==================== design 1
Figure 1. Cells colored by class (design 1).
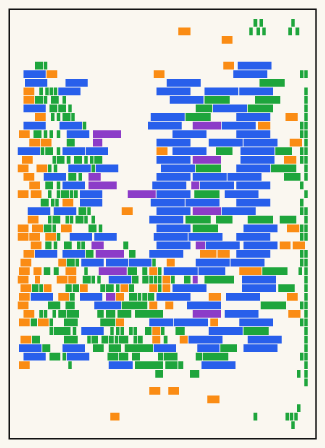
Figure 2. Placement density heat map (design 1).
10 x 14 tiles, from white (low) to dark blue (high), 0 to 100% covered.
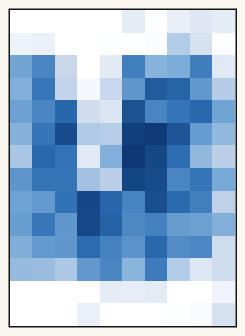
File: src/rtl/mesh_rsc_ni.sv
// Resource-side NI for one XY-mesh node: packs/injects local requests (hold + retransmit on overflow)
// and buffers ejected packets in an RX FIFO. Optional NI_STATS_EN adds saturating 16-bit statistics.
module mesh_rsc_ni #(
  parameter int ROW_N        = 3,
  parameter int COL_M        = 3,
  parameter int PCKT_DATA_W  = 8,
  parameter int FIFO_DEPTH_W = 3,
  parameter int ROW_CORD     = 0,
  parameter int COL_CORD     = 0,
  localparam int ROW_W       = $clog2(ROW_N),
  localparam int COL_W       = $clog2(COL_M),
  localparam int PCKT_W      = PCKT_DATA_W + ROW_W + COL_W
) (
  input  logic                   clk_i,
  input  logic                   rst_ni,
  input  logic [PCKT_DATA_W-1:0] tx_data_i,
  input  logic [ROW_W-1:0]       tx_row_i,
  input  logic [COL_W-1:0]       tx_col_i,
  input  logic                   tx_valid_i,
  output logic                   tx_ready_o,
  output logic                   tx_bad_dest_o,
  output logic [PCKT_W-1:0]      ni_pckt_o,
  output logic                   ni_wren_o,
  input  logic                   noc_full_i,
  input  logic                   noc_ovrflw_i,
  input  logic [PCKT_W-1:0]      noc_pckt_i,
  input  logic                   noc_wren_i,
  output logic                   ni_full_o,
  output logic                   ni_ovrflw_o,
  output logic [PCKT_DATA_W-1:0] rx_data_o,
  output logic                   rx_valid_o,
  input  logic                   rx_ready_i,
  output logic                   rx_misroute_o,
  output logic [15:0]            stat_tx_o,
  output logic [15:0]            stat_rx_o,
  output logic [15:0]            stat_drop_o,
  output logic [15:0]            stat_retry_o
);

  localparam int DEPTH = 2 ** FIFO_DEPTH_W;
  localparam logic [ROW_W-1:0] OWN_ROW = ROW_W'(ROW_CORD);
  localparam logic [COL_W-1:0] OWN_COL = COL_W'(COL_CORD);

  localparam logic [1:0] ST_IDLE  = 2'd0;
  localparam logic [1:0] ST_SEND  = 2'd1;
  localparam logic [1:0] ST_CHECK = 2'd2;
  localparam logic [1:0] ST_WAIT  = 2'd3;

  logic [1:0]        state_q, state_d;
  logic [PCKT_W-1:0] hold_q, hold_d;
  logic [PCKT_W-1:0] pckt_q, pckt_d;
  logic              wren_q, wren_d;
  logic              bad_q, bad_d;
  logic              bad_req;

  assign bad_req = (int'(tx_row_i) >= ROW_N) || (int'(tx_col_i) >= COL_M);

  // Hold register stays untouched until the packet is confirmed, so retransmits resend it verbatim.
  always_comb begin
    state_d = state_q;
    hold_d  = hold_q;
    pckt_d  = pckt_q;
    wren_d  = 1'b0;
    bad_d   = bad_q;
    case (state_q)
      ST_IDLE: begin
        if (tx_valid_i) begin
          if (bad_req) begin
            bad_d = 1'b1;
          end else begin
            hold_d  = {tx_row_i, tx_col_i, tx_data_i};
            state_d = ST_SEND;
          end
        end
      end
      ST_SEND: begin
        if (!noc_full_i) begin
          pckt_d  = hold_q;
          wren_d  = 1'b1;
          state_d = ST_CHECK;
        end
      end
      ST_CHECK: state_d = ST_WAIT;
      ST_WAIT:  state_d = noc_ovrflw_i ? ST_SEND : ST_IDLE;
      default:  state_d = ST_IDLE;
    endcase
  end

  always_ff @(posedge clk_i) begin
    if (!rst_ni) begin
      state_q <= ST_IDLE;
      hold_q  <= '0;
      pckt_q  <= '0;
      wren_q  <= 1'b0;
      bad_q   <= 1'b0;
    end else begin
      state_q <= state_d;
      hold_q  <= hold_d;
      pckt_q  <= pckt_d;
      wren_q  <= wren_d;
      bad_q   <= bad_d;
    end
  end

  assign tx_ready_o    = (state_q == ST_IDLE);
  assign tx_bad_dest_o = bad_q;
  assign ni_pckt_o     = pckt_q;
  assign ni_wren_o     = wren_q;

  logic [PCKT_W-1:0]       mem_q [DEPTH];
  logic [PCKT_W-1:0]       mem_d [DEPTH];
  logic [FIFO_DEPTH_W-1:0] wr_ptr_q, wr_ptr_d, rd_ptr_q, rd_ptr_d;
  logic [FIFO_DEPTH_W:0]   cnt_q, cnt_d;
  logic                    ovf_q, ovf_d;
  logic                    mis_q, mis_d;
  logic                    push, pop, drop;

  assign ni_full_o  = (cnt_q == (FIFO_DEPTH_W + 1)'(DEPTH));
  assign rx_valid_o = (cnt_q != '0);
  // Full is judged on the pre-edge count: a same-cycle pop never makes room for the push.
  assign push       = noc_wren_i && !ni_full_o;
  assign drop       = noc_wren_i && ni_full_o;
  assign pop        = rx_valid_o && rx_ready_i;

  always_comb begin
    mem_d    = mem_q;
    wr_ptr_d = wr_ptr_q;
    rd_ptr_d = rd_ptr_q;
    cnt_d    = cnt_q;
    ovf_d    = drop;
    mis_d    = mis_q;
    if (push) begin
      mem_d[wr_ptr_q] = noc_pckt_i;
      wr_ptr_d        = wr_ptr_q + 1'b1;
      if ((noc_pckt_i[PCKT_W-1 -: ROW_W] != OWN_ROW) ||
          (noc_pckt_i[PCKT_DATA_W +: COL_W] != OWN_COL))
        mis_d = 1'b1;
    end
    if (pop) rd_ptr_d = rd_ptr_q + 1'b1;
    case ({push, pop})
      2'b10:   cnt_d = cnt_q + 1'b1;
      2'b01:   cnt_d = cnt_q - 1'b1;
      default: cnt_d = cnt_q;
    endcase
  end

  always_ff @(posedge clk_i) begin
    mem_q <= mem_d;
  end

  always_ff @(posedge clk_i) begin
    if (!rst_ni) begin
      wr_ptr_q <= '0;
      rd_ptr_q <= '0;
      cnt_q    <= '0;
      ovf_q    <= 1'b0;
      mis_q    <= 1'b0;
    end else begin
      wr_ptr_q <= wr_ptr_d;
      rd_ptr_q <= rd_ptr_d;
      cnt_q    <= cnt_d;
      ovf_q    <= ovf_d;
      mis_q    <= mis_d;
    end
  end

  assign ni_ovrflw_o   = ovf_q;
  assign rx_misroute_o = mis_q;
  assign rx_data_o     = mem_q[rd_ptr_q][PCKT_DATA_W-1:0];

`ifdef NI_STATS_EN
  logic [15:0] tx_q, tx_d, rx_q, rx_d, drop_q, drop_d, retry_q, retry_d;
  logic        tx_done, retry;

  assign tx_done = (state_q == ST_WAIT) && !noc_ovrflw_i;
  assign retry   = (state_q == ST_WAIT) && noc_ovrflw_i;

  always_comb begin
    tx_d    = tx_q;
    rx_d    = rx_q;
    drop_d  = drop_q;
    retry_d = retry_q;
    if (tx_done && tx_q != 16'hFFFF)       tx_d    = tx_q + 16'd1;
    if (push && rx_q != 16'hFFFF)          rx_d    = rx_q + 16'd1;
    if (drop && drop_q != 16'hFFFF)        drop_d  = drop_q + 16'd1;
    if (retry && retry_q != 16'hFFFF)      retry_d = retry_q + 16'd1;
  end

  always_ff @(posedge clk_i) begin
    if (!rst_ni) begin
      tx_q    <= '0;
      rx_q    <= '0;
      drop_q  <= '0;
      retry_q <= '0;
    end else begin
      tx_q    <= tx_d;
      rx_q    <= rx_d;
      drop_q  <= drop_d;
      retry_q <= retry_d;
    end
  end

  assign stat_tx_o    = tx_q;
  assign stat_rx_o    = rx_q;
  assign stat_drop_o  = drop_q;
  assign stat_retry_o = retry_q;
`else
  assign stat_tx_o    = '0;
  assign stat_rx_o    = '0;
  assign stat_drop_o  = '0;
  assign stat_retry_o = '0;
`endif

endmodule

File: config.mk
export PLATFORM = sky130hd
export DESIGN_NAME = mesh_rsc_ni
export DESIGN_NICKNAME = d
export VERILOG_FILES = /design/src/rtl/mesh_rsc_ni.sv
export SDC_FILE = /design/constraint.sdc
export NUM_CORES = 1
export LEC_CHECK = 0
export CAP_MARGIN = 20
export CORE_AREA = 2 2 95 134
export CTS_CLUSTER_DIAMETER = 100
export DETAILED_ROUTE_END_ITERATION = 6
export DIE_AREA = 0 0 97 136
export PLACE_DENSITY = 0.71
export SETUP_SLACK_MARGIN = 0.3
export SYNTH_ARGS = -nofsm -noshare
export SYNTH_HDL_FRONTEND = slang
export SYNTH_SLANG_ARGS = --single-unit
File: constraint.sdc
create_clock -name clk_i -period 2.4 [get_ports clk_i]
set_input_delay 0.36 -clock clk_i [delete_from_list [all_inputs] [get_ports clk_i]]
set_output_delay 0.36 -clock clk_i [all_outputs]
set_load 0.01 [all_outputs]
==> run notes <==
The layout was made with Yosys and OpenROAD.

The mean instance size in the synthesized netlist is 12.9 µm². The remaining antenna violation count is 0. The count of flip-flops with a built-in enable after synthesis is 64. In the post-route report, total wirelength is listed as 8780 µm. The root buffer cell chosen for the clock tree is sky130_fd_sc_hd__clkbuf_16.

The quantity of gates resized following cts is 73. The peak fanout along the critical path is 8. The run finished with clean final reports. The area growth from synthesis to layout is 20.9%. The initial antenna violation count is 0.

The area of placed instances is 5320 µm². Among the non-sequential cells, buffers and inverters take the most area. Looking at the clock tree report, the maximum root-to-sink buffer count equals 2. The cell-mix breakdown from Yosys lists the adder-cell area share as 2.54%. Per the synthesis report, the XOR/XNOR share of the synthesized area is 0.927%.

The area of the die is 13200 µm². The top achievable clock speed is 0.453 GHz. The top routing layer in use is met4. For met1 alone, demand over resource in global routing was 15.1%.

The wire-length estimate of the detail-placed layout is 6030 µm. STA classifies the critical path startpoint as a flop. The share of cells above drive strength 1 is 20.1%.

The largest incremental delay on the critical path is 0.49 ns. The share of the Yosys chip area taken by registers is 57.6%. The number of placed instances, taps included, is 573.

The total leakage power is 2.12 nW. The cell area after synthesis is 4720 µm². The switching component of the power was reported as 0.00136 W. Per the detail_route report, vias per standard cell equal 4.64. The max-cap check violation count is 0. The number of buffer cells added on primary ports is 57. The flow inserted 150 tap cells. The clock tree from TritonCTS is built. Ranked by instance count, the synthesized netlist is headed by 64 x sky130_fd_sc_hd__buf_4, 64 x sky130_fd_sc_hd__edfxtp_1, 61 x sky130_fd_sc_hd__nand2_1, 40 x sky130_fd_sc_hd__dfxtp_1, 27 x sky130_fd_sc_hd__a21boi_0. The worst hold endpoint is hold_q[10]$_SDFFE_PN0P_. The flow reports that the clock network draws 28.6% of the design power.

The clock edge transition at the registers on the reported setup and hold paths is 0.07 ns. The OpenROAD warning count is 31. By instance count after routing, the leading logic cell types are 64 x sky130_fd_sc_hd__conb_1, 64 x sky130_fd_sc_hd__edfxtp_1, 59 x sky130_fd_sc_hd__nand2_1, 47 x sky130_fd_sc_hd__clkdlybuf4s50_1, 36 x sky130_fd_sc_hd__dfxtp_1. Setup repair after global routing could not meet its margin everywhere. In this run the register-to-register setup slack is 0.20 ns. The Yosys warning count is 0. The worst hold path was traced through 2 stages. The flop count is 104.

The area fraction of clock buffers and clock inverters is 5.02%. The simple-gate area share of the yosys netlist is 9.14%. The detailed router placed 2772 vias in this run.

The relative slew slack is 56.7%. The layout clock buffer count is 9. The most crowded layer after global routing is met2. The worst hold path class is flop to flop.

Of the total synthesized cell area, the portion taken by AND-OR and OR-AND cells is 5.93%. The most numerous cell on the critical path is sky130_fd_sc_hd__buf_6. The amount of wire on met3 after detailed routing is 645 µm.

STA classifies the critical path endpoint as a primary output. The sum of buffers and inverters on the critical path is 3. The worst register-to-register path begins at cnt_q[3]$_SDFFE_PN0P_. Synthesis instantiated 37 different standard cells from the library.

Sequential power for this build is 0.00213 W. The area taken by multi-input combinational cells is reported as 1690 µm². Pins over their slew limit in the final report were tallied at 0. The critical path class is flop to primary output. The top-level port count is 122. CTS built an H-tree with a depth of 3.
## Picture notes: Figure 1
- blue: flip-flops (cells 104)
- purple: clock drivers and dummy loads (cells 16)
- orange: other buffers and delay cells (cells 81)
- green: all other logic (cells 247)
standard-cell row count: 48
final standard cell area without fillers: 5710 µm²
flop share of the area: 47.9%
final core occ: 47.3%
area of the placeable core: 12100 µm²

## Picture notes: Figure 2
- fullest tile: 96%
- tiles over 75% full: 16%
- nearly empty tiles: 19%


==================== design 2
[src/rtl/code_entry_controller.sv]
// Code entry sequencer: collects 4-key codes, checks them against a stored
// code, handles OPEN/FAIL dwell, lockout, inactivity timeout and reprogramming.
//
// Ports:
//   clk        system clock (rising edge)
//   reset      synchronous active-low reset
//   key_pulse  one-cycle key strobes [0]=U [1]=D [2]=L [3]=R
//   prog_sw    program-mode request level
//   state_o    FSM state (IDLE..COMMIT = 0..7)
//   digit_cnt  keys collected in the current sequence
//   fails      consecutive mismatch count
//   unlock/error/locked/prog_mode  high in OPEN/FAIL/LOCKED/PROG
//   prog_done  pulse while the new code is committed
//   timeout    pulse when a sequence aborts on inactivity
module code_entry_controller #(
  parameter logic [7:0] DEFAULT_CODE  = 8'hE8,
  parameter int         TIMEOUT_COUNT = 200,
  parameter int         HOLD_COUNT    = 10,
  parameter int         LOCKOUT_COUNT = 50,
  parameter int         MAX_FAILS     = 3
) (
  input  logic       clk,
  input  logic       reset,
  input  logic [3:0] key_pulse,
  input  logic       prog_sw,
  output logic [2:0] state_o,
  output logic [2:0] digit_cnt,
  output logic [1:0] fails,
  output logic       unlock,
  output logic       error,
  output logic       locked,
  output logic       prog_mode,
  output logic       prog_done,
  output logic       timeout
);

  typedef enum logic [2:0] {
    S_IDLE   = 3'd0,
    S_ENTRY  = 3'd1,
    S_CHECK  = 3'd2,
    S_OPEN   = 3'd3,
    S_FAIL   = 3'd4,
    S_LOCKED = 3'd5,
    S_PROG   = 3'd6,
    S_COMMIT = 3'd7
  } state_t;

  // One shared counter serves as inactivity timer and dwell counter;
  // it is sized for the largest terminal count so it never wraps early.
  localparam int M1 =
    (TIMEOUT_COUNT > HOLD_COUNT) ? TIMEOUT_COUNT : HOLD_COUNT;
  localparam int CMAX =
    (M1 > LOCKOUT_COUNT) ? M1 : LOCKOUT_COUNT;
  localparam int CW = $clog2(CMAX + 1);

  localparam logic [CW-1:0] TO_LAST   = CW'(TIMEOUT_COUNT - 1);
  localparam logic [CW-1:0] HOLD_LAST = CW'(HOLD_COUNT - 1);
  localparam logic [CW-1:0] LOCK_LAST = CW'(LOCKOUT_COUNT - 1);
  localparam logic [1:0]    FAIL_MAX  = 2'(MAX_FAILS);

  state_t        state_q, state_d;
  logic [2:0]    cnt_q, cnt_d;
  logic [CW-1:0] tmr_q, tmr_d;
  logic [7:0]    buf_q, buf_d;
  logic [7:0]    code_q, code_d;
  logic [1:0]    fails_q, fails_d;
  logic          to_d;

  logic          unlock_q, error_q, locked_q;
  logic          prog_mode_q, prog_done_q, timeout_q;

  logic          key_vld;
  logic [1:0]    key_dig;

  function automatic logic [7:0] put_digit(
    input logic [7:0] b,
    input logic [1:0] idx,
    input logic [1:0] d
  );
    logic [7:0] r;
    r = b;
    r[{idx, 1'b0} +: 2] = d;
    return r;
  endfunction

  // Only a single strobe counts as a key; chords and silence are ignored.
  always_comb begin
    key_vld = 1'b0;
    key_dig = 2'd0;
    case (key_pulse)
      4'b0001: begin key_vld = 1'b1; key_dig = 2'd0; end
      4'b0010: begin key_vld = 1'b1; key_dig = 2'd1; end
      4'b0100: begin key_vld = 1'b1; key_dig = 2'd2; end
      4'b1000: begin key_vld = 1'b1; key_dig = 2'd3; end
      default: ;
    endcase
  end

  always_comb begin
    state_d = state_q;
    cnt_d   = cnt_q;
    tmr_d   = tmr_q;
    buf_d   = buf_q;
    code_d  = code_q;
    fails_d = fails_q;
    to_d    = 1'b0;

    case (state_q)
      S_IDLE: begin
        if (key_vld) begin
          state_d = S_ENTRY;
          buf_d   = {6'd0, key_dig};
          cnt_d   = 3'd1;
        end
      end

      S_ENTRY, S_PROG: begin
        if (state_q == S_PROG && !prog_sw) begin
          state_d = S_IDLE;
          cnt_d   = 3'd0;
        end else if (key_vld) begin
          // A key on the expiry cycle wins and restarts the timer.
          buf_d = put_digit(buf_q, cnt_q[1:0], key_dig);
          cnt_d = cnt_q + 3'd1;
          tmr_d = '0;
          if (cnt_q == 3'd3) begin
            state_d = (state_q == S_ENTRY) ? S_CHECK : S_COMMIT;
          end
        end else if (tmr_q == TO_LAST) begin
          state_d = S_IDLE;
          cnt_d   = 3'd0;
          to_d    = 1'b1;
        end else begin
          tmr_d = tmr_q + CW'(1);
        end
      end

      S_CHECK: begin
        if (buf_q == code_q) begin
          state_d = S_OPEN;
          fails_d = 2'd0;
        end else begin
          state_d = S_FAIL;
          if (fails_q != 2'd3) begin
            fails_d = fails_q + 2'd1;
          end
        end
      end

      S_OPEN: begin
        if (prog_sw) begin
          state_d = S_PROG;
          cnt_d   = 3'd0;
          buf_d   = 8'd0;
        end else if (tmr_q == HOLD_LAST) begin
          state_d = S_IDLE;
          cnt_d   = 3'd0;
        end else begin
          tmr_d = tmr_q + CW'(1);
        end
      end

      S_FAIL: begin
        if (tmr_q == HOLD_LAST) begin
          cnt_d   = 3'd0;
          state_d = (fails_q == FAIL_MAX) ? S_LOCKED : S_IDLE;
        end else begin
          tmr_d = tmr_q + CW'(1);
        end
      end

      S_LOCKED: begin
        if (tmr_q == LOCK_LAST) begin
          state_d = S_IDLE;
          fails_d = 2'd0;
        end else begin
          tmr_d = tmr_q + CW'(1);
        end
      end

      S_COMMIT: begin
        code_d  = buf_q;
        state_d = S_IDLE;
        cnt_d   = 3'd0;
      end
    endcase

    // Every state entry starts with a fresh timer/dwell count.
    if (state_d != state_q) begin
      tmr_d = '0;
    end
  end

  always_ff @(posedge clk) begin
    if (!reset) begin
      state_q     <= S_IDLE;
      cnt_q       <= 3'd0;
      tmr_q       <= '0;
      buf_q       <= 8'd0;
      code_q      <= DEFAULT_CODE;
      fails_q     <= 2'd0;
      unlock_q    <= 1'b0;
      error_q     <= 1'b0;
      locked_q    <= 1'b0;
      prog_mode_q <= 1'b0;
      prog_done_q <= 1'b0;
      timeout_q   <= 1'b0;
    end else begin
      state_q     <= state_d;
      cnt_q       <= cnt_d;
      tmr_q       <= tmr_d;
      buf_q       <= buf_d;
      code_q      <= code_d;
      fails_q     <= fails_d;
      unlock_q    <= (state_d == S_OPEN);
      error_q     <= (state_d == S_FAIL);
      locked_q    <= (state_d == S_LOCKED);
      prog_mode_q <= (state_d == S_PROG);
      prog_done_q <= (state_d == S_COMMIT);
      timeout_q   <= to_d;
    end
  end

  assign state_o   = state_q;
  assign digit_cnt = cnt_q;
  assign fails     = fails_q;
  assign unlock    = unlock_q;
  assign error     = error_q;
  assign locked    = locked_q;
  assign prog_mode = prog_mode_q;
  assign prog_done = prog_done_q;
  assign timeout   = timeout_q;

endmodule

[config.mk]
export PLATFORM = sky130hd
export DESIGN_NAME = code_entry_controller
export DESIGN_NICKNAME = d
export VERILOG_FILES = /design/src/rtl/code_entry_controller.sv
export SDC_FILE = /design/constraint.sdc
export NUM_CORES = 1
export LEC_CHECK = 0
export CORE_ASPECT_RATIO = 1.2
export CORE_MARGIN = 2
export CORE_UTILIZATION = 44
export CTS_CLUSTER_DIAMETER = 200
export DETAILED_ROUTE_END_ITERATION = 8
export SYNTH_ARGS = -nofsm -noshare
export SYNTH_HDL_FRONTEND = slang
export SYNTH_SLANG_ARGS = --single-unit
[constraint.sdc]
create_clock -name clk -period 5.6 [get_ports clk]
set_clock_uncertainty 0.2 [all_clocks]
set_input_delay 0.84 -clock clk [delete_from_list [all_inputs] [get_ports clk]]
set_output_delay 0.84 -clock clk [all_outputs]
set_load 0.02 [all_outputs]
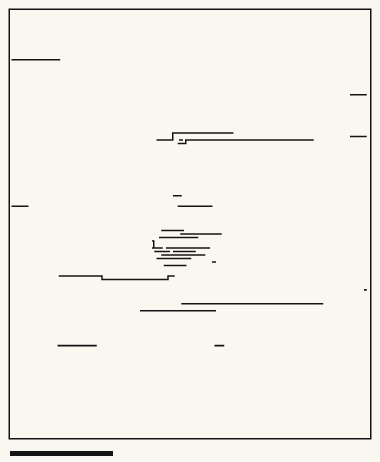
Figure 3: design 2, the metal 3 layer.
The bar under the picture is 20 µm long.
- nets with wire on the layer: 21
- longest straight run: 27.4 µm
- wire length on this layer: 201 µm
- share of all routed wire: 3.7%
Routed WL: 5480 µm
total via count after detailed routing: 2059

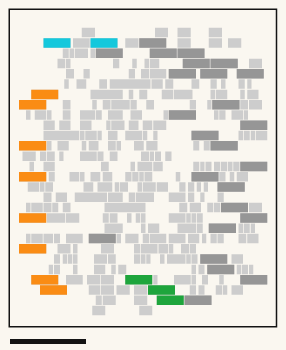
Figure 4: design 2, register map, names as in the netlist.
The bar under the picture is 20 µm long. Other sequential cells in the stronger gray, the rest of the logic in the fainter gray.
- cyan: fails (sequential cells 2)
- green: digit_cnt (sequential cells 3)
- orange: tmr_q (sequential cells 8)
- not colored: 25

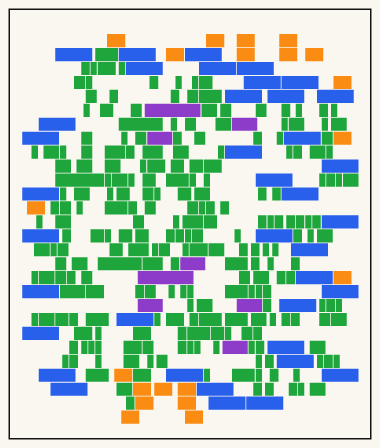
Figure 5: design 2, cells colored by class.
- green: all other logic (cells 233)
- purple: clock drivers and dummy loads (cells 8)
- blue: flip-flops (cells 38)
- orange: other buffers and delay cells (cells 20)
final standard cell area without fillers: 2670 µm²
flop share of the area: 28.5%

==> run notes <==
The layout was made with Yosys and OpenROAD.

Of the total synthesized cell area, the portion taken by AND, OR, NAND and NOR gates is 35.0%. The final antenna diode tally reported by the flow is 0. RePlAce ended its routability-driven mode at a weighted congestion of 0.856.

The total routing usage reported by global routing is 20.0%. The via count of the first global-routing pass is 2005. Across the placement rows, the number of tap cells is 60.

The tool warning count for the run is 31. Warnings reported by Yosys during synthesis add up to 0. The most common cell in the netlist is sky130_fd_sc_hd__dfxtp_1. The run finished with clean final reports. The clock tree from TritonCTS is built. Adding up every negative setup slack in the final design gives 0 ns. Dividing the detail-routed wire length by the instance count gives 15.3 µm.

The total power divided by cell area is 308 nW/µm². Of the synthesized area, sequential elements account for 32.8%. The total leakage power is 0.939 nW. The flop count is 38. Input and output buffers added on the ports amount to 20. The setup slack after placement is 2.20 ns.

The multi-input logic portion of the cell area is 54.9%. The flow measured a signed area growth from synthesis to layout of 15.2%. The flow reports that sequential cells draw 36.9% of the design power. At the worst endpoint, the required time is 5.59 ns. Per the CTS log, the root buffer master is sky130_fd_sc_hd__clkbuf_8. On met2, the global router reports a usage of 35.0%. The share of Yosys cell area claimed by the top area cell type is 32.8%.

==================== design 3
Figure 6. The metal 3 layer (design 3).
The bar under the picture is 50 µm long.
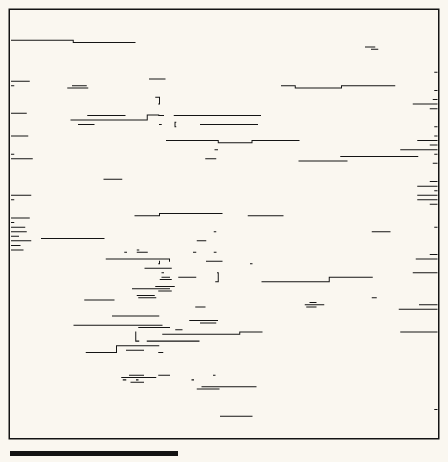
[config.mk]
export PLATFORM = sky130hd
export DESIGN_NAME = crc_check
export DESIGN_NICKNAME = d
export VERILOG_FILES = /design/src/rtl/crc_pkg.sv /design/src/rtl/crc_check.sv
export SDC_FILE = /design/constraint.sdc
export NUM_CORES = 1
export LEC_CHECK = 0
export CELL_PAD_IN_SITES_DETAIL_PLACEMENT = 0
export CELL_PAD_IN_SITES_GLOBAL_PLACEMENT = 1
export CORE_MARGIN = 2
export CORE_UTILIZATION = 49
export CTS_CLUSTER_DIAMETER = 30
export DETAILED_ROUTE_END_ITERATION = 16
export PLACE_DENSITY_LB_ADDON = 0.1
export SLEW_MARGIN = 20
export SYNTH_ARGS = -nofsm -noshare
export SYNTH_HDL_FRONTEND = slang
export SYNTH_SLANG_ARGS = --single-unit
[constraint.sdc]
create_clock -name clk -period 5.8 [get_ports clk]
set_clock_uncertainty 0.1 [all_clocks]
set_input_delay 0.58 -clock clk [delete_from_list [all_inputs] [get_ports clk]]
set_output_delay 0.58 -clock clk [all_outputs]
set_load 0.03 [all_outputs]
[src/rtl/crc_pkg.sv]
// Shared CRC-32 definitions for the generator and checker ends of the packet
// datapath: constants, checker state encoding and the byte-update function.
package crc_pkg;

  localparam logic [31:0] CRC32_POLY   = 32'hEDB8_8320;
  localparam logic [31:0] CRC32_INIT   = 32'hFFFF_FFFF;
  localparam logic [31:0] CRC32_XOROUT = 32'hFFFF_FFFF;

  typedef enum logic [1:0] {
    PAYLOAD = 2'd0,
    TRAILER = 2'd1,
    DROP    = 2'd2,
    REPORT  = 2'd3
  } crc_chk_state_t;

  // Reflected CRC-32, one byte per call, bits consumed LSB-first.
  function automatic logic [31:0] crc32_byte_update(input logic [31:0] crc,
                                                    input logic [7:0]  data);
    logic [31:0] c;
    c = crc ^ {24'h00_0000, data};
    for (int i = 0; i < 8; i++) begin
      if (c[0]) begin
        c = (c >> 1) ^ CRC32_POLY;
      end else begin
        c = c >> 1;
      end
    end
    return c;
  endfunction

endpackage

[src/rtl/crc_check.sv]
// Receive-side CRC-32 checker: one fixed-length payload followed by a 4-byte
// little-endian trailer; reports pass, fail or framing error per packet.
module crc_check
  import crc_pkg::*;
#(
  parameter int PAYLOAD_BYTES = 40
) (
  input  logic        clk,
  input  logic        rst,
  input  logic        in_valid,
  output logic        in_ready,
  input  logic [7:0]  in_data,
  input  logic        in_last,
  output logic        out_valid,
  input  logic        out_ready,
  output logic        out_crc_ok,
  output logic        out_frame_err,
  output logic [31:0] out_crc,
  output logic [15:0] err_cnt
);

  localparam logic [15:0] LAST_IDX = 16'(PAYLOAD_BYTES - 1);

  crc_chk_state_t state_r, state_s;
  logic [31:0]    crc_r, crc_s, rx_crc_r, rx_crc_s, crc_upd_s, out_crc_s;
  logic [15:0]    byte_cnt_r, byte_cnt_s, err_cnt_s;
  logic [1:0]     trl_cnt_r, trl_cnt_s;
  logic           accept_s, ok_s, ferr_s;

  assign in_ready  = (state_r != REPORT);
  assign accept_s  = in_valid && in_ready;
  assign crc_upd_s = crc32_byte_update(crc_r, in_data);

  // Next-state, datapath and result decode for the packet framing FSM.
  always_comb begin
    state_s    = state_r;
    crc_s      = crc_r;
    rx_crc_s   = rx_crc_r;
    byte_cnt_s = byte_cnt_r;
    trl_cnt_s  = trl_cnt_r;
    ok_s       = out_crc_ok;
    ferr_s     = out_frame_err;
    out_crc_s  = out_crc;
    err_cnt_s  = err_cnt;
    case (state_r)
      PAYLOAD: begin
        if (accept_s) begin
          crc_s      = crc_upd_s;
          byte_cnt_s = byte_cnt_r + 16'd1;
          if (in_last) begin
            state_s   = REPORT;
            ok_s      = 1'b0;
            ferr_s    = 1'b1;
            out_crc_s = crc_upd_s ^ CRC32_XOROUT;
          end else if (byte_cnt_r == LAST_IDX) begin
            state_s = TRAILER;
          end else begin
            state_s = PAYLOAD;
          end
        end else begin
          state_s = PAYLOAD;
        end
      end
      TRAILER: begin
        if (accept_s) begin
          rx_crc_s[{trl_cnt_r, 3'b000} +: 8] = in_data;
          trl_cnt_s = trl_cnt_r + 2'd1;
          if (trl_cnt_r == 2'd3) begin
            if (in_last) begin
              state_s   = REPORT;
              ferr_s    = 1'b0;
              ok_s      = ((crc_r ^ CRC32_XOROUT) == rx_crc_s);
              out_crc_s = crc_r ^ CRC32_XOROUT;
            end else begin
              state_s = DROP;
            end
          end else if (in_last) begin
            state_s   = REPORT;
            ok_s      = 1'b0;
            ferr_s    = 1'b1;
            out_crc_s = crc_r ^ CRC32_XOROUT;
          end else begin
            state_s = TRAILER;
          end
        end else begin
          state_s = TRAILER;
        end
      end
      DROP: begin
        if (accept_s && in_last) begin
          state_s   = REPORT;
          ok_s      = 1'b0;
          ferr_s    = 1'b1;
          out_crc_s = crc_r ^ CRC32_XOROUT;
        end else begin
          state_s = DROP;
        end
      end
      REPORT: begin
        if (out_ready) begin
          state_s    = PAYLOAD;
          crc_s      = CRC32_INIT;
          rx_crc_s   = 32'h0000_0000;
          byte_cnt_s = 16'd0;
          trl_cnt_s  = 2'd0;
          if (!out_crc_ok && (err_cnt != 16'hFFFF)) begin
            err_cnt_s = err_cnt + 16'd1;
          end else begin
            err_cnt_s = err_cnt;
          end
        end else begin
          state_s = REPORT;
        end
      end
      default: begin
        state_s    = PAYLOAD;
        crc_s      = CRC32_INIT;
        rx_crc_s   = 32'h0000_0000;
        byte_cnt_s = 16'd0;
        trl_cnt_s  = 2'd0;
      end
    endcase
  end

  // State, datapath and registered result outputs.
  always_ff @(posedge clk or negedge rst) begin
    if (!rst) begin
      state_r       <= PAYLOAD;
      crc_r         <= CRC32_INIT;
      rx_crc_r      <= 32'h0000_0000;
      byte_cnt_r    <= 16'd0;
      trl_cnt_r     <= 2'd0;
      out_valid     <= 1'b0;
      out_crc_ok    <= 1'b0;
      out_frame_err <= 1'b0;
      out_crc       <= 32'h0000_0000;
      err_cnt       <= 16'd0;
    end else begin
      state_r       <= state_s;
      crc_r         <= crc_s;
      rx_crc_r      <= rx_crc_s;
      byte_cnt_r    <= byte_cnt_s;
      trl_cnt_r     <= trl_cnt_s;
      out_valid     <= (state_s == REPORT);
      out_crc_ok    <= ok_s;
      out_frame_err <= ferr_s;
      out_crc       <= out_crc_s;
      err_cnt       <= err_cnt_s;
    end
  end

endmodule

==> run notes <==
The layout was made with Yosys and OpenROAD.

The quantity of gates resized following cts is 0. Per STA, the startpoint of the critical path is trl_cnt_r[0]$_DFFE_PN0P_. The number of nets in the layout is 831. The kind of end point of the critical path is a flop. The Yosys warning count is 0. The buffer depth of the longest clock path is 2. Global routing used 24.7% of the available tracks.

The OpenROAD warning count is 36. The area of the die is 16300 µm². The setup slack after placement is 2.42 ns. The internal power component is 0.00364 W. The share of the Yosys chip area taken by registers is 45.6%. The combined area of the multi-input logic cells is 3900 µm². Sorting the synthesis cell report by count puts at the top sky130_fd_sc_hd__dfrtp_1. The number of buffers added by the clock tree synthesis step is 17. The met3 track demand over resource in global routing is 5.80%. The largest incremental delay on the critical path is 0.62 ns. The simple-gate area share of the yosys netlist is 15.1%. The netlist uses 53 different library cells. The clock sink total is 135. The total of fill cells in the finished design is 1328.

The total negative setup slack is 0 ns. The final report lists the setup-violating endpoint count as 0. Across the VDD grid, the largest voltage drop is 341 µV.

Clock tree buffers and inverters occupy 6.77% of the routed design's cell area. Broken down by cell family, the worst path's largest delay share belongs to simple AND/OR/NAND/NOR gates. The floorplan utilization is 49.7%. The clock root buffer master is sky130_fd_sc_hd__clkbuf_16. The wire length of the first global-routing pass is 31100 µm. The synthesis report lists the most area-consuming cells as sky130_fd_sc_hd__dfrtp_1 34%, sky130_fd_sc_hd__dfstp_2 11%, sky130_fd_sc_hd__xnor2_1 6.4%, sky130_fd_sc_hd__xor2_1 6.4%, sky130_fd_sc_hd__nand2_1 4.1%. The average instance in the mapped netlist occupies 9.92 µm². The remaining antenna violation count is 0. The flow ran to the end, and the final reports show no timing, DRC or antenna violations. The pre-antenna-repair detailed-routing pass consisted of 5 iterations. The layout clock buffer count is 21. The multiplexer fraction of the synthesized cell area is 1.90%. The worst path uses 54.0% of the clock period. The routed length on met2 is 8830 µm.
About Figure 6:
- longest straight run: 26.2 µm
- nets with wire on the layer: 92


==================== design 4
### config.mk
export PLATFORM = sky130hd
export DESIGN_NAME = shift_add_multiplier
export DESIGN_NICKNAME = d
export VERILOG_FILES = /design/src/rtl/shift_add_multiplier.sv
export SDC_FILE = /design/constraint.sdc
export NUM_CORES = 1
export LEC_CHECK = 0
export CORE_AREA = 2 2 71 73
export CTS_CLUSTER_DIAMETER = 100
export CTS_CLUSTER_SIZE = 8
export DETAILED_ROUTE_END_ITERATION = 10
export DIE_AREA = 0 0 73 75
export PLACE_DENSITY = 0.83
export REMOVE_ABC_BUFFERS = 1
export SLEW_MARGIN = 20
export SYNTH_ARGS = -nofsm -noshare
export SYNTH_HDL_FRONTEND = slang
export SYNTH_SLANG_ARGS = --single-unit
### constraint.sdc
create_clock -name clk -period 1.65 [get_ports clk]
set_input_delay 0.2475 -clock clk [delete_from_list [all_inputs] [get_ports clk]]
set_output_delay 0.2475 -clock clk [all_outputs]
set_load 0.02 [all_outputs]
### src/rtl/shift_add_multiplier.sv
// Sequential 8x8 unsigned multiplier: one add-and-shift step per cycle over
// eight cycles, using an 8-bit carry-lookahead adder for the partial sums.

module cla_adder8 (
  input  logic [7:0] a,
  input  logic [7:0] b,
  input  logic       cin,
  output logic       cout,
  output logic [7:0] sum
);

  logic [7:0] g;
  logic [7:0] p;
  logic [8:0] c;
  logic       pp;

  // Each carry is a flat sum of generate terms gated by the propagate chain above them.
  always_comb begin
    g    = a & b;
    p    = a ^ b;
    c    = '0;
    pp   = 1'b0;
    c[0] = cin;
    for (int i = 0; i < 8; i++) begin
      c[i+1] = g[i];
      pp     = p[i];
      for (int j = i - 1; j >= 0; j--) begin
        c[i+1] = c[i+1] | (pp & g[j]);
        pp     = pp & p[j];
      end
      c[i+1] = c[i+1] | (pp & cin);
    end
    sum  = p ^ c[7:0];
    cout = c[8];
  end

endmodule

module shift_add_multiplier (
  input  logic        clk,
  input  logic        rst,
  input  logic        start,
  input  logic [7:0]  a,
  input  logic [7:0]  b,
  output logic        ready,
  output logic        busy,
  output logic        done,
  output logic [15:0] product
);

  localparam int DATA_W = 8;

  typedef enum logic [1:0] {IDLE, CALC, DONE} state_t;

  state_t              state_q, state_d;
  logic [DATA_W-1:0]   mcand_q, mcand_d;    // M
  logic [DATA_W-1:0]   mplier_q, mplier_d;  // Q, low half of the running product
  logic [DATA_W-1:0]   acc_q, acc_d;        // A, high half of the running product
  logic [2:0]          cnt_q, cnt_d;
  logic [2*DATA_W-1:0] product_q, product_d;

  logic [DATA_W-1:0]   addend;
  logic [DATA_W-1:0]   sum;
  logic                carry;
  logic [DATA_W-1:0]   acc_next;
  logic [DATA_W-1:0]   mplier_next;

  assign addend = mplier_q[0] ? mcand_q : '0;

  cla_adder8 u_add (
    .a    (acc_q),
    .b    (addend),
    .cin  (1'b0),
    .cout (carry),
    .sum  (sum)
  );

  // The carry C lives only combinationally: the right shift of {C,A,Q}
  // moves it into A's MSB, leaving C at zero after every step.
  assign acc_next    = {carry, sum[DATA_W-1:1]};
  assign mplier_next = {sum[0], mplier_q[DATA_W-1:1]};

  always_ff @(posedge clk) begin
    if (rst) begin
      state_q   <= IDLE;
      mcand_q   <= '0;
      mplier_q  <= '0;
      acc_q     <= '0;
      cnt_q     <= '0;
      product_q <= '0;
    end else begin
      state_q   <= state_d;
      mcand_q   <= mcand_d;
      mplier_q  <= mplier_d;
      acc_q     <= acc_d;
      cnt_q     <= cnt_d;
      product_q <= product_d;
    end
  end

  always_comb begin
    state_d   = state_q;
    mcand_d   = mcand_q;
    mplier_d  = mplier_q;
    acc_d     = acc_q;
    cnt_d     = cnt_q;
    product_d = product_q;
    unique case (state_q)
      IDLE: begin
        if (start) begin
          state_d  = CALC;
          mcand_d  = a;
          mplier_d = b;
          acc_d    = '0;
          cnt_d    = '0;
        end
      end
      CALC: begin
        acc_d    = acc_next;
        mplier_d = mplier_next;
        cnt_d    = cnt_q + 3'd1;
        if (cnt_q == 3'd7) begin
          state_d   = DONE;
          product_d = {acc_next, mplier_next};
        end
      end
      DONE:    state_d = IDLE;
      default: state_d = IDLE;
    endcase
  end

  always_comb begin
    ready = (state_q == IDLE);
    busy  = (state_q == CALC);
    done  = (state_q == DONE);
  end

  assign product = product_q;

endmodule

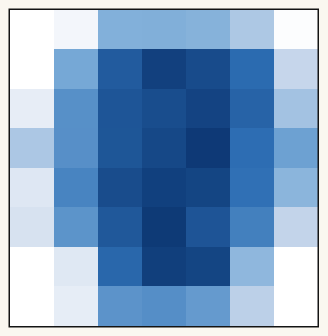
Figure 7: design 4, placement density heat map.
7 x 8 tiles, from white (low) to dark blue (high), 0 to 100% covered.
- densest ninth of the die: center
- mean over tiles: 54%
- tiles over 75% full: 38%
- emptiest ninth of the die: lower left
Core Util at FP: 45.4%
final core occ: 64.3%
area of the placeable core: 4660 µm²

==> run notes <==
The layout was made with Yosys and OpenROAD.

The sequential logic power is 0.00116 W. The routed length on met1 is 2370 µm. In this run the power spent charging and discharging nets is 0.000597 W.

The top cell types in the final layout, fill and taps aside, are 63 x sky130_fd_sc_hd__nand2_1, 44 x sky130_fd_sc_hd__dfxtp_1, 34 x sky130_fd_sc_hd__clkdlybuf4s50_1, 26 x sky130_fd_sc_hd__a21oi_1, 25 x sky130_fd_sc_hd__buf_4. The via count of the first global-routing pass is 1900. The transition at the pin with the smallest max-transition slack is 0.373 ns. The sequential cell area fraction in the yosys report is 42.5%. The sum of buffers and inverters on the critical path is 2. In this run the critical register-to-register path is launched from mplier_q[0]$_SDFFE_PP0P_. For this run, the final setup violation count is recorded as 16. In this run the register-to-register setup slack is -0.30 ns. Once placement completed, the tool counted placed cells totaling 352. Among all stages on the critical path, the largest delay is contributed by sky130_fd_sc_hd__dfxtp_4. The cell area after synthesis is 2120 µm². In the synthesized netlist, mux cells make up 0.473% of the area. Post-synth the commonest register cell is sky130_fd_sc_hd__dfxtp_1. The routed length on met2 is 2870 µm. Total global-route track usage over all layers is 20.4%. The registers of the reported paths see a clock transition of 0.09 ns. The top achievable clock speed is 0.514 GHz. OpenROAD emitted warnings numbering 27. In this run switching power makes up 27.5% of total power. Power comes to 0.00217 W. Ranked by total cell area, the synthesized netlist is headed by sky130_fd_sc_hd__dfxtp_1 43%, sky130_fd_sc_hd__nand2_1 12%, sky130_fd_sc_hd__a21oi_1 6.9%, sky130_fd_sc_hd__ha_1 5.9%, sky130_fd_sc_hd__a311oi_1 3.7%. The final cycle utilization of the critical path is 118%. The clock sink total is 45. The flip-flop count of the largest register after layout is 16. For this block, the routed nets add up to 5650 µm of wire.

The worst setup path is captured at a flop. The number of buffer cells added on primary ports is 37. The final max-slew violation count recorded for this run is 0. In this run the horizontal extent of the chip is 73 µm. Tracing the worst setup path back leads to its startpoint at mplier_q[0]$_SDFFE_PP0P_. The area used by sequential logic in the layout is 905 µm².

The non-filler instance count after layout is 369. On the critical path the data arrives at 2.15 ns. The number of buffers added by the clock tree synthesis step is 5. Synthesis handed over a netlist of 257 instances. The worst path setup slack after routing is -0.295 ns. Counting endpoints that fail hold in the final report gives 0. The mean instance size in the synthesized netlist is 8.24 µm². The most common cell in the netlist is sky130_fd_sc_hd__nand2_1. Routed signal wires occupy layers up through met4. The flow ran to the end, but the final reports show violations. The buffer depth of the longest clock path is 2. The global-route track usage on met1 is 24.7%. The finished design was reported to have a net count of 344.

The Yosys warning count is 0. OpenSTA lists the critical path endpoint as acc_q[1]$_SDFFE_PP0P_. The capture point of the worst register-to-register path is recorded as acc_q[1]$_SDFFE_PP0P_. Setup repair after global routing could not meet its margin everywhere. In this run the vertical extent of the chip is 75 µm. Pin placement for this block handled 38 I/O pins. The logic depth of the worst register-to-register path is 9. The layout contains a multi-input combinational cell count of 192.

Per the synthesis report, the number of distinct cell types is 40. The most numerous cell on the critical path is sky130_fd_sc_hd__nor2_1. In the routed design, unresolved DRC markers number 0. Combinational logic burns 13.8% of the power.

The required time of the critical path is 1.85 ns. The power dissipated in the clock network is 0.000720 W. The area fraction in compound gates after synthesis is 18.5%.

The final reports fail on setup timing. The library cell used most frequently in the layout, excluding fill and tap cells, is sky130_fd_sc_hd__nand2_1. After layout, the minimum clock period comes to 1.95 ns. The total leakage power is 1.19 nW. The peak fanout along the critical path is 6. The timing report attributes the biggest portion of critical-path delay to adder cells.

In the final layout, multi-input gates take up 42.7% of the cell area.
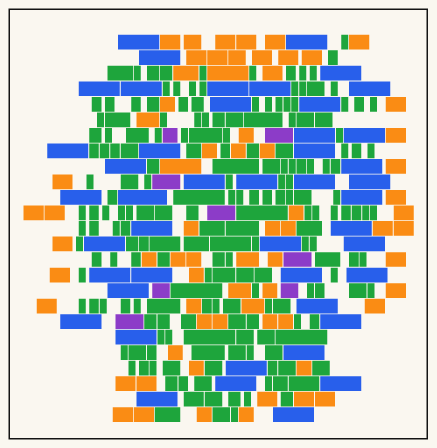
Figure 8: design 4, cells colored by class.
- orange: other buffers and delay cells (cells 68)
- blue: flip-flops (cells 45)
- purple: clock drivers and dummy loads (cells 8)
- green: all other logic (cells 194)
standard-cell row count: 25
final standard cell area without fillers: 3000 µm²
flop share of the area: 30.2%


==================== design 5
===== config.mk =====
export PLATFORM = sky130hd
export DESIGN_NAME = gf2m_mult_serial_flat
export DESIGN_NICKNAME = d
export VERILOG_FILES = /design/src/rtl/gf2m_pkg.sv /design/src/rtl/gf2m_mult_serial_if.sv /design/src/rtl/gf2m_digit_step.sv /design/src/rtl/gf2m_mult_serial.sv /design/src/flat_wrapper.sv
export SDC_FILE = /design/constraint.sdc
export NUM_CORES = 1
export LEC_CHECK = 0
export CAP_MARGIN = 20
export CORE_UTILIZATION = 30
export CTS_BUF_LIST = sky130_fd_sc_hd__clkbuf_4 sky130_fd_sc_hd__clkbuf_8
export CTS_CLUSTER_SIZE = 8
export DETAILED_ROUTE_END_ITERATION = 8
export SLEW_MARGIN = 0
export SYNTH_ARGS = -nofsm -noshare
export SYNTH_HDL_FRONTEND = slang
export SYNTH_HIERARCHICAL = 1
export SYNTH_SLANG_ARGS = --single-unit

===== constraint.sdc =====
create_clock -name clk -period 4.3 [get_ports clk]
set_input_delay 0.86 -clock clk [delete_from_list [all_inputs] [get_ports clk]]
set_output_delay 0.86 -clock clk [all_outputs]
set_load 0.03 [all_outputs]

===== src/rtl/gf2m_pkg.sv =====
// Shared definitions for the digit-serial GF(2^M) multiplier:
// default AES reduction polynomial, FSM state type and the xtime helper
// (multiply by x modulo P) used by both the datapath and the reference model.
package gf2m_pkg;

  localparam int unsigned GF2M_MAX_M = 32;
  localparam logic [7:0]  AES_POLY   = 8'h1B;

  typedef logic [GF2M_MAX_M-1:0] gf2m_word_t;
  typedef logic [GF2M_MAX_M:0]   gf2m_wide_t;

  typedef enum logic [1:0] {
    IDLE = 2'd0,
    BUSY = 2'd1,
    DONE = 2'd2
  } gf2m_state_t;

  // acc*x mod P for a field of degree m (m <= GF2M_MAX_M); x^m is implicit in poly.
  function automatic gf2m_word_t gf2m_xtime(input gf2m_word_t  acc,
                                            input gf2m_word_t  poly,
                                            input int unsigned m = 8);
    gf2m_wide_t w_one_hot;
    gf2m_word_t w_mask;
    gf2m_word_t w_msb;
    w_one_hot = gf2m_wide_t'(1) << m;
    w_mask    = gf2m_word_t'(w_one_hot - gf2m_wide_t'(1));
    w_msb     = gf2m_word_t'(w_one_hot >> 1);
    return ((acc << 1) & w_mask) ^ (((acc & w_msb) != '0) ? (poly & w_mask) : '0);
  endfunction

endpackage


===== src/rtl/gf2m_mult_serial_if.sv =====
// Operand/product handshake bundle for gf2m_mult_serial.
//   in_valid/in_ready/a/b   : operand pair, accepted when in_valid & in_ready
//   out_valid/out_ready/c   : product, consumed when out_valid & out_ready
// master = producer of operands / consumer of products; slave = multiplier.
interface gf2m_mult_serial_if #(
  parameter int unsigned M = 8
) ();

  logic         in_valid;
  logic         in_ready;
  logic [M-1:0] a;
  logic [M-1:0] b;
  logic         out_valid;
  logic         out_ready;
  logic [M-1:0] c;

  modport master (
    output in_valid, a, b, out_ready,
    input  in_ready, out_valid, c
  );

  modport slave (
    input  in_valid, a, b, out_ready,
    output in_ready, out_valid, c
  );

endinterface


===== src/rtl/gf2m_digit_step.sv =====
// One cycle of the MSB-first multiplier datapath: applies DIGIT Horner steps
//   acc <- (acc*x mod P) ^ (b_i ? areg : 0)
// for the top DIGIT multiplier bits, most significant first.
// Ports:
//   i_acc    : current accumulator
//   i_areg   : latched multiplicand
//   i_bdig   : next DIGIT multiplier bits (MSB = first bit to consume)
//   o_acc_c  : accumulator after the DIGIT steps (combinational)
module gf2m_digit_step
  import gf2m_pkg::*;
#(
  parameter int unsigned    M     = 8,
  parameter logic [M-1:0]   POLY  = M'(AES_POLY),
  parameter int unsigned    DIGIT = 1
) (
  input  logic [M-1:0]     i_acc,
  input  logic [M-1:0]     i_areg,
  input  logic [DIGIT-1:0] i_bdig,
  output logic [M-1:0]     o_acc_c
);

  logic [M-1:0]     w_acc;
  logic [DIGIT-1:0] w_bits;

  // Unrolled chain; w_bits is shifted so its MSB is always the current bit.
  always_comb begin
    w_acc  = i_acc;
    w_bits = i_bdig;
    for (int unsigned k = 0; k < DIGIT; k++) begin
      w_acc  = M'(gf2m_xtime(gf2m_word_t'(w_acc), gf2m_word_t'(POLY), M))
             ^ (w_bits[DIGIT-1] ? i_areg : '0);
      w_bits = w_bits << 1;
    end
    o_acc_c = w_acc;
  end

endmodule


===== src/rtl/gf2m_mult_serial.sv =====
// Digit-serial GF(2^M) multiplier, C = A*B mod P(x), M/DIGIT cycles per product.
// Constant-time: every operand pair takes exactly N = M/DIGIT BUSY cycles.
// Ports:
//   clk       : rising-edge clock
//   rst       : asynchronous active-high reset
//   bus.slave : in_valid/in_ready/a/b operand handshake,
//               out_valid/out_ready/c product handshake (c, out_valid registered;
//               in_ready combinational from state and out_ready)
module gf2m_mult_serial
  import gf2m_pkg::*;
#(
  parameter int unsigned  M     = 8,
  parameter logic [M-1:0] POLY  = M'(AES_POLY),
  parameter int unsigned  DIGIT = 1
) (
  input  logic                 clk,
  input  logic                 rst,
  gf2m_mult_serial_if.slave    bus
);

  localparam int unsigned N  = M / DIGIT;
  localparam int unsigned CW = (N > 1) ? $clog2(N) : 1;

  // Elaboration-time parameter sanity.
  if (DIGIT == 0) begin : g_bad_digit_zero
    $error("gf2m_mult_serial: DIGIT must be non-zero");
  end else if ((M % DIGIT) != 0) begin : g_bad_digit_div
    $error("gf2m_mult_serial: DIGIT must divide M");
  end
  if ((M == 0) || (M > GF2M_MAX_M)) begin : g_bad_m
    $error("gf2m_mult_serial: M out of supported range");
  end

  gf2m_state_t   r_state;
  gf2m_state_t   w_state_nxt;
  logic [M-1:0]  r_areg;
  logic [M-1:0]  r_breg;
  logic [M-1:0]  r_acc;
  logic [CW-1:0] r_cnt;
  logic [M-1:0]  r_c;
  logic          r_out_valid;

  logic          w_in_ready;
  logic          w_accept;
  logic          w_step;
  logic          w_last;
  logic          w_release;
  logic [M-1:0]  w_acc_nxt;

  gf2m_digit_step #(
    .M     (M),
    .POLY  (POLY),
    .DIGIT (DIGIT)
  ) u_step (
    .i_acc   (r_acc),
    .i_areg  (r_areg),
    .i_bdig  (r_breg[M-1 -: DIGIT]),
    .o_acc_c (w_acc_nxt)
  );

  // State register.
  always_ff @(posedge clk or posedge rst) begin
    if (rst) begin
      r_state <= IDLE;
    end else begin
      r_state <= w_state_nxt;
    end
  end

  // Next-state and datapath controls; DONE with out_ready doubles as an accept slot.
  always_comb begin
    w_state_nxt = r_state;
    w_in_ready  = 1'b0;
    w_accept    = 1'b0;
    w_step      = 1'b0;
    w_last      = 1'b0;
    w_release   = 1'b0;
    case (r_state)
      IDLE: begin
        w_in_ready = 1'b1;
        if (bus.in_valid) begin
          w_accept    = 1'b1;
          w_state_nxt = BUSY;
        end
      end
      BUSY: begin
        w_step = 1'b1;
        if (r_cnt == '0) begin
          w_last      = 1'b1;
          w_state_nxt = DONE;
        end
      end
      DONE: begin
        if (bus.out_ready) begin
          w_in_ready  = 1'b1;
          w_release   = 1'b1;
          if (bus.in_valid) begin
            w_accept    = 1'b1;
            w_state_nxt = BUSY;
          end else begin
            w_state_nxt = IDLE;
          end
        end
      end
      default: begin
        w_state_nxt = IDLE;
      end
    endcase
  end

  // Operand, accumulator and counter registers.
  always_ff @(posedge clk or posedge rst) begin
    if (rst) begin
      r_areg <= '0;
      r_breg <= '0;
      r_acc  <= '0;
      r_cnt  <= '0;
    end else if (w_accept) begin
      r_areg <= bus.a;
      r_breg <= bus.b;
      r_acc  <= '0;
      r_cnt  <= CW'(N - 1);
    end else if (w_step) begin
      r_acc  <= w_acc_nxt;
      r_breg <= M'(r_breg << DIGIT);
      r_cnt  <= r_cnt - CW'(1);
    end
  end

  // Result register and valid flag; c only changes on the final step.
  always_ff @(posedge clk or posedge rst) begin
    if (rst) begin
      r_c         <= '0;
      r_out_valid <= 1'b0;
    end else begin
      if (w_last) begin
        r_c         <= w_acc_nxt;
        r_out_valid <= 1'b1;
      end else if (w_release) begin
        r_out_valid <= 1'b0;
      end
    end
  end

  assign bus.in_ready  = w_in_ready;
  assign bus.out_valid = r_out_valid;
  assign bus.c         = r_c;

endmodule


===== src/flat_wrapper.sv =====
// flat-port wrapper written by rule: the top's interface ports become plain ports
module gf2m_mult_serial_flat import gf2m_pkg::*;
#(
  parameter int unsigned  M     = 8,
  parameter logic [M-1:0] POLY  = M'(AES_POLY),
  parameter int unsigned  DIGIT = 1
)
  (clk, rst, bus_in_valid, bus_a, bus_b, bus_out_ready, bus_in_ready, bus_out_valid, bus_c);
  gf2m_mult_serial_if #(.M(M)) bus_i ();
  input  logic clk;
  input  logic rst;
  input wire logic [$bits(bus_i.in_valid)-1:0] bus_in_valid;
  input wire logic [$bits(bus_i.a)-1:0] bus_a;
  input wire logic [$bits(bus_i.b)-1:0] bus_b;
  input wire logic [$bits(bus_i.out_ready)-1:0] bus_out_ready;
  output wire logic [$bits(bus_i.in_ready)-1:0] bus_in_ready;
  output wire logic [$bits(bus_i.out_valid)-1:0] bus_out_valid;
  output wire logic [$bits(bus_i.c)-1:0] bus_c;
  assign bus_i.in_valid = bus_in_valid;
  assign bus_i.a = bus_a;
  assign bus_i.b = bus_b;
  assign bus_i.out_ready = bus_out_ready;
  assign bus_in_ready = bus_i.in_ready;
  assign bus_out_valid = bus_i.out_valid;
  assign bus_c = bus_i.c;
  gf2m_mult_serial #(.M(M), .POLY(POLY), .DIGIT(DIGIT)) u_core (.clk(clk), .rst(rst), .bus(bus_i));
endmodule

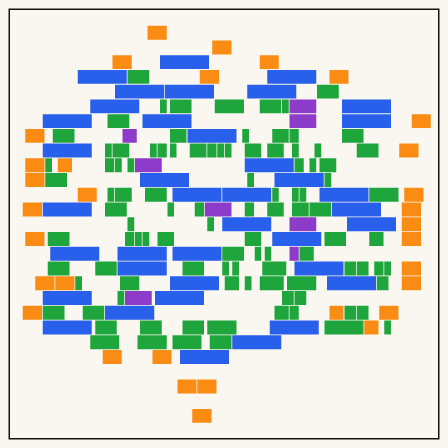
Figure 9: design 5, cells colored by class.
- blue: flip-flops (cells 38)
- green: all other logic (cells 102)
- purple: clock drivers and dummy loads (cells 8)
- orange: other buffers and delay cells (cells 32)
final standard cell area without fillers: 2240 µm²
area of the placeable core: 5610 µm²
final core occ: 39.9%
flop share of the area: 42.5%

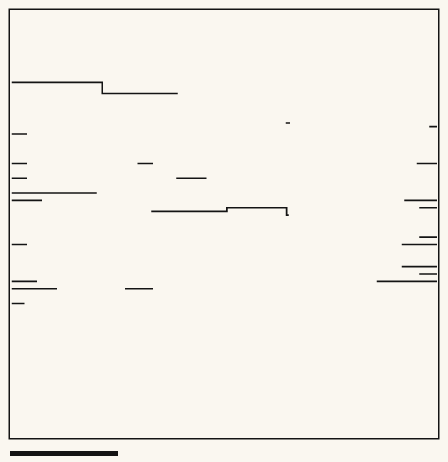
Figure 10: design 5, the metal 3 layer.
The bar under the picture is 20 µm long.
- longest straight run: 16.6 µm
- share of all routed wire: 4.9%
- wire length on this layer: 160 µm
- nets with wire on the layer: 20
total via count after detailed routing: 1131
Routed WL: 3260 µm
fraction of met3 tracks used by global routing: 3.56%

==> run notes <==
The layout was made with Yosys and OpenROAD.

Signal routing reaches up to met4. met2 is the most crowded layer. The run finished with clean final reports. The leakage component of the power was reported as 0.990 nW.

The maximum ir drop on the vdd rail is 298 µV. The flow reports an fmax of 0.320 GHz. The combinational power is 0.000804 W.

In the setup report, the worst path falls into the class input port to primary output. According to the floorplan log, the row count is 27. The chip area line in the Yosys stat output reads 1780 µm². Synthesis handed over a netlist of 147 instances. The kind of end point of the critical path is a primary output. In this run, power in flip-flops and latches comes to 0.000640 W. At the worst endpoint, the required time is 3.44 ns. The number of non-clock inverters in the layout is 6. The Yosys warning count is 6. The proportion of total power due to net switching is 36.3%.

Per the skew report, the later register of the worst-skew pair sees a clock latency of 0.29 ns. The combined area of the multi-input logic cells is 764 µm². The sequential cell area fraction in the yosys report is 53.5%. The placed instances occupy a cell area of 2140 µm². Counting flops with a built-in enable in the synthesized netlist gives 0. In this run the post-CTS setup repair buffer count came out at 0.

Setup repair after global routing left no endpoint under its margin. Counting every net in the synthesized netlist gives 169. At the floorplan stage, the core utilization is reported as 31.7%. The async set or reset register ratio after synthesis is 100%. The share of total power in sequential cells is 37.6%. Measured along the x axis, the die boundary spans 79.0 µm. In this run the worst hold path is classified as flop to flop.

The logic depth of the worst register-to-register path is 3. The post-synthesis share of cell area spent on full adders, half adders and majority gates is 1.41%. The first detailed-routing pass took 4 iterations.

The final routed DRC violation total is 0. The combinational gate count is 96. Detailed routing placed a total of 160 µm of wire on met3. The class occupying the most area after layout is reported as flip-flops and latches.

The registers of the reported paths see a clock transition of 0.07 ns. The tool warning count for the run is 27. The clock network accounts for 15.1% of the total power. For this run, the leading register cell type out of synthesis is sky130_fd_sc_hd__dfrtp_1. The non-filler instance count after layout is 252.

The critical path in the final layout is reported with a setup slack of 1.18 ns. The number of buffer cells added on primary ports is 29. The clock net in this run drives a total of 38 sinks.

After synthesis the cells add up to 1780 µm². At the end of routability-driven placement, the weighted congestion stood at 0.681. The start point of the worst hold path is u_core/bus.out_valid$_DFFE_PP0P_.

The area used by sequential logic in the layout is 951 µm². The total negative setup slack is 0 ns. The number of buffers added by the clock tree synthesis step is 5. The fraction of area in non-clock buffers is 14.0%. The flop count is 38. Counting stages on the worst path, the most repeated cell is sky130_fd_sc_hd__clkdlybuf4s50_1. Before CTS, the worst setup slack after placement is 1.19 ns. In this run the clock root is driven by a sky130_fd_sc_hd__clkbuf_8. The library cells used most frequently in the layout, excluding fill and tap cells, are 38 x sky130_fd_sc_hd__dfrtp_1, 29 x sky130_fd_sc_hd__clkdlybuf4s50_1, 27 x sky130_fd_sc_hd__nand2_1, 23 x sky130_fd_sc_hd__mux2_2, 10 x sky130_fd_sc_hd__a21oi_1.

The leftover overflow at the end of global routing is 0. The final setup skew is 0.00538 ns. The number of hold buffers added after CTS was 0. The data arrival time at the worst-slack endpoint is 2.26 ns. The area fraction in compound gates after synthesis is 6.05%.

==================== design 6
--- config.mk ---
export PLATFORM = sky130hd
export DESIGN_NAME = ntsc_composite_gen
export DESIGN_NICKNAME = d
export VERILOG_FILES = /design/src/rtl/ntsc_composite_gen.sv
export SDC_FILE = /design/constraint.sdc
export NUM_CORES = 1
export LEC_CHECK = 0
export ABC_AREA = 1
export CAP_MARGIN = 25
export CORE_MARGIN = 1
export CORE_UTILIZATION = 40
export DETAILED_ROUTE_END_ITERATION = 10
export SLEW_MARGIN = 20
export SYNTH_ARGS = -nofsm -noshare
export SYNTH_HDL_FRONTEND = slang
export SYNTH_SLANG_ARGS = --single-unit
--- constraint.sdc ---
create_clock -name CLK -period 4.02 [get_ports CLK]
set_input_delay 0.603 -clock CLK [delete_from_list [all_inputs] [get_ports CLK]]
set_output_delay 0.603 -clock CLK [all_outputs]
set_load 0.01 [all_outputs]
--- src/rtl/ntsc_composite_gen.sv ---
// NTSC-style composite video generator: dot/line timing, sync and colour
// burst insertion, and per-CLK chroma modulation of a 6-bit palette pixel.
// Optional feature: define ODD_FRAME_SKIP_EN to drop the last dot of odd
// frames while rendering_en is high.
module ntsc_composite_gen #(
    parameter int unsigned H_TOTAL     = 341,
    parameter int unsigned V_TOTAL     = 262,
    parameter int unsigned CLK_PER_DOT = 4,
    parameter int unsigned H_ACTIVE    = 256,
    parameter int unsigned V_ACTIVE    = 240,
    parameter int unsigned HSYNC_START = 280,
    parameter int unsigned HSYNC_LEN   = 25,
    parameter int unsigned BURST_START = 309,
    parameter int unsigned BURST_LEN   = 14,
    parameter int unsigned VSYNC_START = 245,
    parameter int unsigned VSYNC_LEN   = 3,
    parameter int unsigned OUT_W       = 8,
    parameter int unsigned BLANK_LEVEL = 46,
    parameter int unsigned LUMA_STEP   = 30,
    parameter int unsigned CHROMA_AMP  = 24,
    parameter int unsigned BURST_AMP   = 46
) (
    input  logic             CLK,
    input  logic             RST,
    input  logic [5:0]       pix_data,
    input  logic             rendering_en,
    output logic [8:0]       dot_x,
    output logic [8:0]       dot_y,
    output logic             pix_req,
    output logic             frame_start,
    output logic             odd_frame,
    output logic [OUT_W-1:0] VOUT
);

    localparam int unsigned CW = (CLK_PER_DOT > 1) ? $clog2(CLK_PER_DOT) : 1;
    localparam int unsigned LW = OUT_W + 2;

    localparam logic [CW-1:0]    CNT_LAST  = CW'(CLK_PER_DOT - 1);
    localparam logic [8:0]       X_LAST    = 9'(H_TOTAL - 1);
    localparam logic [8:0]       Y_LAST    = 9'(V_TOTAL - 1);
    localparam logic [8:0]       X_SKIP    = 9'(H_TOTAL - 2);
    localparam logic [OUT_W-1:0] LVL_BLANK = OUT_W'(BLANK_LEVEL);
    localparam logic [OUT_W-1:0] BURST_HI  = OUT_W'(BLANK_LEVEL + BURST_AMP / 2);
    localparam logic [OUT_W-1:0] BURST_LO  = OUT_W'(BLANK_LEVEL - BURST_AMP / 2);

    localparam logic signed [LW-1:0] CHR     = LW'(CHROMA_AMP / 2);
    localparam logic signed [LW-1:0] LVL_MIN = LW'(1);
    localparam logic signed [LW-1:0] LVL_MAX = LW'((1 << OUT_W) - 1);

    // True when v lies in the half-open window [start, start+len)
    function automatic logic in_win(input logic [8:0] v, input int unsigned start,
                                    input int unsigned len);
        return (32'(v) >= start) && (32'(v) < start + len);
    endfunction

    // Chroma sign: positive while (phase + hue) mod 12 falls in the first half
    function automatic logic chroma_pos(input logic [3:0] ph, input logic [3:0] hue);
        logic [4:0] s;
        s = 5'(ph) + 5'(hue);
        if (s >= 5'd12) begin
            s = s - 5'd12;
        end
        return s < 5'd6;
    endfunction

    logic [CW-1:0]    cnt_q, cnt_d;
    logic [8:0]       x_q, x_d;
    logic [8:0]       y_q, y_d;
    logic [8:0]       y_succ;
    logic [3:0]       ph_q, ph_d;
    logic             odd_q, odd_d;
    logic             pix_req_q, pix_req_d;
    logic             fs_q, fs_d;
    logic [5:0]       pix_q, pix_d;
    logic [5:0]       disp_q, disp_d;
    logic [OUT_W-1:0] vout_q, vout_d;
    logic             tick;
    logic             skip;
    logic             skip_fetch;
    logic signed [LW-1:0] lvl;
    logic [3:0]       hue;

    assign tick = (cnt_q == CNT_LAST);

`ifdef ODD_FRAME_SKIP_EN
    // Odd frames lose their final dot when rendering is on at the skip point
    assign skip       = tick && odd_q && rendering_en && (x_q == X_SKIP) && (y_q == Y_LAST);
    assign skip_fetch = odd_q;
`else
    logic unused_rendering_en;
    assign unused_rendering_en = rendering_en;
    assign skip       = 1'b0;
    assign skip_fetch = 1'b0;
`endif

    // Dot divider, raster counters, frame parity and pixel fetch pipeline
    always_comb begin
        cnt_d     = cnt_q + CW'(1);
        x_d       = x_q;
        y_d       = y_q;
        y_succ    = '0;
        odd_d     = odd_q;
        fs_d      = 1'b0;
        pix_req_d = 1'b0;
        pix_d     = pix_q;
        disp_d    = disp_q;
        ph_d      = (ph_q >= 4'd10) ? 4'd0 : ph_q + 4'd2;

        if (pix_req_q) begin
            pix_d = pix_data;
        end

        if (tick) begin
            cnt_d  = '0;
            disp_d = pix_q;
            if (skip || (x_q == X_LAST)) begin
                x_d = '0;
                if (skip || (y_q == Y_LAST)) begin
                    y_d = '0;
                end else begin
                    y_d = y_q + 9'd1;
                end
            end else begin
                x_d = x_q + 9'd1;
            end

            fs_d = (x_d == 9'd0) && (y_d == 9'd0);
            if (fs_d) begin
                odd_d = ~odd_q;
            end

            // Fetch during this dot the pixel shown on the dot after it
            y_succ    = (y_d == Y_LAST) ? 9'd0 : y_d + 9'd1;
            pix_req_d = ((32'(x_d) + 32'd1 < H_ACTIVE) && (32'(y_d) < V_ACTIVE))
                     || ((x_d == X_LAST) && (32'(y_succ) < V_ACTIVE))
                     || (skip_fetch && (x_d == X_SKIP) && (y_d == Y_LAST));
        end
    end

    // Output level for the upcoming CLK: sync > burst > active > blank
    always_comb begin
        hue = disp_d[3:0];
        lvl = LW'(BLANK_LEVEL) + (LW'(disp_d[5:4]) + LW'(1)) * LW'(LUMA_STEP);
        if ((hue >= 4'd1) && (hue <= 4'd12)) begin
            lvl = chroma_pos(ph_d, hue) ? lvl + CHR : lvl - CHR;
        end
        if (lvl < LVL_MIN) begin
            lvl = LVL_MIN;
        end else if (lvl > LVL_MAX) begin
            lvl = LVL_MAX;
        end

        vout_d = LVL_BLANK;
        if (in_win(x_d, HSYNC_START, HSYNC_LEN) || in_win(y_d, VSYNC_START, VSYNC_LEN)) begin
            vout_d = '0;
        end else if (in_win(x_d, BURST_START, BURST_LEN)) begin
            vout_d = chroma_pos(ph_d, 4'd8) ? BURST_HI : BURST_LO;
        end else if ((32'(x_d) < H_ACTIVE) && (32'(y_d) < V_ACTIVE) && (hue <= 4'd13)) begin
            vout_d = lvl[OUT_W-1:0];
        end
    end

    // State registers with synchronous reset
    always_ff @(posedge CLK) begin
        if (RST) begin
            cnt_q     <= '0;
            x_q       <= '0;
            y_q       <= '0;
            ph_q      <= '0;
            odd_q     <= 1'b0;
            pix_req_q <= 1'b0;
            fs_q      <= 1'b0;
            pix_q     <= '0;
            disp_q    <= '0;
            vout_q    <= '0;
        end else begin
            cnt_q     <= cnt_d;
            x_q       <= x_d;
            y_q       <= y_d;
            ph_q      <= ph_d;
            odd_q     <= odd_d;
            pix_req_q <= pix_req_d;
            fs_q      <= fs_d;
            pix_q     <= pix_d;
            disp_q    <= disp_d;
            vout_q    <= vout_d;
        end
    end

    assign dot_x       = x_q;
    assign dot_y       = y_q;
    assign pix_req     = pix_req_q;
    assign frame_start = fs_q;
    assign odd_frame   = odd_q;
    assign VOUT        = vout_q;

endmodule

==> run notes <==
The layout was made with Yosys and OpenROAD.

In the Yosys report the total cell count is 543. Combinational cells account for 37.1% of the total power. As logged by OpenROAD, the buffers inserted on ports number 36. The area growth from synthesis to layout is 18.5%. The area of placed instances is 3860 µm². Summing the areas of all and, or, nand and nor instances in the mapped netlist gives 41.6% of the synthesized area. For this run the aggregate overflow at the end of global routing stands at 0. For reference, full adder, half adder and majority cells occupy 8.17% of the area reported after synthesis. The top-level port count is 38.

Clock tree buffers and inverters occupy 2.89% of the routed design's cell area. The run finished with clean final reports. Summing all multi-input logic gate instances after layout gives 2150 µm². The cell type of the slowest stage on the worst timing path is sky130_fd_sc_hd__ha_1. After detailed routing, the met3 layer carries 237 µm of wire.

The most common cell in the netlist is sky130_fd_sc_hd__nand2_1. The gate count of the mapped netlist is 543. The global routing report lists met2 layer usage as 32.9%. The initial antenna violation count is 0.

In this run the power spent charging and discharging nets is 0.000497 W. Yosys printed 0 warnings. The count of buffers added by post-CTS timing repair for setup is 0. The summed standard-cell area reported by yosys is 3400 µm². The worst setup path is captured at a flop. The portion of synthesized area spent on multiplexers is 0%.

The biggest area contributor in the post-synthesis netlist is sky130_fd_sc_hd__dfxtp_1. The multi-input logic portion of the cell area is 53.4%. Ranked by instance count, the synthesized netlist is headed by 156 x sky130_fd_sc_hd__nand2_1, 67 x sky130_fd_sc_hd__inv_1, 65 x sky130_fd_sc_hd__nor2_1, 47 x sky130_fd_sc_hd__dfxtp_1, 42 x sky130_fd_sc_hd__nand3_1. Per the timing report, the achievable frequency comes out to 0.269 GHz. Of all the cell area in the finished design, non-clock buffers hold 10.1%. The combinational power is 0.000518 W.

The mapped netlist covers 3400 µm². The total power consumption of the routed design is 0.00140 W. The final timing report derives a shortest allowable period of 3.72 ns. Once detail routing completed, the nets flagged for antenna violations numbered 0.

Prior to clock tree synthesis, the placed netlist has a worst setup slack of 0.0671 ns. The sequential cell area fraction in the yosys report is 27.7%. The number of setup violations in the final report is 0. The number of register bits inferred by synthesis is 47. Global routing used 19.5% of the available tracks. The dominant kind of combinational cell is simple AND/OR/NAND/NOR gates. The total leakage power is 1.89 nW. Summed over all nets, wire length on met2 after detailed routing comes to 3820 µm. The launch point of the worst min-delay path is recorded as ph_q[0]$_SDFF_PP0_. The power dissipated in the clock network is 0.000362 W. Per STA, the library cell used most along the worst path is sky130_fd_sc_hd__nand2_1. The share of Yosys cell area claimed by the top area cell type is 27.7%. The power report lists the sequential group at 0.000517 W. There are 47 flip-flops and latches. The non-filler instance count after layout is 687.

The OpenROAD warning count is 33. The final layout report lists a non-clock buffer count of 42.
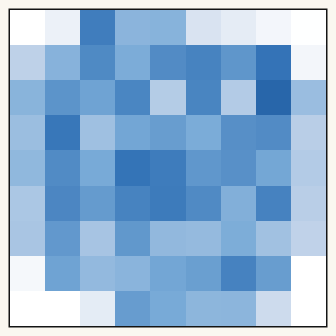
Figure 11: design 6, placement density heat map.
9 x 9 tiles, from white (low) to dark blue (high), 0 to 100% covered.
- nearly empty tiles: 7.4%
- densest ninth of the die: center
- fullest tile: 78%
- tiles over 75% full: 1.2%
- mean over tiles: 44%

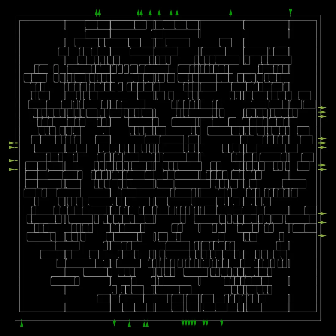
Figure 12: design 6, cell outlines without signal wires.
count of fill cells added during filler insertion: 845
number of tap cells added at floorplan: 105
flop share of the area: 23.4%
final core occ: 49.0%
area of the placeable core: 8220 µm²


==================== design 7
Figure 13. Placement density heat map (design 7).
13 x 13 tiles, from white (low) to dark blue (high), 0 to 100% covered.
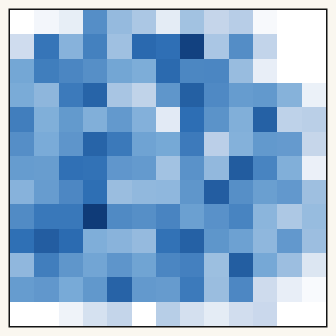
Figure 14. Cells colored by class (design 7).
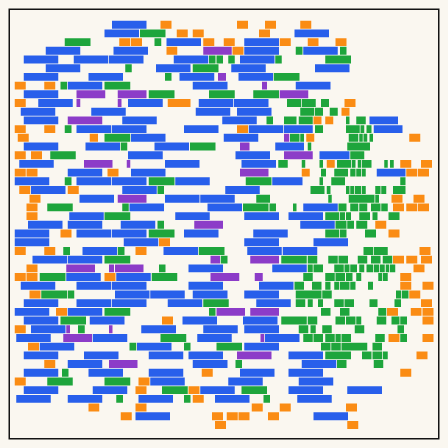
Figure 15. The metal 3 layer (design 7).
The bar under the picture is 50 µm long.
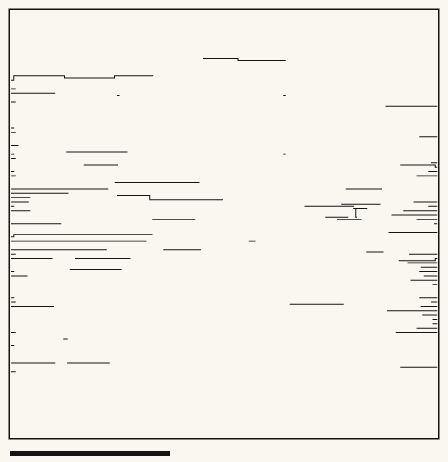
## src/rtl/regfile_wb_ctrl_if.sv

```systemverilog
// ---------------------------------------------------------------------------
// regfile_wb_ctrl_if
//   Writeback request channel from the execute/memory stage to the
//   register-file writeback controller.
//
//   Signals:
//     wb_valid  request valid (master -> slave)
//     wb_ready  slave can accept the request (slave -> master)
//     wb_rd     destination GPR index
//     wb_data   result data, or jump target when wb_jump=1
//     wb_jump   entry is a PC update rather than a GPR write
//
//   Modports:
//     master  the producer of results (execute/memory stage, testbench)
//     slave   the writeback controller
// ---------------------------------------------------------------------------
interface regfile_wb_ctrl_if;
  logic        wb_valid;
  logic        wb_ready;
  logic [4:0]  wb_rd;
  logic [31:0] wb_data;
  logic        wb_jump;

  modport master (output wb_valid, output wb_rd, output wb_data,
                  output wb_jump, input wb_ready);
  modport slave  (input wb_valid, input wb_rd, input wb_data,
                  input wb_jump, output wb_ready);
endinterface

```

## src/rtl/regfile_wb_ctrl.sv

```systemverilog
// ---------------------------------------------------------------------------
// regfile_wb_ctrl
//   Writeback-side initiator for the CPU register file. Completed results
//   arrive over a valid/ready channel and are queued in a DEPTH-entry FIFO.
//   One entry per cycle is drained into the register-file write port. A
//   pending-write scoreboard lets decode stall on RAW hazards, and the PC is
//   frozen while a jump is still waiting in the queue.
//
//   Ports:
//     clk, rst_n      clock (rising edge) / asynchronous active-low reset
//     halt            CPU halted: no drain, pushes still accepted
//     wb              writeback request channel (slave modport)
//     rs1_query       decode rs1 index  -> rs1_busy
//     rs2_query       decode rs2 index  -> rs2_busy
//     reg_rd_wrn      0 = GPR write this cycle, 1 = read/idle
//     rd_reg_offset   GPR write index
//     reg_data_in     write data / new PC
//     update_pc       load PC from reg_data_in this cycle
//     freeze_pc       hold PC (no increment)
//     fifo_level      current occupancy, 0..DEPTH
// ---------------------------------------------------------------------------
module regfile_wb_ctrl #(
  parameter int DEPTH = 4,
  parameter int PTR_W = 2
) (
  input  logic               clk,
  input  logic               rst_n,
  input  logic               halt,
  regfile_wb_ctrl_if.slave   wb,
  input  logic [4:0]         rs1_query,
  input  logic [4:0]         rs2_query,
  output logic               rs1_busy,
  output logic               rs2_busy,
  output logic               reg_rd_wrn,
  output logic [4:0]         rd_reg_offset,
  output logic [31:0]        reg_data_in,
  output logic               update_pc,
  output logic               freeze_pc,
  output logic [PTR_W:0]     fifo_level
);

  // Queue storage, split per field.
  logic [31:0]      mem_data [DEPTH];
  logic [4:0]       mem_rd   [DEPTH];
  logic             mem_jump [DEPTH];

  logic [PTR_W-1:0] head;
  logic [PTR_W-1:0] tail;
  logic [PTR_W:0]   level;

  logic full;
  logic empty;
  logic push;
  logic pop;

  // Ready depends only on registered occupancy, never on this cycle's pop,
  // so a full queue frees its slot one cycle after the pop.
  assign full     = (level == (PTR_W+1)'(DEPTH));
  assign empty    = (level == '0);
  assign push     = wb.wb_valid && !full;
  assign pop      = !empty && !halt;
  assign wb.wb_ready = !full;
  assign fifo_level  = level;

  // Pointers and occupancy.
  always_ff @(posedge clk or negedge rst_n) begin
    if (!rst_n) begin
      head  <= '0;
      tail  <= '0;
      level <= '0;
    end else begin
      // NOTE: state registers use non-blocking assignments so every flop
      // samples the pre-edge values regardless of statement order.
      if (push) tail <= tail + 1'b1;
      if (pop)  head <= head + 1'b1;
      case ({push, pop})
        2'b10:   level <= level + 1'b1;
        2'b01:   level <= level - 1'b1;
        default: level <= level;
      endcase
    end
  end

  // NOTE: the storage array has no reset; validity comes solely from the
  // head pointer and occupancy, so stale contents are never observed and
  // the array can map onto plain registers or a small RAM.
  always_ff @(posedge clk) begin
    if (push) begin
      mem_data[tail] <= wb.wb_data;
      mem_rd[tail]   <= wb.wb_rd;
      mem_jump[tail] <= wb.wb_jump;
    end
  end

  // Register-file write port, driven straight from the head entry.
  always_comb begin
    // NOTE: every combinational output gets a default first so no path
    // through the block leaves it unassigned, which would infer a latch.
    reg_rd_wrn    = 1'b1;
    rd_reg_offset = '0;
    reg_data_in   = '0;
    update_pc     = 1'b0;
    if (pop) begin
      reg_data_in = mem_data[head];
      if (mem_jump[head]) begin
        update_pc = 1'b1;
      end else if (mem_rd[head] != 5'd0) begin
        // Writes to x0 are drained but never reach the register file.
        reg_rd_wrn    = 1'b0;
        rd_reg_offset = mem_rd[head];
      end
    end
  end

  // Scoreboard and PC freeze, evaluated over all currently valid entries.
  // The head stays in the scoreboard even in the cycle it is popped, so
  // decode may stall one cycle longer than strictly required.
  logic             jump_waiting;
  logic [PTR_W-1:0] slot_offset;
  logic             slot_valid;

  always_comb begin
    rs1_busy     = 1'b0;
    rs2_busy     = 1'b0;
    jump_waiting = 1'b0;
    slot_offset  = '0;
    slot_valid   = 1'b0;
    for (int i = 0; i < DEPTH; i++) begin
      // Distance from head, modulo DEPTH, tells whether slot i is occupied.
      slot_offset = PTR_W'(i) - head;
      slot_valid  = ({1'b0, slot_offset} < level);
      if (slot_valid && !mem_jump[i]) begin
        if (rs1_query != 5'd0 && mem_rd[i] == rs1_query) rs1_busy = 1'b1;
        if (rs2_query != 5'd0 && mem_rd[i] == rs2_query) rs2_busy = 1'b1;
      end
      // A jump being applied this cycle no longer holds the PC.
      if (slot_valid && mem_jump[i] && !(pop && PTR_W'(i) == head))
        jump_waiting = 1'b1;
    end
  end

  assign freeze_pc = (jump_waiting || full) && !update_pc;

endmodule

```

## src/flat_wrapper.sv

```systemverilog
// flat-port wrapper written by rule: the top's interface ports become plain ports
module regfile_wb_ctrl_flat 
#(
  parameter int DEPTH = 4,
  parameter int PTR_W = 2
)
  (clk, rst_n, halt, rs1_query, rs2_query, rs1_busy, rs2_busy, reg_rd_wrn, rd_reg_offset, reg_data_in, update_pc, freeze_pc, fifo_level, wb_wb_valid, wb_wb_rd, wb_wb_data, wb_wb_jump, wb_wb_ready);
  regfile_wb_ctrl_if wb_i ();
  input  logic clk;
  input  logic rst_n;
  input  logic halt;
  input  logic [4:0] rs1_query;
  input  logic [4:0] rs2_query;
  output logic rs1_busy;
  output logic rs2_busy;
  output logic reg_rd_wrn;
  output logic [4:0] rd_reg_offset;
  output logic [31:0] reg_data_in;
  output logic update_pc;
  output logic freeze_pc;
  output logic [PTR_W:0] fifo_level;
  input wire logic [$bits(wb_i.wb_valid)-1:0] wb_wb_valid;
  input wire logic [$bits(wb_i.wb_rd)-1:0] wb_wb_rd;
  input wire logic [$bits(wb_i.wb_data)-1:0] wb_wb_data;
  input wire logic [$bits(wb_i.wb_jump)-1:0] wb_wb_jump;
  output wire logic [$bits(wb_i.wb_ready)-1:0] wb_wb_ready;
  assign wb_i.wb_valid = wb_wb_valid;
  assign wb_i.wb_rd = wb_wb_rd;
  assign wb_i.wb_data = wb_wb_data;
  assign wb_i.wb_jump = wb_wb_jump;
  assign wb_wb_ready = wb_i.wb_ready;
  regfile_wb_ctrl #(.DEPTH(DEPTH), .PTR_W(PTR_W)) u_core (.clk(clk), .rst_n(rst_n), .halt(halt), .wb(wb_i), .rs1_query(rs1_query), .rs2_query(rs2_query), .rs1_busy(rs1_busy), .rs2_busy(rs2_busy), .reg_rd_wrn(reg_rd_wrn), .rd_reg_offset(rd_reg_offset), .reg_data_in(reg_data_in), .update_pc(update_pc), .freeze_pc(freeze_pc), .fifo_level(fifo_level));
endmodule
```

## config.mk

```make
export PLATFORM = sky130hd
export DESIGN_NAME = regfile_wb_ctrl_flat
export DESIGN_NICKNAME = d
export VERILOG_FILES = /design/src/rtl/regfile_wb_ctrl_if.sv /design/src/rtl/regfile_wb_ctrl.sv /design/src/flat_wrapper.sv
export SDC_FILE = /design/constraint.sdc
export NUM_CORES = 1
export LEC_CHECK = 0
export CAP_MARGIN = 10
export CORE_UTILIZATION = 40
export DETAILED_ROUTE_END_ITERATION = 6
export SYNTH_ARGS = -nofsm -noshare
export SYNTH_HDL_FRONTEND = slang
export SYNTH_SLANG_ARGS = --single-unit
```

## constraint.sdc

```tcl
create_clock -name clk -period 3.7 [get_ports clk]
set_input_delay 0.555 -clock clk [delete_from_list [all_inputs] [get_ports clk]]
set_output_delay 0.555 -clock clk [all_outputs]
set_load 0.005 [all_outputs]
```

==> run notes <==
The layout was made with Yosys and OpenROAD.

Wire segments on met3 add up to 805 µm in the final route. The remaining antenna violation count is 0. The flow reports power dissipated in combinational cells as 0.00223 W. The most critical min-delay path falls under input port to asynchronous set/reset pin. The leftover overflow at the end of global routing is 0. OpenSTA lists the critical path startpoint as u_core.head[0]$_DFFE_PN0P_. The area of the die is 17900 µm². Entering global routing, the biggest net connects 42 pins.

The total negative setup slack is 0 ns. The net load switching power is 0.00185 W. The max-cap check violation count is 0. The sum of buffers and inverters on the critical path is 3. Per the synthesis report, the dominant area consumer among library cells is sky130_fd_sc_hd__edfxtp_1. The number of buffers added by the clock tree synthesis step is 17.

In the power breakdown, the internal column shows 0.00457 W. The layout contains a multi-input combinational cell count of 203. The non-filler instance count after layout is 729. The flow ran to the end, and the final reports show no timing, DRC or antenna violations. Port buffering added 97 buffers. The proportion of total power due to net switching is 28.8%.

The stage logs contain a warning count of 33. The total vias in the final route is 3716. In the routed design, unresolved DRC markers number 0. The total power divided by cell area is 735 nW/µm². The kind of cell with the highest combined delay along the critical path is buffers and inverters. OpenROAD reports that the post-layout worst path occupies 96.7% of the period. The relative slew slack is 57.4%. Timing analysis after detailed placement gives a worst setup slack of 0.543 ns. In the post-synthesis netlist, the biggest area contributors are sky130_fd_sc_hd__edfxtp_1 66%, sky130_fd_sc_hd__mux4_2 12%, sky130_fd_sc_hd__xnor2_1 3.5%, sky130_fd_sc_hd__and2_1 3.4%, sky130_fd_sc_hd__dfrtp_1 2.5%. The worst setup path is captured at a primary output. The clock buffers instantiated in the layout total 20. The layout has 105 buffers outside the clock class. The sequential logic power is 0.00254 W. Of all nets on the critical path, the largest fanout is 3.

The congestion estimate from routability-driven global placement came to 0.916. The data arrival time at the worst-slack endpoint is 3.02 ns. The largest contributor to cell area by class is flip-flops and latches. The logic depth of the worst register-to-register path is 8. The required time of the critical path is 3.14 ns. Per the synthesis report, the simple-gate share of the synthesized area is 6.63%. In this run, synthesis inferred 152 flip-flops with an integrated enable. The count of final max-slew check failures is 0. In the final layout, flip-flops and latches occupy 4740 µm². The time the worst path needs with I/O delays and setup is 3.58 ns. The routed length per instance is 19.2 µm.

The number of distinct library cells after synthesis is 32. The clock arrives with 0.00922 ns of skew. The worst setup path is of the flop to primary output kind. Setup repair after global routing left no endpoint under its margin.
## Picture notes: Figure 13
- tiles over 75% full: 9.5%
- densest ninth of the die: middle left
- nearly empty tiles: 7.1%
- fullest tile: 95%
- emptiest ninth of the die: upper right
- mean over tiles: 47%
Core Util at FP: 41.5%
final core occ: 52.1%
area of the placeable core: 16800 µm²

## Picture notes: Figure 14
- orange: other buffers and delay cells (cells 105)
- green: all other logic (cells 213)
- purple: clock drivers and dummy loads (cells 32)
- blue: flip-flops (cells 159)
standard-cell row count: 47
flop share of the area: 54.3%
final standard cell area without fillers: 8730 µm²

## Picture notes: Figure 15
- share of all routed wire: 5.8%
- longest straight run: 43.2 µm


==================== design 8
Figure 16. Cell outlines without signal wires (design 8).
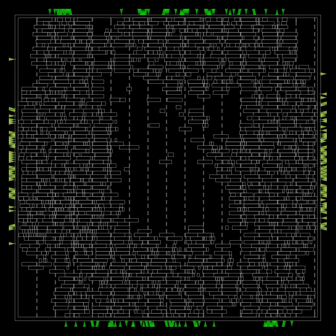
`src/rtl/credit_req_rsp_bridge_pkg.sv`:
```
// Shared types and constants for the credit request/response bridge.
// Revision: 1.0
`default_nettype none

package credit_req_rsp_bridge_pkg;

  typedef enum logic [1:0] {
    CMD_NOP  = 2'b00,
    CMD_DATA = 2'b01
  } rsp_cmd_e;

  localparam int CNT_W = 4;

  function automatic int ch_width(input int n);
    return (n <= 1) ? 1 : $clog2(n);
  endfunction

endpackage

`default_nettype wire

```
`src/rtl/crb_fifo.sv`:
```
// Per-channel FIFO; a full FIFO still accepts a push when popped in the same cycle.
// Revision: 1.0
`default_nettype none

module crb_fifo #(
  parameter int DW    = 64,
  parameter int DEPTH = 4
) (
  input  logic          clk,
  input  logic          rst,
  input  logic          i_push,
  input  logic [DW-1:0] i_din,
  input  logic          i_pop,
  output logic [DW-1:0] o_dout,
  output logic          o_empty,
  output logic          o_full
);

  localparam int AW = (DEPTH > 1) ? $clog2(DEPTH) : 1;

  logic [DW-1:0] r_mem [DEPTH];
  logic [AW:0]   r_wp;
  logic [AW:0]   r_rp;
  logic          w_wr;
  logic          w_rd;

  // Extra MSB on each pointer separates full from empty when the indices match.
  assign o_empty = (r_wp == r_rp);
  assign o_full  = (r_wp[AW] != r_rp[AW]) && (r_wp[AW-1:0] == r_rp[AW-1:0]);
  assign o_dout  = r_mem[r_rp[AW-1:0]];
  assign w_wr    = i_push && (!o_full || i_pop);
  assign w_rd    = i_pop && !o_empty;

  always_ff @(posedge clk) begin
    if (rst) begin
      r_wp <= '0;
      r_rp <= '0;
    end else begin
      if (w_wr) begin
        r_mem[r_wp[AW-1:0]] <= i_din;
        r_wp                <= r_wp + 1'b1;
      end
      if (w_rd) begin
        r_rp <= r_rp + 1'b1;
      end
    end
  end

endmodule

`default_nettype wire

```
`src/rtl/credit_req_rsp_bridge.sv`:
```
// Round-robin bridge from NCH credited request FIFOs to one credited response port.
// Optional error flags: define CREDIT_REQ_RSP_BRIDGE_ERR_CHK_EN. Revision: 1.0
`default_nettype none

module credit_req_rsp_bridge
  import credit_req_rsp_bridge_pkg::*;
#(
  parameter int NCH         = 2,
  parameter int DW          = 64,
  parameter int DEPTH       = 4,
  parameter int RSP_CREDITS = 4
) (
  input  logic                       clk,
  input  logic                       rst,
  input  logic [NCH-1:0]             req_val,
  input  logic [NCH*DW-1:0]          req_dat,
  output logic [NCH-1:0]             req_credit,
  output logic [1:0]                 rsp_cmd,
  output logic [DW-1:0]              rsp_data,
  output logic [ch_width(NCH)-1:0]   rsp_ch,
  input  logic                       rsp_credit,
  output logic [NCH-1:0]             err
);

  localparam int              CW        = ch_width(NCH);
  localparam logic [CNT_W-1:0] c_CNT_MAX = CNT_W'(RSP_CREDITS);
  localparam logic [0:0]      ST_IDLE   = 1'b0;
  localparam logic [0:0]      ST_ISSUE  = 1'b1;

  logic [DW-1:0]    w_dout [NCH];
  logic [NCH-1:0]   w_empty;
  logic [NCH-1:0]   w_full;
  logic [NCH-1:0]   w_pop;
  logic             w_found;
  logic [CW-1:0]    w_gnt;
  logic [0:0]       w_state;
  logic             w_issue;
  logic             w_inc;

  rsp_cmd_e         r_cmd;
  logic [DW-1:0]    r_data;
  logic [CW-1:0]    r_ch;
  logic [NCH-1:0]   r_credit;
  logic [CNT_W-1:0] r_cnt;
  logic [CW-1:0]    r_last;

  genvar gi;
  generate
    for (gi = 0; gi < NCH; gi++) begin : g_ch
      crb_fifo #(
        .DW    (DW),
        .DEPTH (DEPTH)
      ) u_fifo (
        .clk     (clk),
        .rst     (rst),
        .i_push  (req_val[gi]),
        .i_din   (req_dat[gi*DW +: DW]),
        .i_pop   (w_pop[gi]),
        .o_dout  (w_dout[gi]),
        .o_empty (w_empty[gi]),
        .o_full  (w_full[gi])
      );
    end
  endgenerate

  // Search starts one past the last grant so every busy channel gets a turn.
  always_comb begin
    logic [CW-1:0] sel;
    w_found = 1'b0;
    w_gnt   = '0;
    sel     = '0;
    for (int k = 1; k <= NCH; k++) begin
      sel = CW'((int'(r_last) + k) % NCH);
      if (!w_found && !w_empty[sel]) begin
        w_found = 1'b1;
        w_gnt   = sel;
      end
    end
  end

  assign w_state = (w_found && (r_cnt != '0)) ? ST_ISSUE : ST_IDLE;
  assign w_issue = (w_state == ST_ISSUE);
  assign w_inc   = rsp_credit && (r_cnt != c_CNT_MAX);

  always_comb begin
    w_pop = '0;
    for (int k = 0; k < NCH; k++) begin
      w_pop[k] = w_issue && (w_gnt == CW'(k));
    end
  end

  always_ff @(posedge clk) begin
    if (rst) begin
      r_cmd    <= CMD_NOP;
      r_data   <= '0;
      r_ch     <= '0;
      r_credit <= '0;
      r_cnt    <= c_CNT_MAX;
      r_last   <= CW'(NCH - 1);
    end else begin
      r_credit <= w_pop;
      if (w_issue) begin
        r_cmd  <= CMD_DATA;
        r_data <= w_dout[w_gnt];
        r_ch   <= w_gnt;
        r_last <= w_gnt;
      end else begin
        r_cmd  <= CMD_NOP;
        r_data <= '0;
        r_ch   <= '0;
      end
      if (w_issue && !w_inc) begin
        r_cnt <= r_cnt - CNT_W'(1);
      end else if (!w_issue && w_inc) begin
        r_cnt <= r_cnt + CNT_W'(1);
      end
    end
  end

  assign rsp_cmd    = r_cmd;
  assign rsp_data   = r_data;
  assign rsp_ch     = r_ch;
  assign req_credit = r_credit;

`ifdef CREDIT_REQ_RSP_BRIDGE_ERR_CHK_EN
  logic [NCH-1:0] r_err;
  logic [NCH-1:0] w_err_set;

  always_comb begin
    w_err_set    = req_val & w_full & ~w_pop;
    w_err_set[0] = w_err_set[0] | (rsp_credit && (r_cnt == c_CNT_MAX));
  end

  always_ff @(posedge clk) begin
    if (rst) begin
      r_err <= '0;
    end else begin
      r_err <= r_err | w_err_set;
    end
  end

  assign err = r_err;
`else
  logic w_unused_full;
  assign w_unused_full = &{1'b0, w_full};
  assign err           = '0;
`endif

endmodule

`default_nettype wire

```
`config.mk`:
```
export PLATFORM = sky130hd
export DESIGN_NAME = credit_req_rsp_bridge
export DESIGN_NICKNAME = d
export VERILOG_FILES = /design/src/rtl/credit_req_rsp_bridge_pkg.sv /design/src/rtl/crb_fifo.sv /design/src/rtl/credit_req_rsp_bridge.sv
export SDC_FILE = /design/constraint.sdc
export NUM_CORES = 1
export LEC_CHECK = 0
export ABC_AREA = 1
export CORE_MARGIN = 2
export CORE_UTILIZATION = 45
export DETAILED_ROUTE_END_ITERATION = 12
export GPL_TIMING_DRIVEN = 0
export HOLD_SLACK_MARGIN = 0.12
export PLACE_DENSITY = 0.72
export REMOVE_ABC_BUFFERS = 1
export SLEW_MARGIN = 30
export SYNTH_ARGS = -nofsm -noshare
export SYNTH_HDL_FRONTEND = slang
export SYNTH_SLANG_ARGS = --single-unit
```
`constraint.sdc`:
```
create_clock -name clk -period 5.6 [get_ports clk]
set_input_delay 1.12 -clock clk [delete_from_list [all_inputs] [get_ports clk]]
set_output_delay 1.12 -clock clk [all_outputs]
set_load 0.01 [all_outputs]
```
==> run notes <==
The layout was made with Yosys and OpenROAD.

The data arrival time at the worst-slack endpoint is 3.75 ns. The area growth from synthesis to layout is 24.7%. The synthesized design contains 601 register bits. The initial antenna violation count is 4. The maximum number of pins on one net before global-route repair is 77. Per the hold report, the tightest min-delay path originates at r_last$_SDFFE_PP1N_. The flow ran to the end, and the final reports show no timing, DRC or antenna violations. The relative slew slack is 41.7%. The final standard cell area without fillers is 28100 µm². Across the VDD grid, the largest voltage drop is 526 µV. For this run, the final setup violation count is recorded as 0. For reference, the most critical setup path is categorized as input port to flop. The required time of the critical path is 5.90 ns. The number of sequential cells reported for the layout is 601. The predominant post-synthesis flop cell is sky130_fd_sc_hd__edfxtp_1. The family of cells with the greatest summed delay on the critical path is buffers and inverters. In the hold report, the worst path ends at r_last$_SDFFE_PP1N_.
About Figure 16:
non-filler cells in the finished layout: 2550
area of the placeable core: 49800 µm²
count of fill cells added during filler insertion: 3849


==================== design 9
Figure 17. Cells colored by class (design 9).
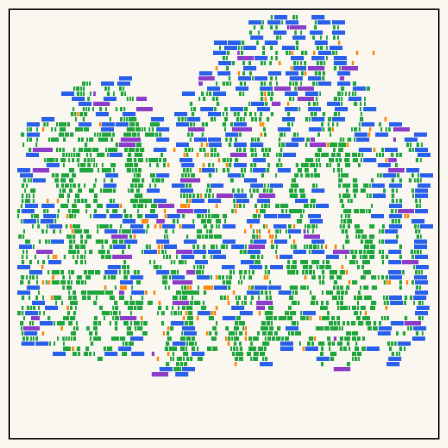
Figure 18. Placement density heat map (design 9).
23 x 23 tiles, from white (low) to dark blue (high), 0 to 100% covered.
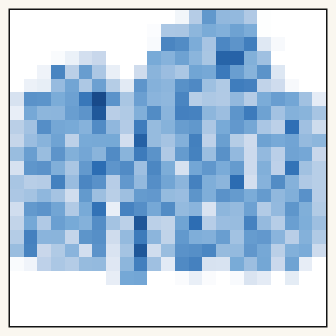
## config.mk

```make
export PLATFORM = sky130hd
export DESIGN_NAME = pwm_param_calc_flat
export DESIGN_NICKNAME = d
export VERILOG_FILES = /design/src/rtl/pwm_param_calc_if.sv /design/src/rtl/pwm_param_calc.sv /design/src/flat_wrapper.sv
export SDC_FILE = /design/constraint.sdc
export NUM_CORES = 1
export LEC_CHECK = 0
export CORE_MARGIN = 2
export CORE_UTILIZATION = 30
export DETAILED_ROUTE_END_ITERATION = 8
export DONT_BUFFER_PORTS = 1
export GPL_TIMING_DRIVEN = 0
export PLACE_DENSITY = 0.52
export SLEW_MARGIN = 15
export SYNTH_ARGS = -nofsm -noshare
export SYNTH_HDL_FRONTEND = slang
export SYNTH_SLANG_ARGS = --single-unit
```

## constraint.sdc

```tcl
create_clock -name clk -period 4.3 [get_ports clk]
set_clock_uncertainty 0.1 [all_clocks]
set_input_delay 0.86 -clock clk [delete_from_list [all_inputs] [get_ports clk]]
set_output_delay 0.86 -clock clk [all_outputs]
set_load 0.005 [all_outputs]
```

## src/rtl/pwm_param_calc_if.sv

```systemverilog
// pwm_param_calc_if
//   Groups the request handshake coming from the UDP parameter parser and the
//   configuration strobe going to the PWM channel array.
//
//   Request side (requester -> calculator):
//     cfg_vld            request valid
//     cfg_rdy            request ready, high only while the calculator is idle
//     cfg_channel [7:0]  target channel index
//     cfg_en             PWM output enable
//     cfg_freq   [31:0]  output frequency in Hz
//     cfg_duty   [7:0]   duty cycle in percent (values above 100 are clamped)
//
//   Result side (calculator -> PWM channels):
//     pwm_config_vld     one-cycle configuration strobe
//     pwm_config_channel channel addressed by the strobe
//     pwm_en             enable for that channel
//     pwm_period [27:0]  clock counts per PWM period
//     pwm_hlevel [27:0]  clock counts of high level
//     cfg_err            one-cycle pulse when a request is rejected
//
//   master : the requester / result consumer side (testbench, parser)
//   slave  : the calculator itself
interface pwm_param_calc_if;

  logic        cfg_vld;
  logic        cfg_rdy;
  logic [7:0]  cfg_channel;
  logic        cfg_en;
  logic [31:0] cfg_freq;
  logic [7:0]  cfg_duty;
  logic        pwm_config_vld;
  logic [7:0]  pwm_config_channel;
  logic        pwm_en;
  logic [27:0] pwm_period;
  logic [27:0] pwm_hlevel;
  logic        cfg_err;

  modport master (
    output cfg_vld, cfg_channel, cfg_en, cfg_freq, cfg_duty,
    input  cfg_rdy, pwm_config_vld, pwm_config_channel, pwm_en,
           pwm_period, pwm_hlevel, cfg_err
  );

  modport slave (
    input  cfg_vld, cfg_channel, cfg_en, cfg_freq, cfg_duty,
    output cfg_rdy, pwm_config_vld, pwm_config_channel, pwm_en,
           pwm_period, pwm_hlevel, cfg_err
  );

endinterface

```

## src/rtl/pwm_param_calc.sv

```systemverilog
// pwm_param_calc
//   Turns one PWM request (frequency in Hz, duty in percent, enable) into the
//   clock-count parameters used by the PWM channel array:
//     period = min(CLK_FREQ / freq, 0x0FFFFFFF)
//     hlevel = floor(period * min(duty, 100) / 100)
//   The arithmetic is sequential: a 32-step restoring divider, a 7-step
//   shift-add multiplier and a 35-step restoring divider by 100, so the
//   latency is fixed by the path taken and never by the operand values.
//
//   Ports:
//     clk  module clock
//     rst  synchronous, active-high reset
//     bus  pwm_param_calc_if.slave (request handshake + configuration strobe)
//
//   Parameters:
//     CLK_FREQ  PWM module clock in Hz (below 2^32)
//     CH_NUM    number of PWM channels, valid indices 0..CH_NUM-1
module pwm_param_calc #(
  parameter logic [31:0] CLK_FREQ = 32'd100_000_000,
  parameter int          CH_NUM   = 8
) (
  input logic             clk,
  input logic             rst,
  pwm_param_calc_if.slave bus
);

  localparam logic [8:0]  LP_CH_NUM     = 9'(CH_NUM);
  localparam logic [27:0] LP_PERIOD_MAX = 28'hFFF_FFFF;
  localparam logic [7:0]  LP_PERCENT    = 8'd100;
  localparam logic [5:0]  LP_DIV1_LAST  = 6'd31;
  localparam logic [5:0]  LP_MUL_LAST   = 6'd6;
  localparam logic [5:0]  LP_DIV2_LAST  = 6'd34;

  typedef enum logic [2:0] {
    S_IDLE,
    S_DIV1,
    S_MUL,
    S_DIV2,
    S_DONE,
    S_ERR
  } state_t;

  state_t r_state;
  state_t w_stateNext;

  logic [5:0]  r_cnt;
  logic [7:0]  r_chan;
  logic        r_en;
  logic [31:0] r_freq;
  logic [6:0]  r_duty;
  logic [31:0] r_rem1;
  logic [31:0] r_quo1;
  logic [27:0] r_period;
  logic [34:0] r_mcand;
  logic [34:0] r_acc;
  logic [6:0]  r_rem2;

  logic [7:0]  r_outChan;
  logic        r_outEn;
  logic [27:0] r_outPeriod;
  logic [27:0] r_outHlevel;

  logic        w_reqBad;
  logic [32:0] w_trial1;
  logic        w_ge1;
  logic [31:0] w_rem1Next;
  logic [31:0] w_quo1Next;
  logic [27:0] w_periodSat;
  logic [7:0]  w_trial2;
  logic        w_ge2;
  logic [6:0]  w_rem2Next;
  logic [34:0] w_acc2Next;

  // Request screening and the single step of each restoring divider.
  // The divider registers hold the dividend and shift the quotient bits in
  // from the bottom, so after the last step the register is the quotient.
  // The "next" values are exposed so the FSM can judge the final quotient
  // in the same cycle the last bit is produced.
  always_comb begin
    w_reqBad    = ({1'b0, bus.cfg_channel} >= LP_CH_NUM) || (bus.cfg_freq == 32'd0);

    w_trial1    = {r_rem1, r_quo1[31]};
    w_ge1       = (w_trial1 >= {1'b0, r_freq});
    // When the trial value reaches the divisor the true difference is below
    // the divisor, so a 32-bit subtraction is exact.
    w_rem1Next  = w_ge1 ? (w_trial1[31:0] - r_freq) : w_trial1[31:0];
    w_quo1Next  = {r_quo1[30:0], w_ge1};
    w_periodSat = (|w_quo1Next[31:28]) ? LP_PERIOD_MAX : w_quo1Next[27:0];

    w_trial2    = {r_rem2, r_acc[34]};
    w_ge2       = (w_trial2 >= LP_PERCENT);
    w_rem2Next  = w_ge2 ? 7'(w_trial2 - LP_PERCENT) : w_trial2[6:0];
    w_acc2Next  = {r_acc[33:0], w_ge2};
  end

  // State register.
  always_ff @(posedge clk) begin
    if (rst) begin
      r_state <= S_IDLE;
    end else begin
      r_state <= w_stateNext;
    end
  end

  // Next-state logic. Each arithmetic phase lasts a fixed number of cycles
  // counted by r_cnt, which restarts on every state change.
  always_comb begin
    w_stateNext = r_state;
    case (r_state)
      S_IDLE: begin
        if (bus.cfg_vld) begin
          if (w_reqBad) begin
            w_stateNext = S_ERR;
          end else if (!bus.cfg_en) begin
            w_stateNext = S_DONE;
          end else begin
            w_stateNext = S_DIV1;
          end
        end
      end
      S_DIV1: begin
        if (r_cnt == LP_DIV1_LAST) begin
          w_stateNext = (w_quo1Next == 32'd0) ? S_ERR : S_MUL;
        end
      end
      S_MUL: begin
        if (r_cnt == LP_MUL_LAST) begin
          w_stateNext = S_DIV2;
        end
      end
      S_DIV2: begin
        if (r_cnt == LP_DIV2_LAST) begin
          w_stateNext = S_DONE;
        end
      end
      S_DONE:  w_stateNext = S_IDLE;
      S_ERR:   w_stateNext = S_IDLE;
      default: w_stateNext = S_IDLE;
    endcase
  end

  // Datapath: request latch, divider/multiplier iterations, and the output
  // registers. The output registers are only written on the edge that enters
  // DONE, which is what keeps them unchanged across rejected requests.
  always_ff @(posedge clk) begin
    if (rst) begin
      r_cnt       <= '0;
      r_chan      <= '0;
      r_en        <= 1'b0;
      r_freq      <= '0;
      r_duty      <= '0;
      r_rem1      <= '0;
      r_quo1      <= '0;
      r_period    <= '0;
      r_mcand     <= '0;
      r_acc       <= '0;
      r_rem2      <= '0;
      r_outChan   <= '0;
      r_outEn     <= 1'b0;
      r_outPeriod <= '0;
      r_outHlevel <= '0;
    end else begin
      if (r_state != w_stateNext) begin
        r_cnt <= '0;
      end else begin
        r_cnt <= r_cnt + 6'd1;
      end

      case (r_state)
        S_IDLE: begin
          if (bus.cfg_vld) begin
            r_chan <= bus.cfg_channel;
            r_en   <= bus.cfg_en;
            r_freq <= bus.cfg_freq;
            r_duty <= (bus.cfg_duty > LP_PERCENT) ? 7'd100 : bus.cfg_duty[6:0];
            r_rem1 <= '0;
            r_quo1 <= CLK_FREQ;
            // A disabled channel skips the arithmetic and reports zero counts.
            if (!w_reqBad && !bus.cfg_en) begin
              r_outChan   <= bus.cfg_channel;
              r_outEn     <= 1'b0;
              r_outPeriod <= '0;
              r_outHlevel <= '0;
            end
          end
        end
        S_DIV1: begin
          r_rem1 <= w_rem1Next;
          r_quo1 <= w_quo1Next;
          if (r_cnt == LP_DIV1_LAST) begin
            r_period <= w_periodSat;
            r_mcand  <= {7'd0, w_periodSat};
            r_acc    <= '0;
          end
        end
        S_MUL: begin
          // LSB-first shift-add: each duty bit adds the suitably shifted period.
          if (r_duty[0]) begin
            r_acc <= r_acc + r_mcand;
          end
          r_mcand <= r_mcand << 1;
          r_duty  <= r_duty >> 1;
          if (r_cnt == LP_MUL_LAST) begin
            r_rem2 <= '0;
          end
        end
        S_DIV2: begin
          r_rem2 <= w_rem2Next;
          r_acc  <= w_acc2Next;
          // The product never exceeds period * 100, so the quotient fits 28 bits.
          if (r_cnt == LP_DIV2_LAST) begin
            r_outChan   <= r_chan;
            r_outEn     <= r_en;
            r_outPeriod <= r_period;
            r_outHlevel <= w_acc2Next[27:0];
          end
        end
        default: begin
        end
      endcase
    end
  end

  // Outputs: handshake and pulses decode straight from the state register,
  // the configuration values come from the held output registers.
  always_comb begin
    bus.cfg_rdy            = (r_state == S_IDLE);
    bus.pwm_config_vld     = (r_state == S_DONE);
    bus.cfg_err            = (r_state == S_ERR);
    bus.pwm_config_channel = r_outChan;
    bus.pwm_en             = r_outEn;
    bus.pwm_period         = r_outPeriod;
    bus.pwm_hlevel         = r_outHlevel;
  end

endmodule

```

## src/flat_wrapper.sv

```systemverilog
// flat-port wrapper written by rule: the top's interface ports become plain ports
module pwm_param_calc_flat 
#(
  parameter logic [31:0] CLK_FREQ = 32'd100_000_000,
  parameter int          CH_NUM   = 8
)
  (clk, rst, bus_cfg_vld, bus_cfg_channel, bus_cfg_en, bus_cfg_freq, bus_cfg_duty, bus_cfg_rdy, bus_pwm_config_vld, bus_pwm_config_channel, bus_pwm_en, bus_pwm_period, bus_pwm_hlevel, bus_cfg_err);
  pwm_param_calc_if bus_i ();
  input logic clk;
  input logic rst;
  input wire logic [$bits(bus_i.cfg_vld)-1:0] bus_cfg_vld;
  input wire logic [$bits(bus_i.cfg_channel)-1:0] bus_cfg_channel;
  input wire logic [$bits(bus_i.cfg_en)-1:0] bus_cfg_en;
  input wire logic [$bits(bus_i.cfg_freq)-1:0] bus_cfg_freq;
  input wire logic [$bits(bus_i.cfg_duty)-1:0] bus_cfg_duty;
  output wire logic [$bits(bus_i.cfg_rdy)-1:0] bus_cfg_rdy;
  output wire logic [$bits(bus_i.pwm_config_vld)-1:0] bus_pwm_config_vld;
  output wire logic [$bits(bus_i.pwm_config_channel)-1:0] bus_pwm_config_channel;
  output wire logic [$bits(bus_i.pwm_en)-1:0] bus_pwm_en;
  output wire logic [$bits(bus_i.pwm_period)-1:0] bus_pwm_period;
  output wire logic [$bits(bus_i.pwm_hlevel)-1:0] bus_pwm_hlevel;
  output wire logic [$bits(bus_i.cfg_err)-1:0] bus_cfg_err;
  assign bus_i.cfg_vld = bus_cfg_vld;
  assign bus_i.cfg_channel = bus_cfg_channel;
  assign bus_i.cfg_en = bus_cfg_en;
  assign bus_i.cfg_freq = bus_cfg_freq;
  assign bus_i.cfg_duty = bus_cfg_duty;
  assign bus_cfg_rdy = bus_i.cfg_rdy;
  assign bus_pwm_config_vld = bus_i.pwm_config_vld;
  assign bus_pwm_config_channel = bus_i.pwm_config_channel;
  assign bus_pwm_en = bus_i.pwm_en;
  assign bus_pwm_period = bus_i.pwm_period;
  assign bus_pwm_hlevel = bus_i.pwm_hlevel;
  assign bus_cfg_err = bus_i.cfg_err;
  pwm_param_calc #(.CLK_FREQ(CLK_FREQ), .CH_NUM(CH_NUM)) u_core (.clk(clk), .rst(rst), .bus(bus_i));
endmodule
```

==> run notes <==
The layout was made with Yosys and OpenROAD.

The clock sink total is 291. The number of gates resized after CTS was 0. Checking hold timing, the worst path is listed with class input port to flop. The worst path setup slack after routing is 0.525 ns. Looking at the reg2reg group, the worst path ends at u_core.r_rem1[31]$_SDFFE_PP0P_.

For reference, the final report shows the max-slew violation count at 0. The group drawing the most power is the clock network. For this run, global-route usage on met2 was measured as 33.5%. For this run, the final setup violation count is recorded as 0.

The multiplexer fraction of the synthesized cell area is 1.29%. The depth of the CTS H-tree is 2. The amount of wire on met3 after detailed routing is 3470 µm. The detail route stage leaves a number of antenna-violating nets equal to 0. Per the timing report, the achievable frequency comes out to 0.265 GHz. For this sky-water flow run, the detailed-routed wirelength per cell is reported as 19.9 µm.

The logic depth of the worst register-to-register path is 11. Synthesis instantiated 71 different standard cells from the library. The top-level port count is 120. The clock network latency to the later pin of the worst-skew pair is 0.56 ns. The run finished with clean final reports. Summed over the clock group, the power is 0.00323 W. The worst hold path passes through 2 cells. The layout summary lists the proportion of cells stronger than drive strength 1 as 4.89%. The routed length on met1 is 22800 µm.

The number of buffers outside the clock class in the layout is 137. Combinational logic burns 19.2% of the power. The combinational gate count is 1463. The most common cell in the netlist is sky130_fd_sc_hd__nand2_1. After detailed routing, the number of remaining DRC violations is 0.

For the finished layout, the period the worst path requires is 3.78 ns. The combined area of the multi-input logic cells is 8540 µm².
About Figure 17:
- green: all other logic (cells 1516)
- purple: clock drivers and dummy loads (cells 60)
- blue: flip-flops (cells 291)
- orange: other buffers and delay cells (cells 137)

About Figure 18:
- tiles over 75% full: 1.9%
- nearly empty tiles: 28%
- fullest tile: 90%
- mean over tiles: 31%
area of the placeable core: 49900 µm²
Core Util at FP: 30.3%
final core occ: 34.5%


==================== design 10
Figure 19. Placement density heat map (design 10).
11 x 10 tiles, from white (low) to dark blue (high), 0 to 100% covered.
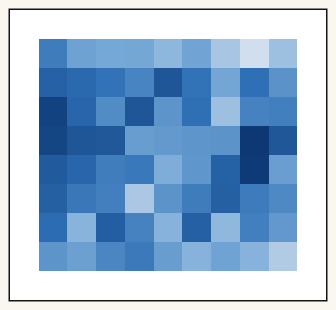
Figure 20. Cell outlines without signal wires (design 10).
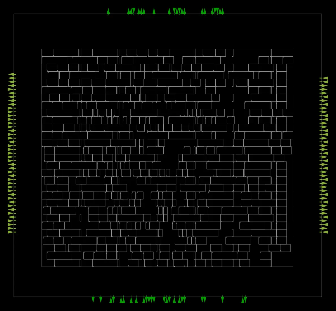
--- config.mk ---
export PLATFORM = sky130hd
export DESIGN_NAME = instruction_fetch
export DESIGN_NICKNAME = d
export VERILOG_FILES = /design/src/rtl/proc_pkg.sv /design/src/rtl/link_stack.sv /design/src/rtl/instruction_fetch.sv
export SDC_FILE = /design/constraint.sdc
export NUM_CORES = 1
export LEC_CHECK = 0
export CORE_ASPECT_RATIO = 0.9
export CORE_MARGIN = 10
export CORE_UTILIZATION = 44
export DETAILED_ROUTE_END_ITERATION = 8
export PLACE_DENSITY = 0.81
export SKIP_CTS_REPAIR_TIMING = 1
export SLEW_MARGIN = 10
export SYNTH_ARGS = -nofsm -noshare
export SYNTH_HDL_FRONTEND = slang
export SYNTH_SLANG_ARGS = --single-unit
--- constraint.sdc ---
create_clock -name clk -period 2.05 [get_ports clk]
set_input_delay 0.3075 -clock clk [delete_from_list [all_inputs] [get_ports clk]]
set_output_delay 0.3075 -clock clk [all_outputs]
set_load 0.05 [all_outputs]
--- src/rtl/proc_pkg.sv ---
// proc_pkg: shared widths, link stack depth and fetch FSM state type
package proc_pkg;
    localparam int ADDR_W     = 16;
    localparam int INS_W      = 21;
    localparam int LINK_DEPTH = 4;

    typedef enum logic [1:0] {IDLE, ISSUE, CAPTURE, HOLD} fetch_state_e;
endpackage

--- src/rtl/link_stack.sv ---
// link_stack: LIFO of return addresses; exists only when LINK_STACK_EN is defined
// Ports:
//   clk, rst_n  clock, asynchronous active-low reset
//   push        store din as the new top (oldest entry dropped when full)
//   pop         discard the top; popping an empty stack sets err
//   push & pop  replace the top with din
//   din         address to store
//   top         current top entry, 0 when empty
//   err         sticky underflow flag, cleared only by reset
`ifdef LINK_STACK_EN
module link_stack
    import proc_pkg::*;
#(
    parameter int W     = ADDR_W,
    parameter int DEPTH = LINK_DEPTH
) (
    input  logic         clk,
    input  logic         rst_n,
    input  logic         push,
    input  logic         pop,
    input  logic [W-1:0] din,
    output logic [W-1:0] top,
    output logic         err
);
    localparam int CW = $clog2(DEPTH + 1);

    // stk[0] is the top; entries at or beyond cnt are stale and never shown
    logic [W-1:0]  stk [DEPTH];
    logic [CW-1:0] cnt;
    logic          empty;

    assign empty = cnt == '0;
    assign top   = empty ? '0 : stk[0];

    always_ff @(posedge clk or negedge rst_n) begin
        if (!rst_n) begin
            cnt <= '0;
            err <= 1'b0;
            for (int i = 0; i < DEPTH; i++) stk[i] <= '0;
        end else if (push && pop) begin
            stk[0] <= din;
            if (empty) begin
                cnt <= CW'(1);
                err <= 1'b1;
            end
        end else if (push) begin
            stk[0] <= din;
            for (int i = 1; i < DEPTH; i++) stk[i] <= stk[i-1];
            if (cnt != CW'(DEPTH)) cnt <= cnt + CW'(1);
        end else if (pop) begin
            for (int i = 0; i < DEPTH - 1; i++) stk[i] <= stk[i+1];
            stk[DEPTH-1] <= '0;
            if (empty) err <= 1'b1;
            else cnt <= cnt - CW'(1);
        end
    end
endmodule
`endif

--- src/rtl/instruction_fetch.sv ---
// instruction_fetch: PC/link owner, synchronous imem reader, valid/ready instruction source
// Ports:
//   clk, rst_n                 clock, asynchronous active-low reset
//   imem_addr, imem_en         memory address (= PC) and read enable
//   imem_data                  read data, one cycle after imem_en
//   ins, ins_addr, ins_valid   fetched instruction and its address
//   ins_ready                  decoder accepts the held instruction
//   load_pc, new_pc            redirect target, applied on acceptance
//   load_linkreg, new_linkreg  link update (call), applied on acceptance
//   ret                        next PC = link value, applied on acceptance
//   linkreg, stack_err         link value / top of stack, sticky underflow
// Build option: LINK_STACK_EN turns the link register into a 4-entry LIFO.
module instruction_fetch
    import proc_pkg::*;
#(
    parameter int                ADDR_W   = proc_pkg::ADDR_W,
    parameter int                INS_W    = proc_pkg::INS_W,
    parameter logic [ADDR_W-1:0] RESET_PC = '0
) (
    input  logic              clk,
    input  logic              rst_n,
    output logic [ADDR_W-1:0] imem_addr,
    output logic              imem_en,
    input  logic [INS_W-1:0]  imem_data,
    output logic [INS_W-1:0]  ins,
    output logic [ADDR_W-1:0] ins_addr,
    output logic              ins_valid,
    input  logic              ins_ready,
    input  logic              load_pc,
    input  logic [ADDR_W-1:0] new_pc,
    input  logic              load_linkreg,
    input  logic [ADDR_W-1:0] new_linkreg,
    input  logic              ret,
    output logic [ADDR_W-1:0] linkreg,
    output logic              stack_err
);
    fetch_state_e      state, state_n;
    logic [ADDR_W-1:0] pc, pc_n, link_val;
    logic              accept;

    always_comb begin
        state_n = state;
        imem_en = 1'b0;
        accept  = 1'b0;
        unique case (state)
            IDLE:    state_n = ISSUE;
            ISSUE: begin
                imem_en = 1'b1;
                state_n = CAPTURE;
            end
            CAPTURE: state_n = HOLD;
            HOLD: begin
                accept  = ins_ready;
                state_n = ins_ready ? ISSUE : HOLD;
            end
        endcase
    end

    assign pc_n      = load_pc ? new_pc : ret ? link_val : pc + ADDR_W'(1);
    assign imem_addr = pc;
    assign linkreg   = link_val;

    always_ff @(posedge clk or negedge rst_n) begin
        if (!rst_n) begin
            state     <= IDLE;
            pc        <= RESET_PC;
            ins       <= '0;
            ins_addr  <= '0;
            ins_valid <= 1'b0;
        end else begin
            state <= state_n;
            if (state == CAPTURE) begin
                ins       <= imem_data;
                ins_addr  <= pc;
                ins_valid <= 1'b1;
            end
            if (accept) begin
                ins_valid <= 1'b0;
                pc        <= pc_n;
            end
        end
    end

`ifdef LINK_STACK_EN
    link_stack #(.W(ADDR_W), .DEPTH(LINK_DEPTH)) u_link_stack (
        .clk   (clk),
        .rst_n (rst_n),
        .push  (accept && load_linkreg),
        .pop   (accept && ret),
        .din   (new_linkreg),
        .top   (link_val),
        .err   (stack_err)
    );
`else
    always_ff @(posedge clk or negedge rst_n) begin
        if (!rst_n) link_val <= '0;
        else if (accept && load_linkreg) link_val <= new_linkreg;
    end

    assign stack_err = 1'b0;
`endif
endmodule

==> run notes <==
The layout was made with Yosys and OpenROAD.

The maximum number of pins on one net before global-route repair is 40. The cell accounting for the most synthesized area is sky130_fd_sc_hd__dfrtp_1. The final timing report lists a hold violation count of 0. The sequential cell area fraction in the yosys report is 54.2%.

Among logic cells in the layout, the one with the most instances is sky130_fd_sc_hd__clkdlybuf4s50_1. The number of vias per cell after detailed routing is 5.27. The placeable core area is 7180 µm². In the log, the iteration count for the first detailed-route pass is 4. Looking at the global route congestion table, the highest-usage layer is met2. The family of cells with the greatest summed delay on the critical path is buffers and inverters. Derived from the worst setup path, the maximum achievable clock frequency is 0.503 GHz. In the Yosys report the total cell count is 278.

The depth of the CTS H-tree is 3. Sorting the synthesized cells by how often they occur yields 72 x sky130_fd_sc_hd__dfrtp_1, 53 x sky130_fd_sc_hd__mux2_2, 19 x sky130_fd_sc_hd__nand2_1, 19 x sky130_fd_sc_hd__nor2_1, 14 x sky130_fd_sc_hd__o21ai_0. The predominant post-synthesis flop cell is sky130_fd_sc_hd__dfrtp_1.

The number of distinct library cells after synthesis is 52. Between the synthesized netlist and the finished layout, the area growth was recorded as 48.2%. For the worst flop-to-flop path, the logic depth is 5.

The total routing usage reported by global routing is 16.7%. The die covers 11400 µm². The start of the worst register-to-register path is imem_addr[0]$_DFFE_PN0P_. The total negative setup slack is 0 ns.

In this run the number of cells on the critical path is 1. The detailed router's first-iteration violation count is 176. For this run, the slowest stage of the critical path takes 0.86 ns. The OpenROAD warning count is 26. The summed standard-cell area reported by yosys is 3330 µm². The worst path setup slack after routing is 0.0637 ns. The transition at the pin with the smallest max-transition slack is 0.542 ns. The cell type of the slowest stage on the worst timing path is sky130_fd_sc_hd__clkdlybuf4s50_1.

For this block, the via count after detailed routing is 2692. The run finished with clean final reports. The end point of the critical path is imem_addr[12]. In this run the worst hold path is classified as input port to asynchronous set/reset pin. The x dimension of the die is 112 µm. TritonCTS built the clock tree. The remaining antenna violation count is 0.

The time the worst path needs with I/O delays and setup is 1.99 ns. The post-detailed-placement half-perimeter wirelength is 7400 µm.
About Figure 19:
- fullest tile: 97%
- tiles over 75% full: 18%
- mean over tiles: 42%
- nearly empty tiles: 35%

About Figure 20:
number of tap cells added at floorplan: 93
flop share of the area: 36.5%
final core occ: 68.6%
standard-cell row count: 29
total number of sequential cells: 72


==================== design 11
Figure 21. The metal 3 layer (design 11).
The bar under the picture is 20 µm long.
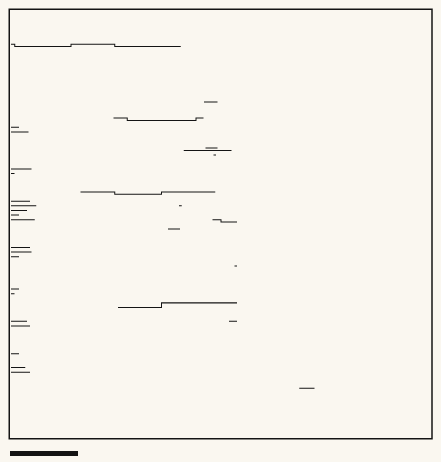
Figure 22. Cell outlines without signal wires (design 11).
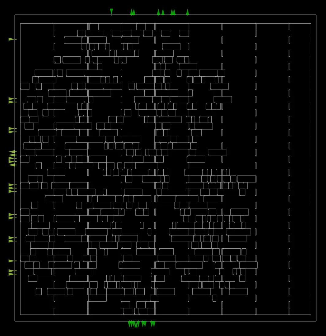
**src/rtl/sys_input_conditioner.sv**
```systemverilog
// Front-panel input stage: two-flop synchronizers, a debounced load-button FSM that
// issues a one-cycle load strobe with a captured PC value, and a select-bus stability filter.
module sys_input_conditioner #(
    parameter int DEBOUNCE_CYCLES = 50000,
    parameter int PC_WIDTH        = 8,
    parameter int SEL_WIDTH       = 8
) (
    input  logic                 SYS_clk,
    input  logic                 SYS_reset,
    input  logic                 btn_load_raw,
    input  logic [PC_WIDTH-1:0]  sw_pc_raw,
    input  logic [SEL_WIDTH-1:0] sw_sel_raw,
    output logic                 load_pulse,
    output logic [PC_WIDTH-1:0]  pc_val,
    output logic [SEL_WIDTH-1:0] output_sel,
    output logic                 load_busy
);

    localparam int CNT_W = $clog2(DEBOUNCE_CYCLES);
    localparam logic [CNT_W-1:0] CNT_LAST = CNT_W'(DEBOUNCE_CYCLES - 1);
    localparam logic [CNT_W-1:0] CNT_ONE  = CNT_W'(1);

    typedef enum logic [1:0] {
        IDLE         = 2'd0,
        PRESS_WAIT   = 2'd1,
        HELD         = 2'd2,
        RELEASE_WAIT = 2'd3
    } state_t;

    logic                 btn_meta_q;
    logic                 btn_s_q;
    logic [PC_WIDTH-1:0]  pc_meta_q;
    logic [PC_WIDTH-1:0]  pc_s_q;
    logic [SEL_WIDTH-1:0] sel_meta_q;
    logic [SEL_WIDTH-1:0] sel_s_q;

    state_t               state_q;
    logic [CNT_W-1:0]     cnt_q;
    logic [SEL_WIDTH-1:0] sel_cand_q;
    logic [CNT_W-1:0]     scnt_q;

    // Two-flop synchronizers; only the second stage feeds downstream logic.
    always_ff @(posedge SYS_clk) begin
        if (SYS_reset) begin
            btn_meta_q <= 1'b0;
            btn_s_q    <= 1'b0;
            pc_meta_q  <= '0;
            pc_s_q     <= '0;
            sel_meta_q <= '0;
            sel_s_q    <= '0;
        end else begin
            btn_meta_q <= btn_load_raw;
            btn_s_q    <= btn_meta_q;
            pc_meta_q  <= sw_pc_raw;
            pc_s_q     <= pc_meta_q;
            sel_meta_q <= sw_sel_raw;
            sel_s_q    <= sel_meta_q;
        end
    end

    // Button debounce FSM with registered strobe and PC capture.
    always_ff @(posedge SYS_clk) begin
        if (SYS_reset) begin
            state_q    <= IDLE;
            cnt_q      <= '0;
            load_pulse <= 1'b0;
            pc_val     <= '0;
        end else begin
            load_pulse <= 1'b0;
            case (state_q)
                IDLE: begin
                    if (btn_s_q) begin
                        state_q <= PRESS_WAIT;
                        cnt_q   <= CNT_ONE;
                    end else begin
                        state_q <= IDLE;
                    end
                end
                PRESS_WAIT: begin
                    if (!btn_s_q) begin
                        state_q <= IDLE;
                        cnt_q   <= '0;
                    end else if (cnt_q == CNT_LAST) begin
                        state_q    <= HELD;
                        load_pulse <= 1'b1;
                        pc_val     <= pc_s_q;
                    end else begin
                        cnt_q <= cnt_q + CNT_ONE;
                    end
                end
                HELD: begin
                    if (!btn_s_q) begin
                        state_q <= RELEASE_WAIT;
                        cnt_q   <= CNT_ONE;
                    end else begin
                        state_q <= HELD;
                    end
                end
                RELEASE_WAIT: begin
                    // A bounce back high returns to HELD without re-arming the strobe.
                    if (btn_s_q) begin
                        state_q <= HELD;
                        cnt_q   <= '0;
                    end else if (cnt_q == CNT_LAST) begin
                        state_q <= IDLE;
                    end else begin
                        cnt_q <= cnt_q + CNT_ONE;
                    end
                end
                default: begin
                    state_q <= IDLE;
                    cnt_q   <= '0;
                end
            endcase
        end
    end

    // Select filter: a new value must persist unchanged before it reaches output_sel.
    always_ff @(posedge SYS_clk) begin
        if (SYS_reset) begin
            sel_cand_q <= '0;
            scnt_q     <= '0;
            output_sel <= '0;
        end else if (sel_s_q != sel_cand_q) begin
            sel_cand_q <= sel_s_q;
            scnt_q     <= '0;
        end else if (scnt_q == CNT_LAST) begin
            output_sel <= sel_cand_q;
        end else begin
            scnt_q <= scnt_q + CNT_ONE;
        end
    end

    assign load_busy = (state_q != IDLE);

endmodule
```
**config.mk**
```make
export PLATFORM = sky130hd
export DESIGN_NAME = sys_input_conditioner
export DESIGN_NICKNAME = d
export VERILOG_FILES = /design/src/rtl/sys_input_conditioner.sv
export SDC_FILE = /design/constraint.sdc
export NUM_CORES = 1
export LEC_CHECK = 0
export ABC_CLOCK_PERIOD_IN_PS = 2000
export CORE_AREA = 2 2 122 124
export CTS_CLUSTER_DIAMETER = 120
export DETAILED_ROUTE_END_ITERATION = 6
export DIE_AREA = 0 0 124 126
export PLACE_DENSITY = 0.43
export SYNTH_ARGS = -nofsm -noshare
export SYNTH_HDL_FRONTEND = slang
export SYNTH_SLANG_ARGS = --single-unit
```
**constraint.sdc**
```tcl
create_clock -name SYS_clk -period 2 [get_ports SYS_clk]
set_input_delay 0.3 -clock SYS_clk [delete_from_list [all_inputs] [get_ports SYS_clk]]
set_output_delay 0.3 -clock SYS_clk [all_outputs]
set_load 0.01 [all_outputs]
```
==> run notes <==
The layout was made with Yosys and OpenROAD.

The most critical hold endpoint after final layout shows a slack of 0.324 ns. The async set or reset register ratio after synthesis is 0%. The sequential logic power is 0.00191 W. The top-level port count is 37. Counting endpoints that fail hold in the final report gives 0. The peak fanout along the critical path is 8. The via count of the first global-routing pass is 2530. Clock tree buffers and inverters occupy 7.11% of the routed design's cell area. The flow ran to the end, and the final reports show no timing, DRC or antenna violations.

The number of distinct library cells after synthesis is 41. The final standard cell area without fillers is 4560 µm². After layout, the setup clock skew is reported as 0.00624 ns. TritonRoute reported its final design rule violation total as 0. The power dissipated in the clock network is 0.00183 W. The floorplan step set the die height to 126 µm. Yosys mapped a number of flops with a built-in enable equal to 0. Among logic cells in the layout, the one with the most instances is sky130_fd_sc_hd__dfxtp_1.

The worst hold path class is input port to flop. The class occupying the most area after layout is reported as flip-flops and latches. Global routing used 9.74% of the available tracks.
About Figure 21:
- longest straight run: 22.1 µm
- nets with wire on the layer: 26
- wire length on this layer: 270 µm
- share of all routed wire: 3.8%
- main direction: horizontal
Routed WL: 7040 µm
fraction of met3 tracks used by global routing: 3.08%
total via count after detailed routing: 2599

About Figure 22:
final core occ: 31.9%
standard-cell row count: 44



==> gallery <==
Cell outlines without signal wires.
image #1
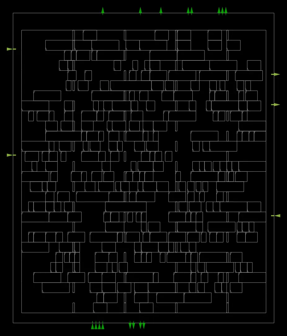
image #2
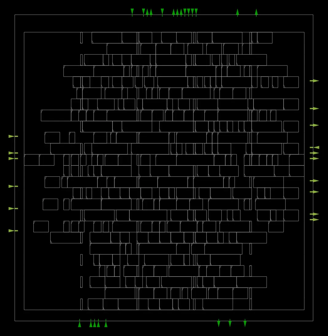
image #3
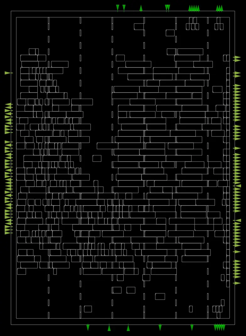
image #4
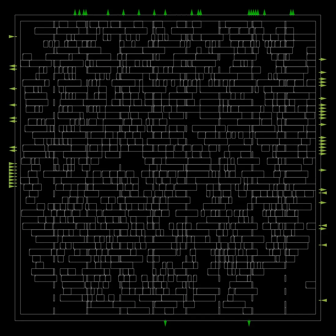
image #5
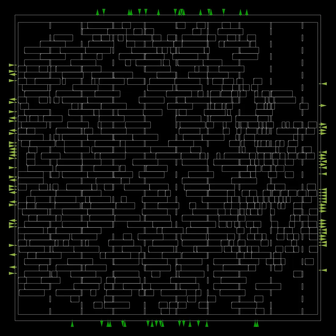
image #6
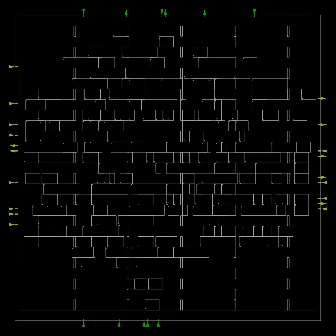
- fewest cells: image #6
- most sequential cells: image #5
image #5 -> design 7
image #3 -> design 1
image #2 -> design 4
image #6 -> design 5
image #1 -> design 2
image #4 -> design 3


==> gallery <==
Register map, names as in the netlist.
shot_01.png
The bar under the picture is 50 µm long. Other sequential cells in the stronger gray, the rest of the logic in the fainter gray.
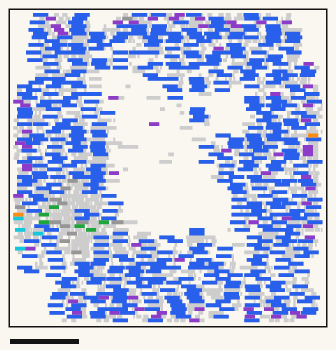
shot_02.png
The bar under the picture is 50 µm long. Other sequential cells in the stronger gray, the rest of the logic in the fainter gray.
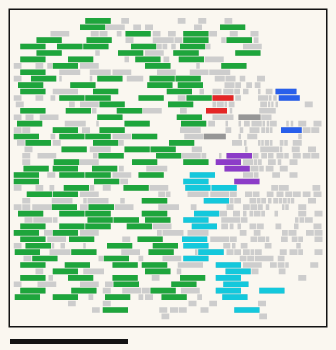
shot_03.png
The bar under the picture is 20 µm long. Other sequential cells in the stronger gray, the rest of the logic in the fainter gray.
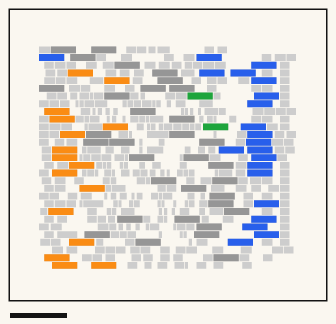
shot_04.png
The bar under the picture is 20 µm long. Other sequential cells in the stronger gray, the rest of the logic in the fainter gray.
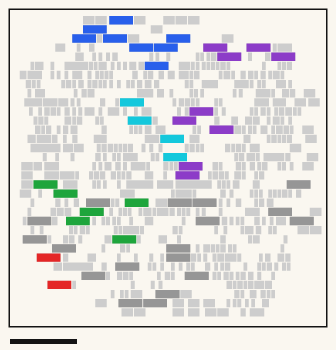
shot_05.png
The bar under the picture is 20 µm long. Other sequential cells in the stronger gray, the rest of the logic in the fainter gray.
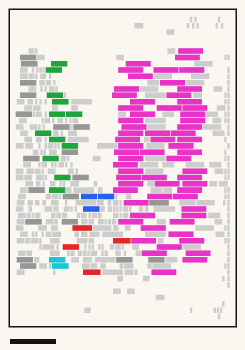
shot_06.png
The bar under the picture is 20 µm long. Other sequential cells in the stronger gray, the rest of the logic in the fainter gray.
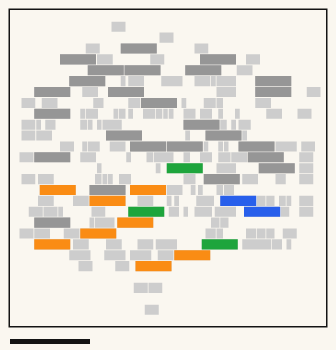
shot_05.png is design 1.
shot_03.png is design 10.
shot_02.png is design 7.
shot_01.png is design 8.
shot_06.png is design 5.
shot_04.png is design 6.
Of these, fewest sequential cells: shot_06.png
Of these, largest die: shot_01.png

Key to shot_03.png:
- blue: ins (sequential cells 21)
- green: state (sequential cells 2)
- orange: linkreg (sequential cells 16)
- not colored: 33

Power and IR drop assume default switching activity.
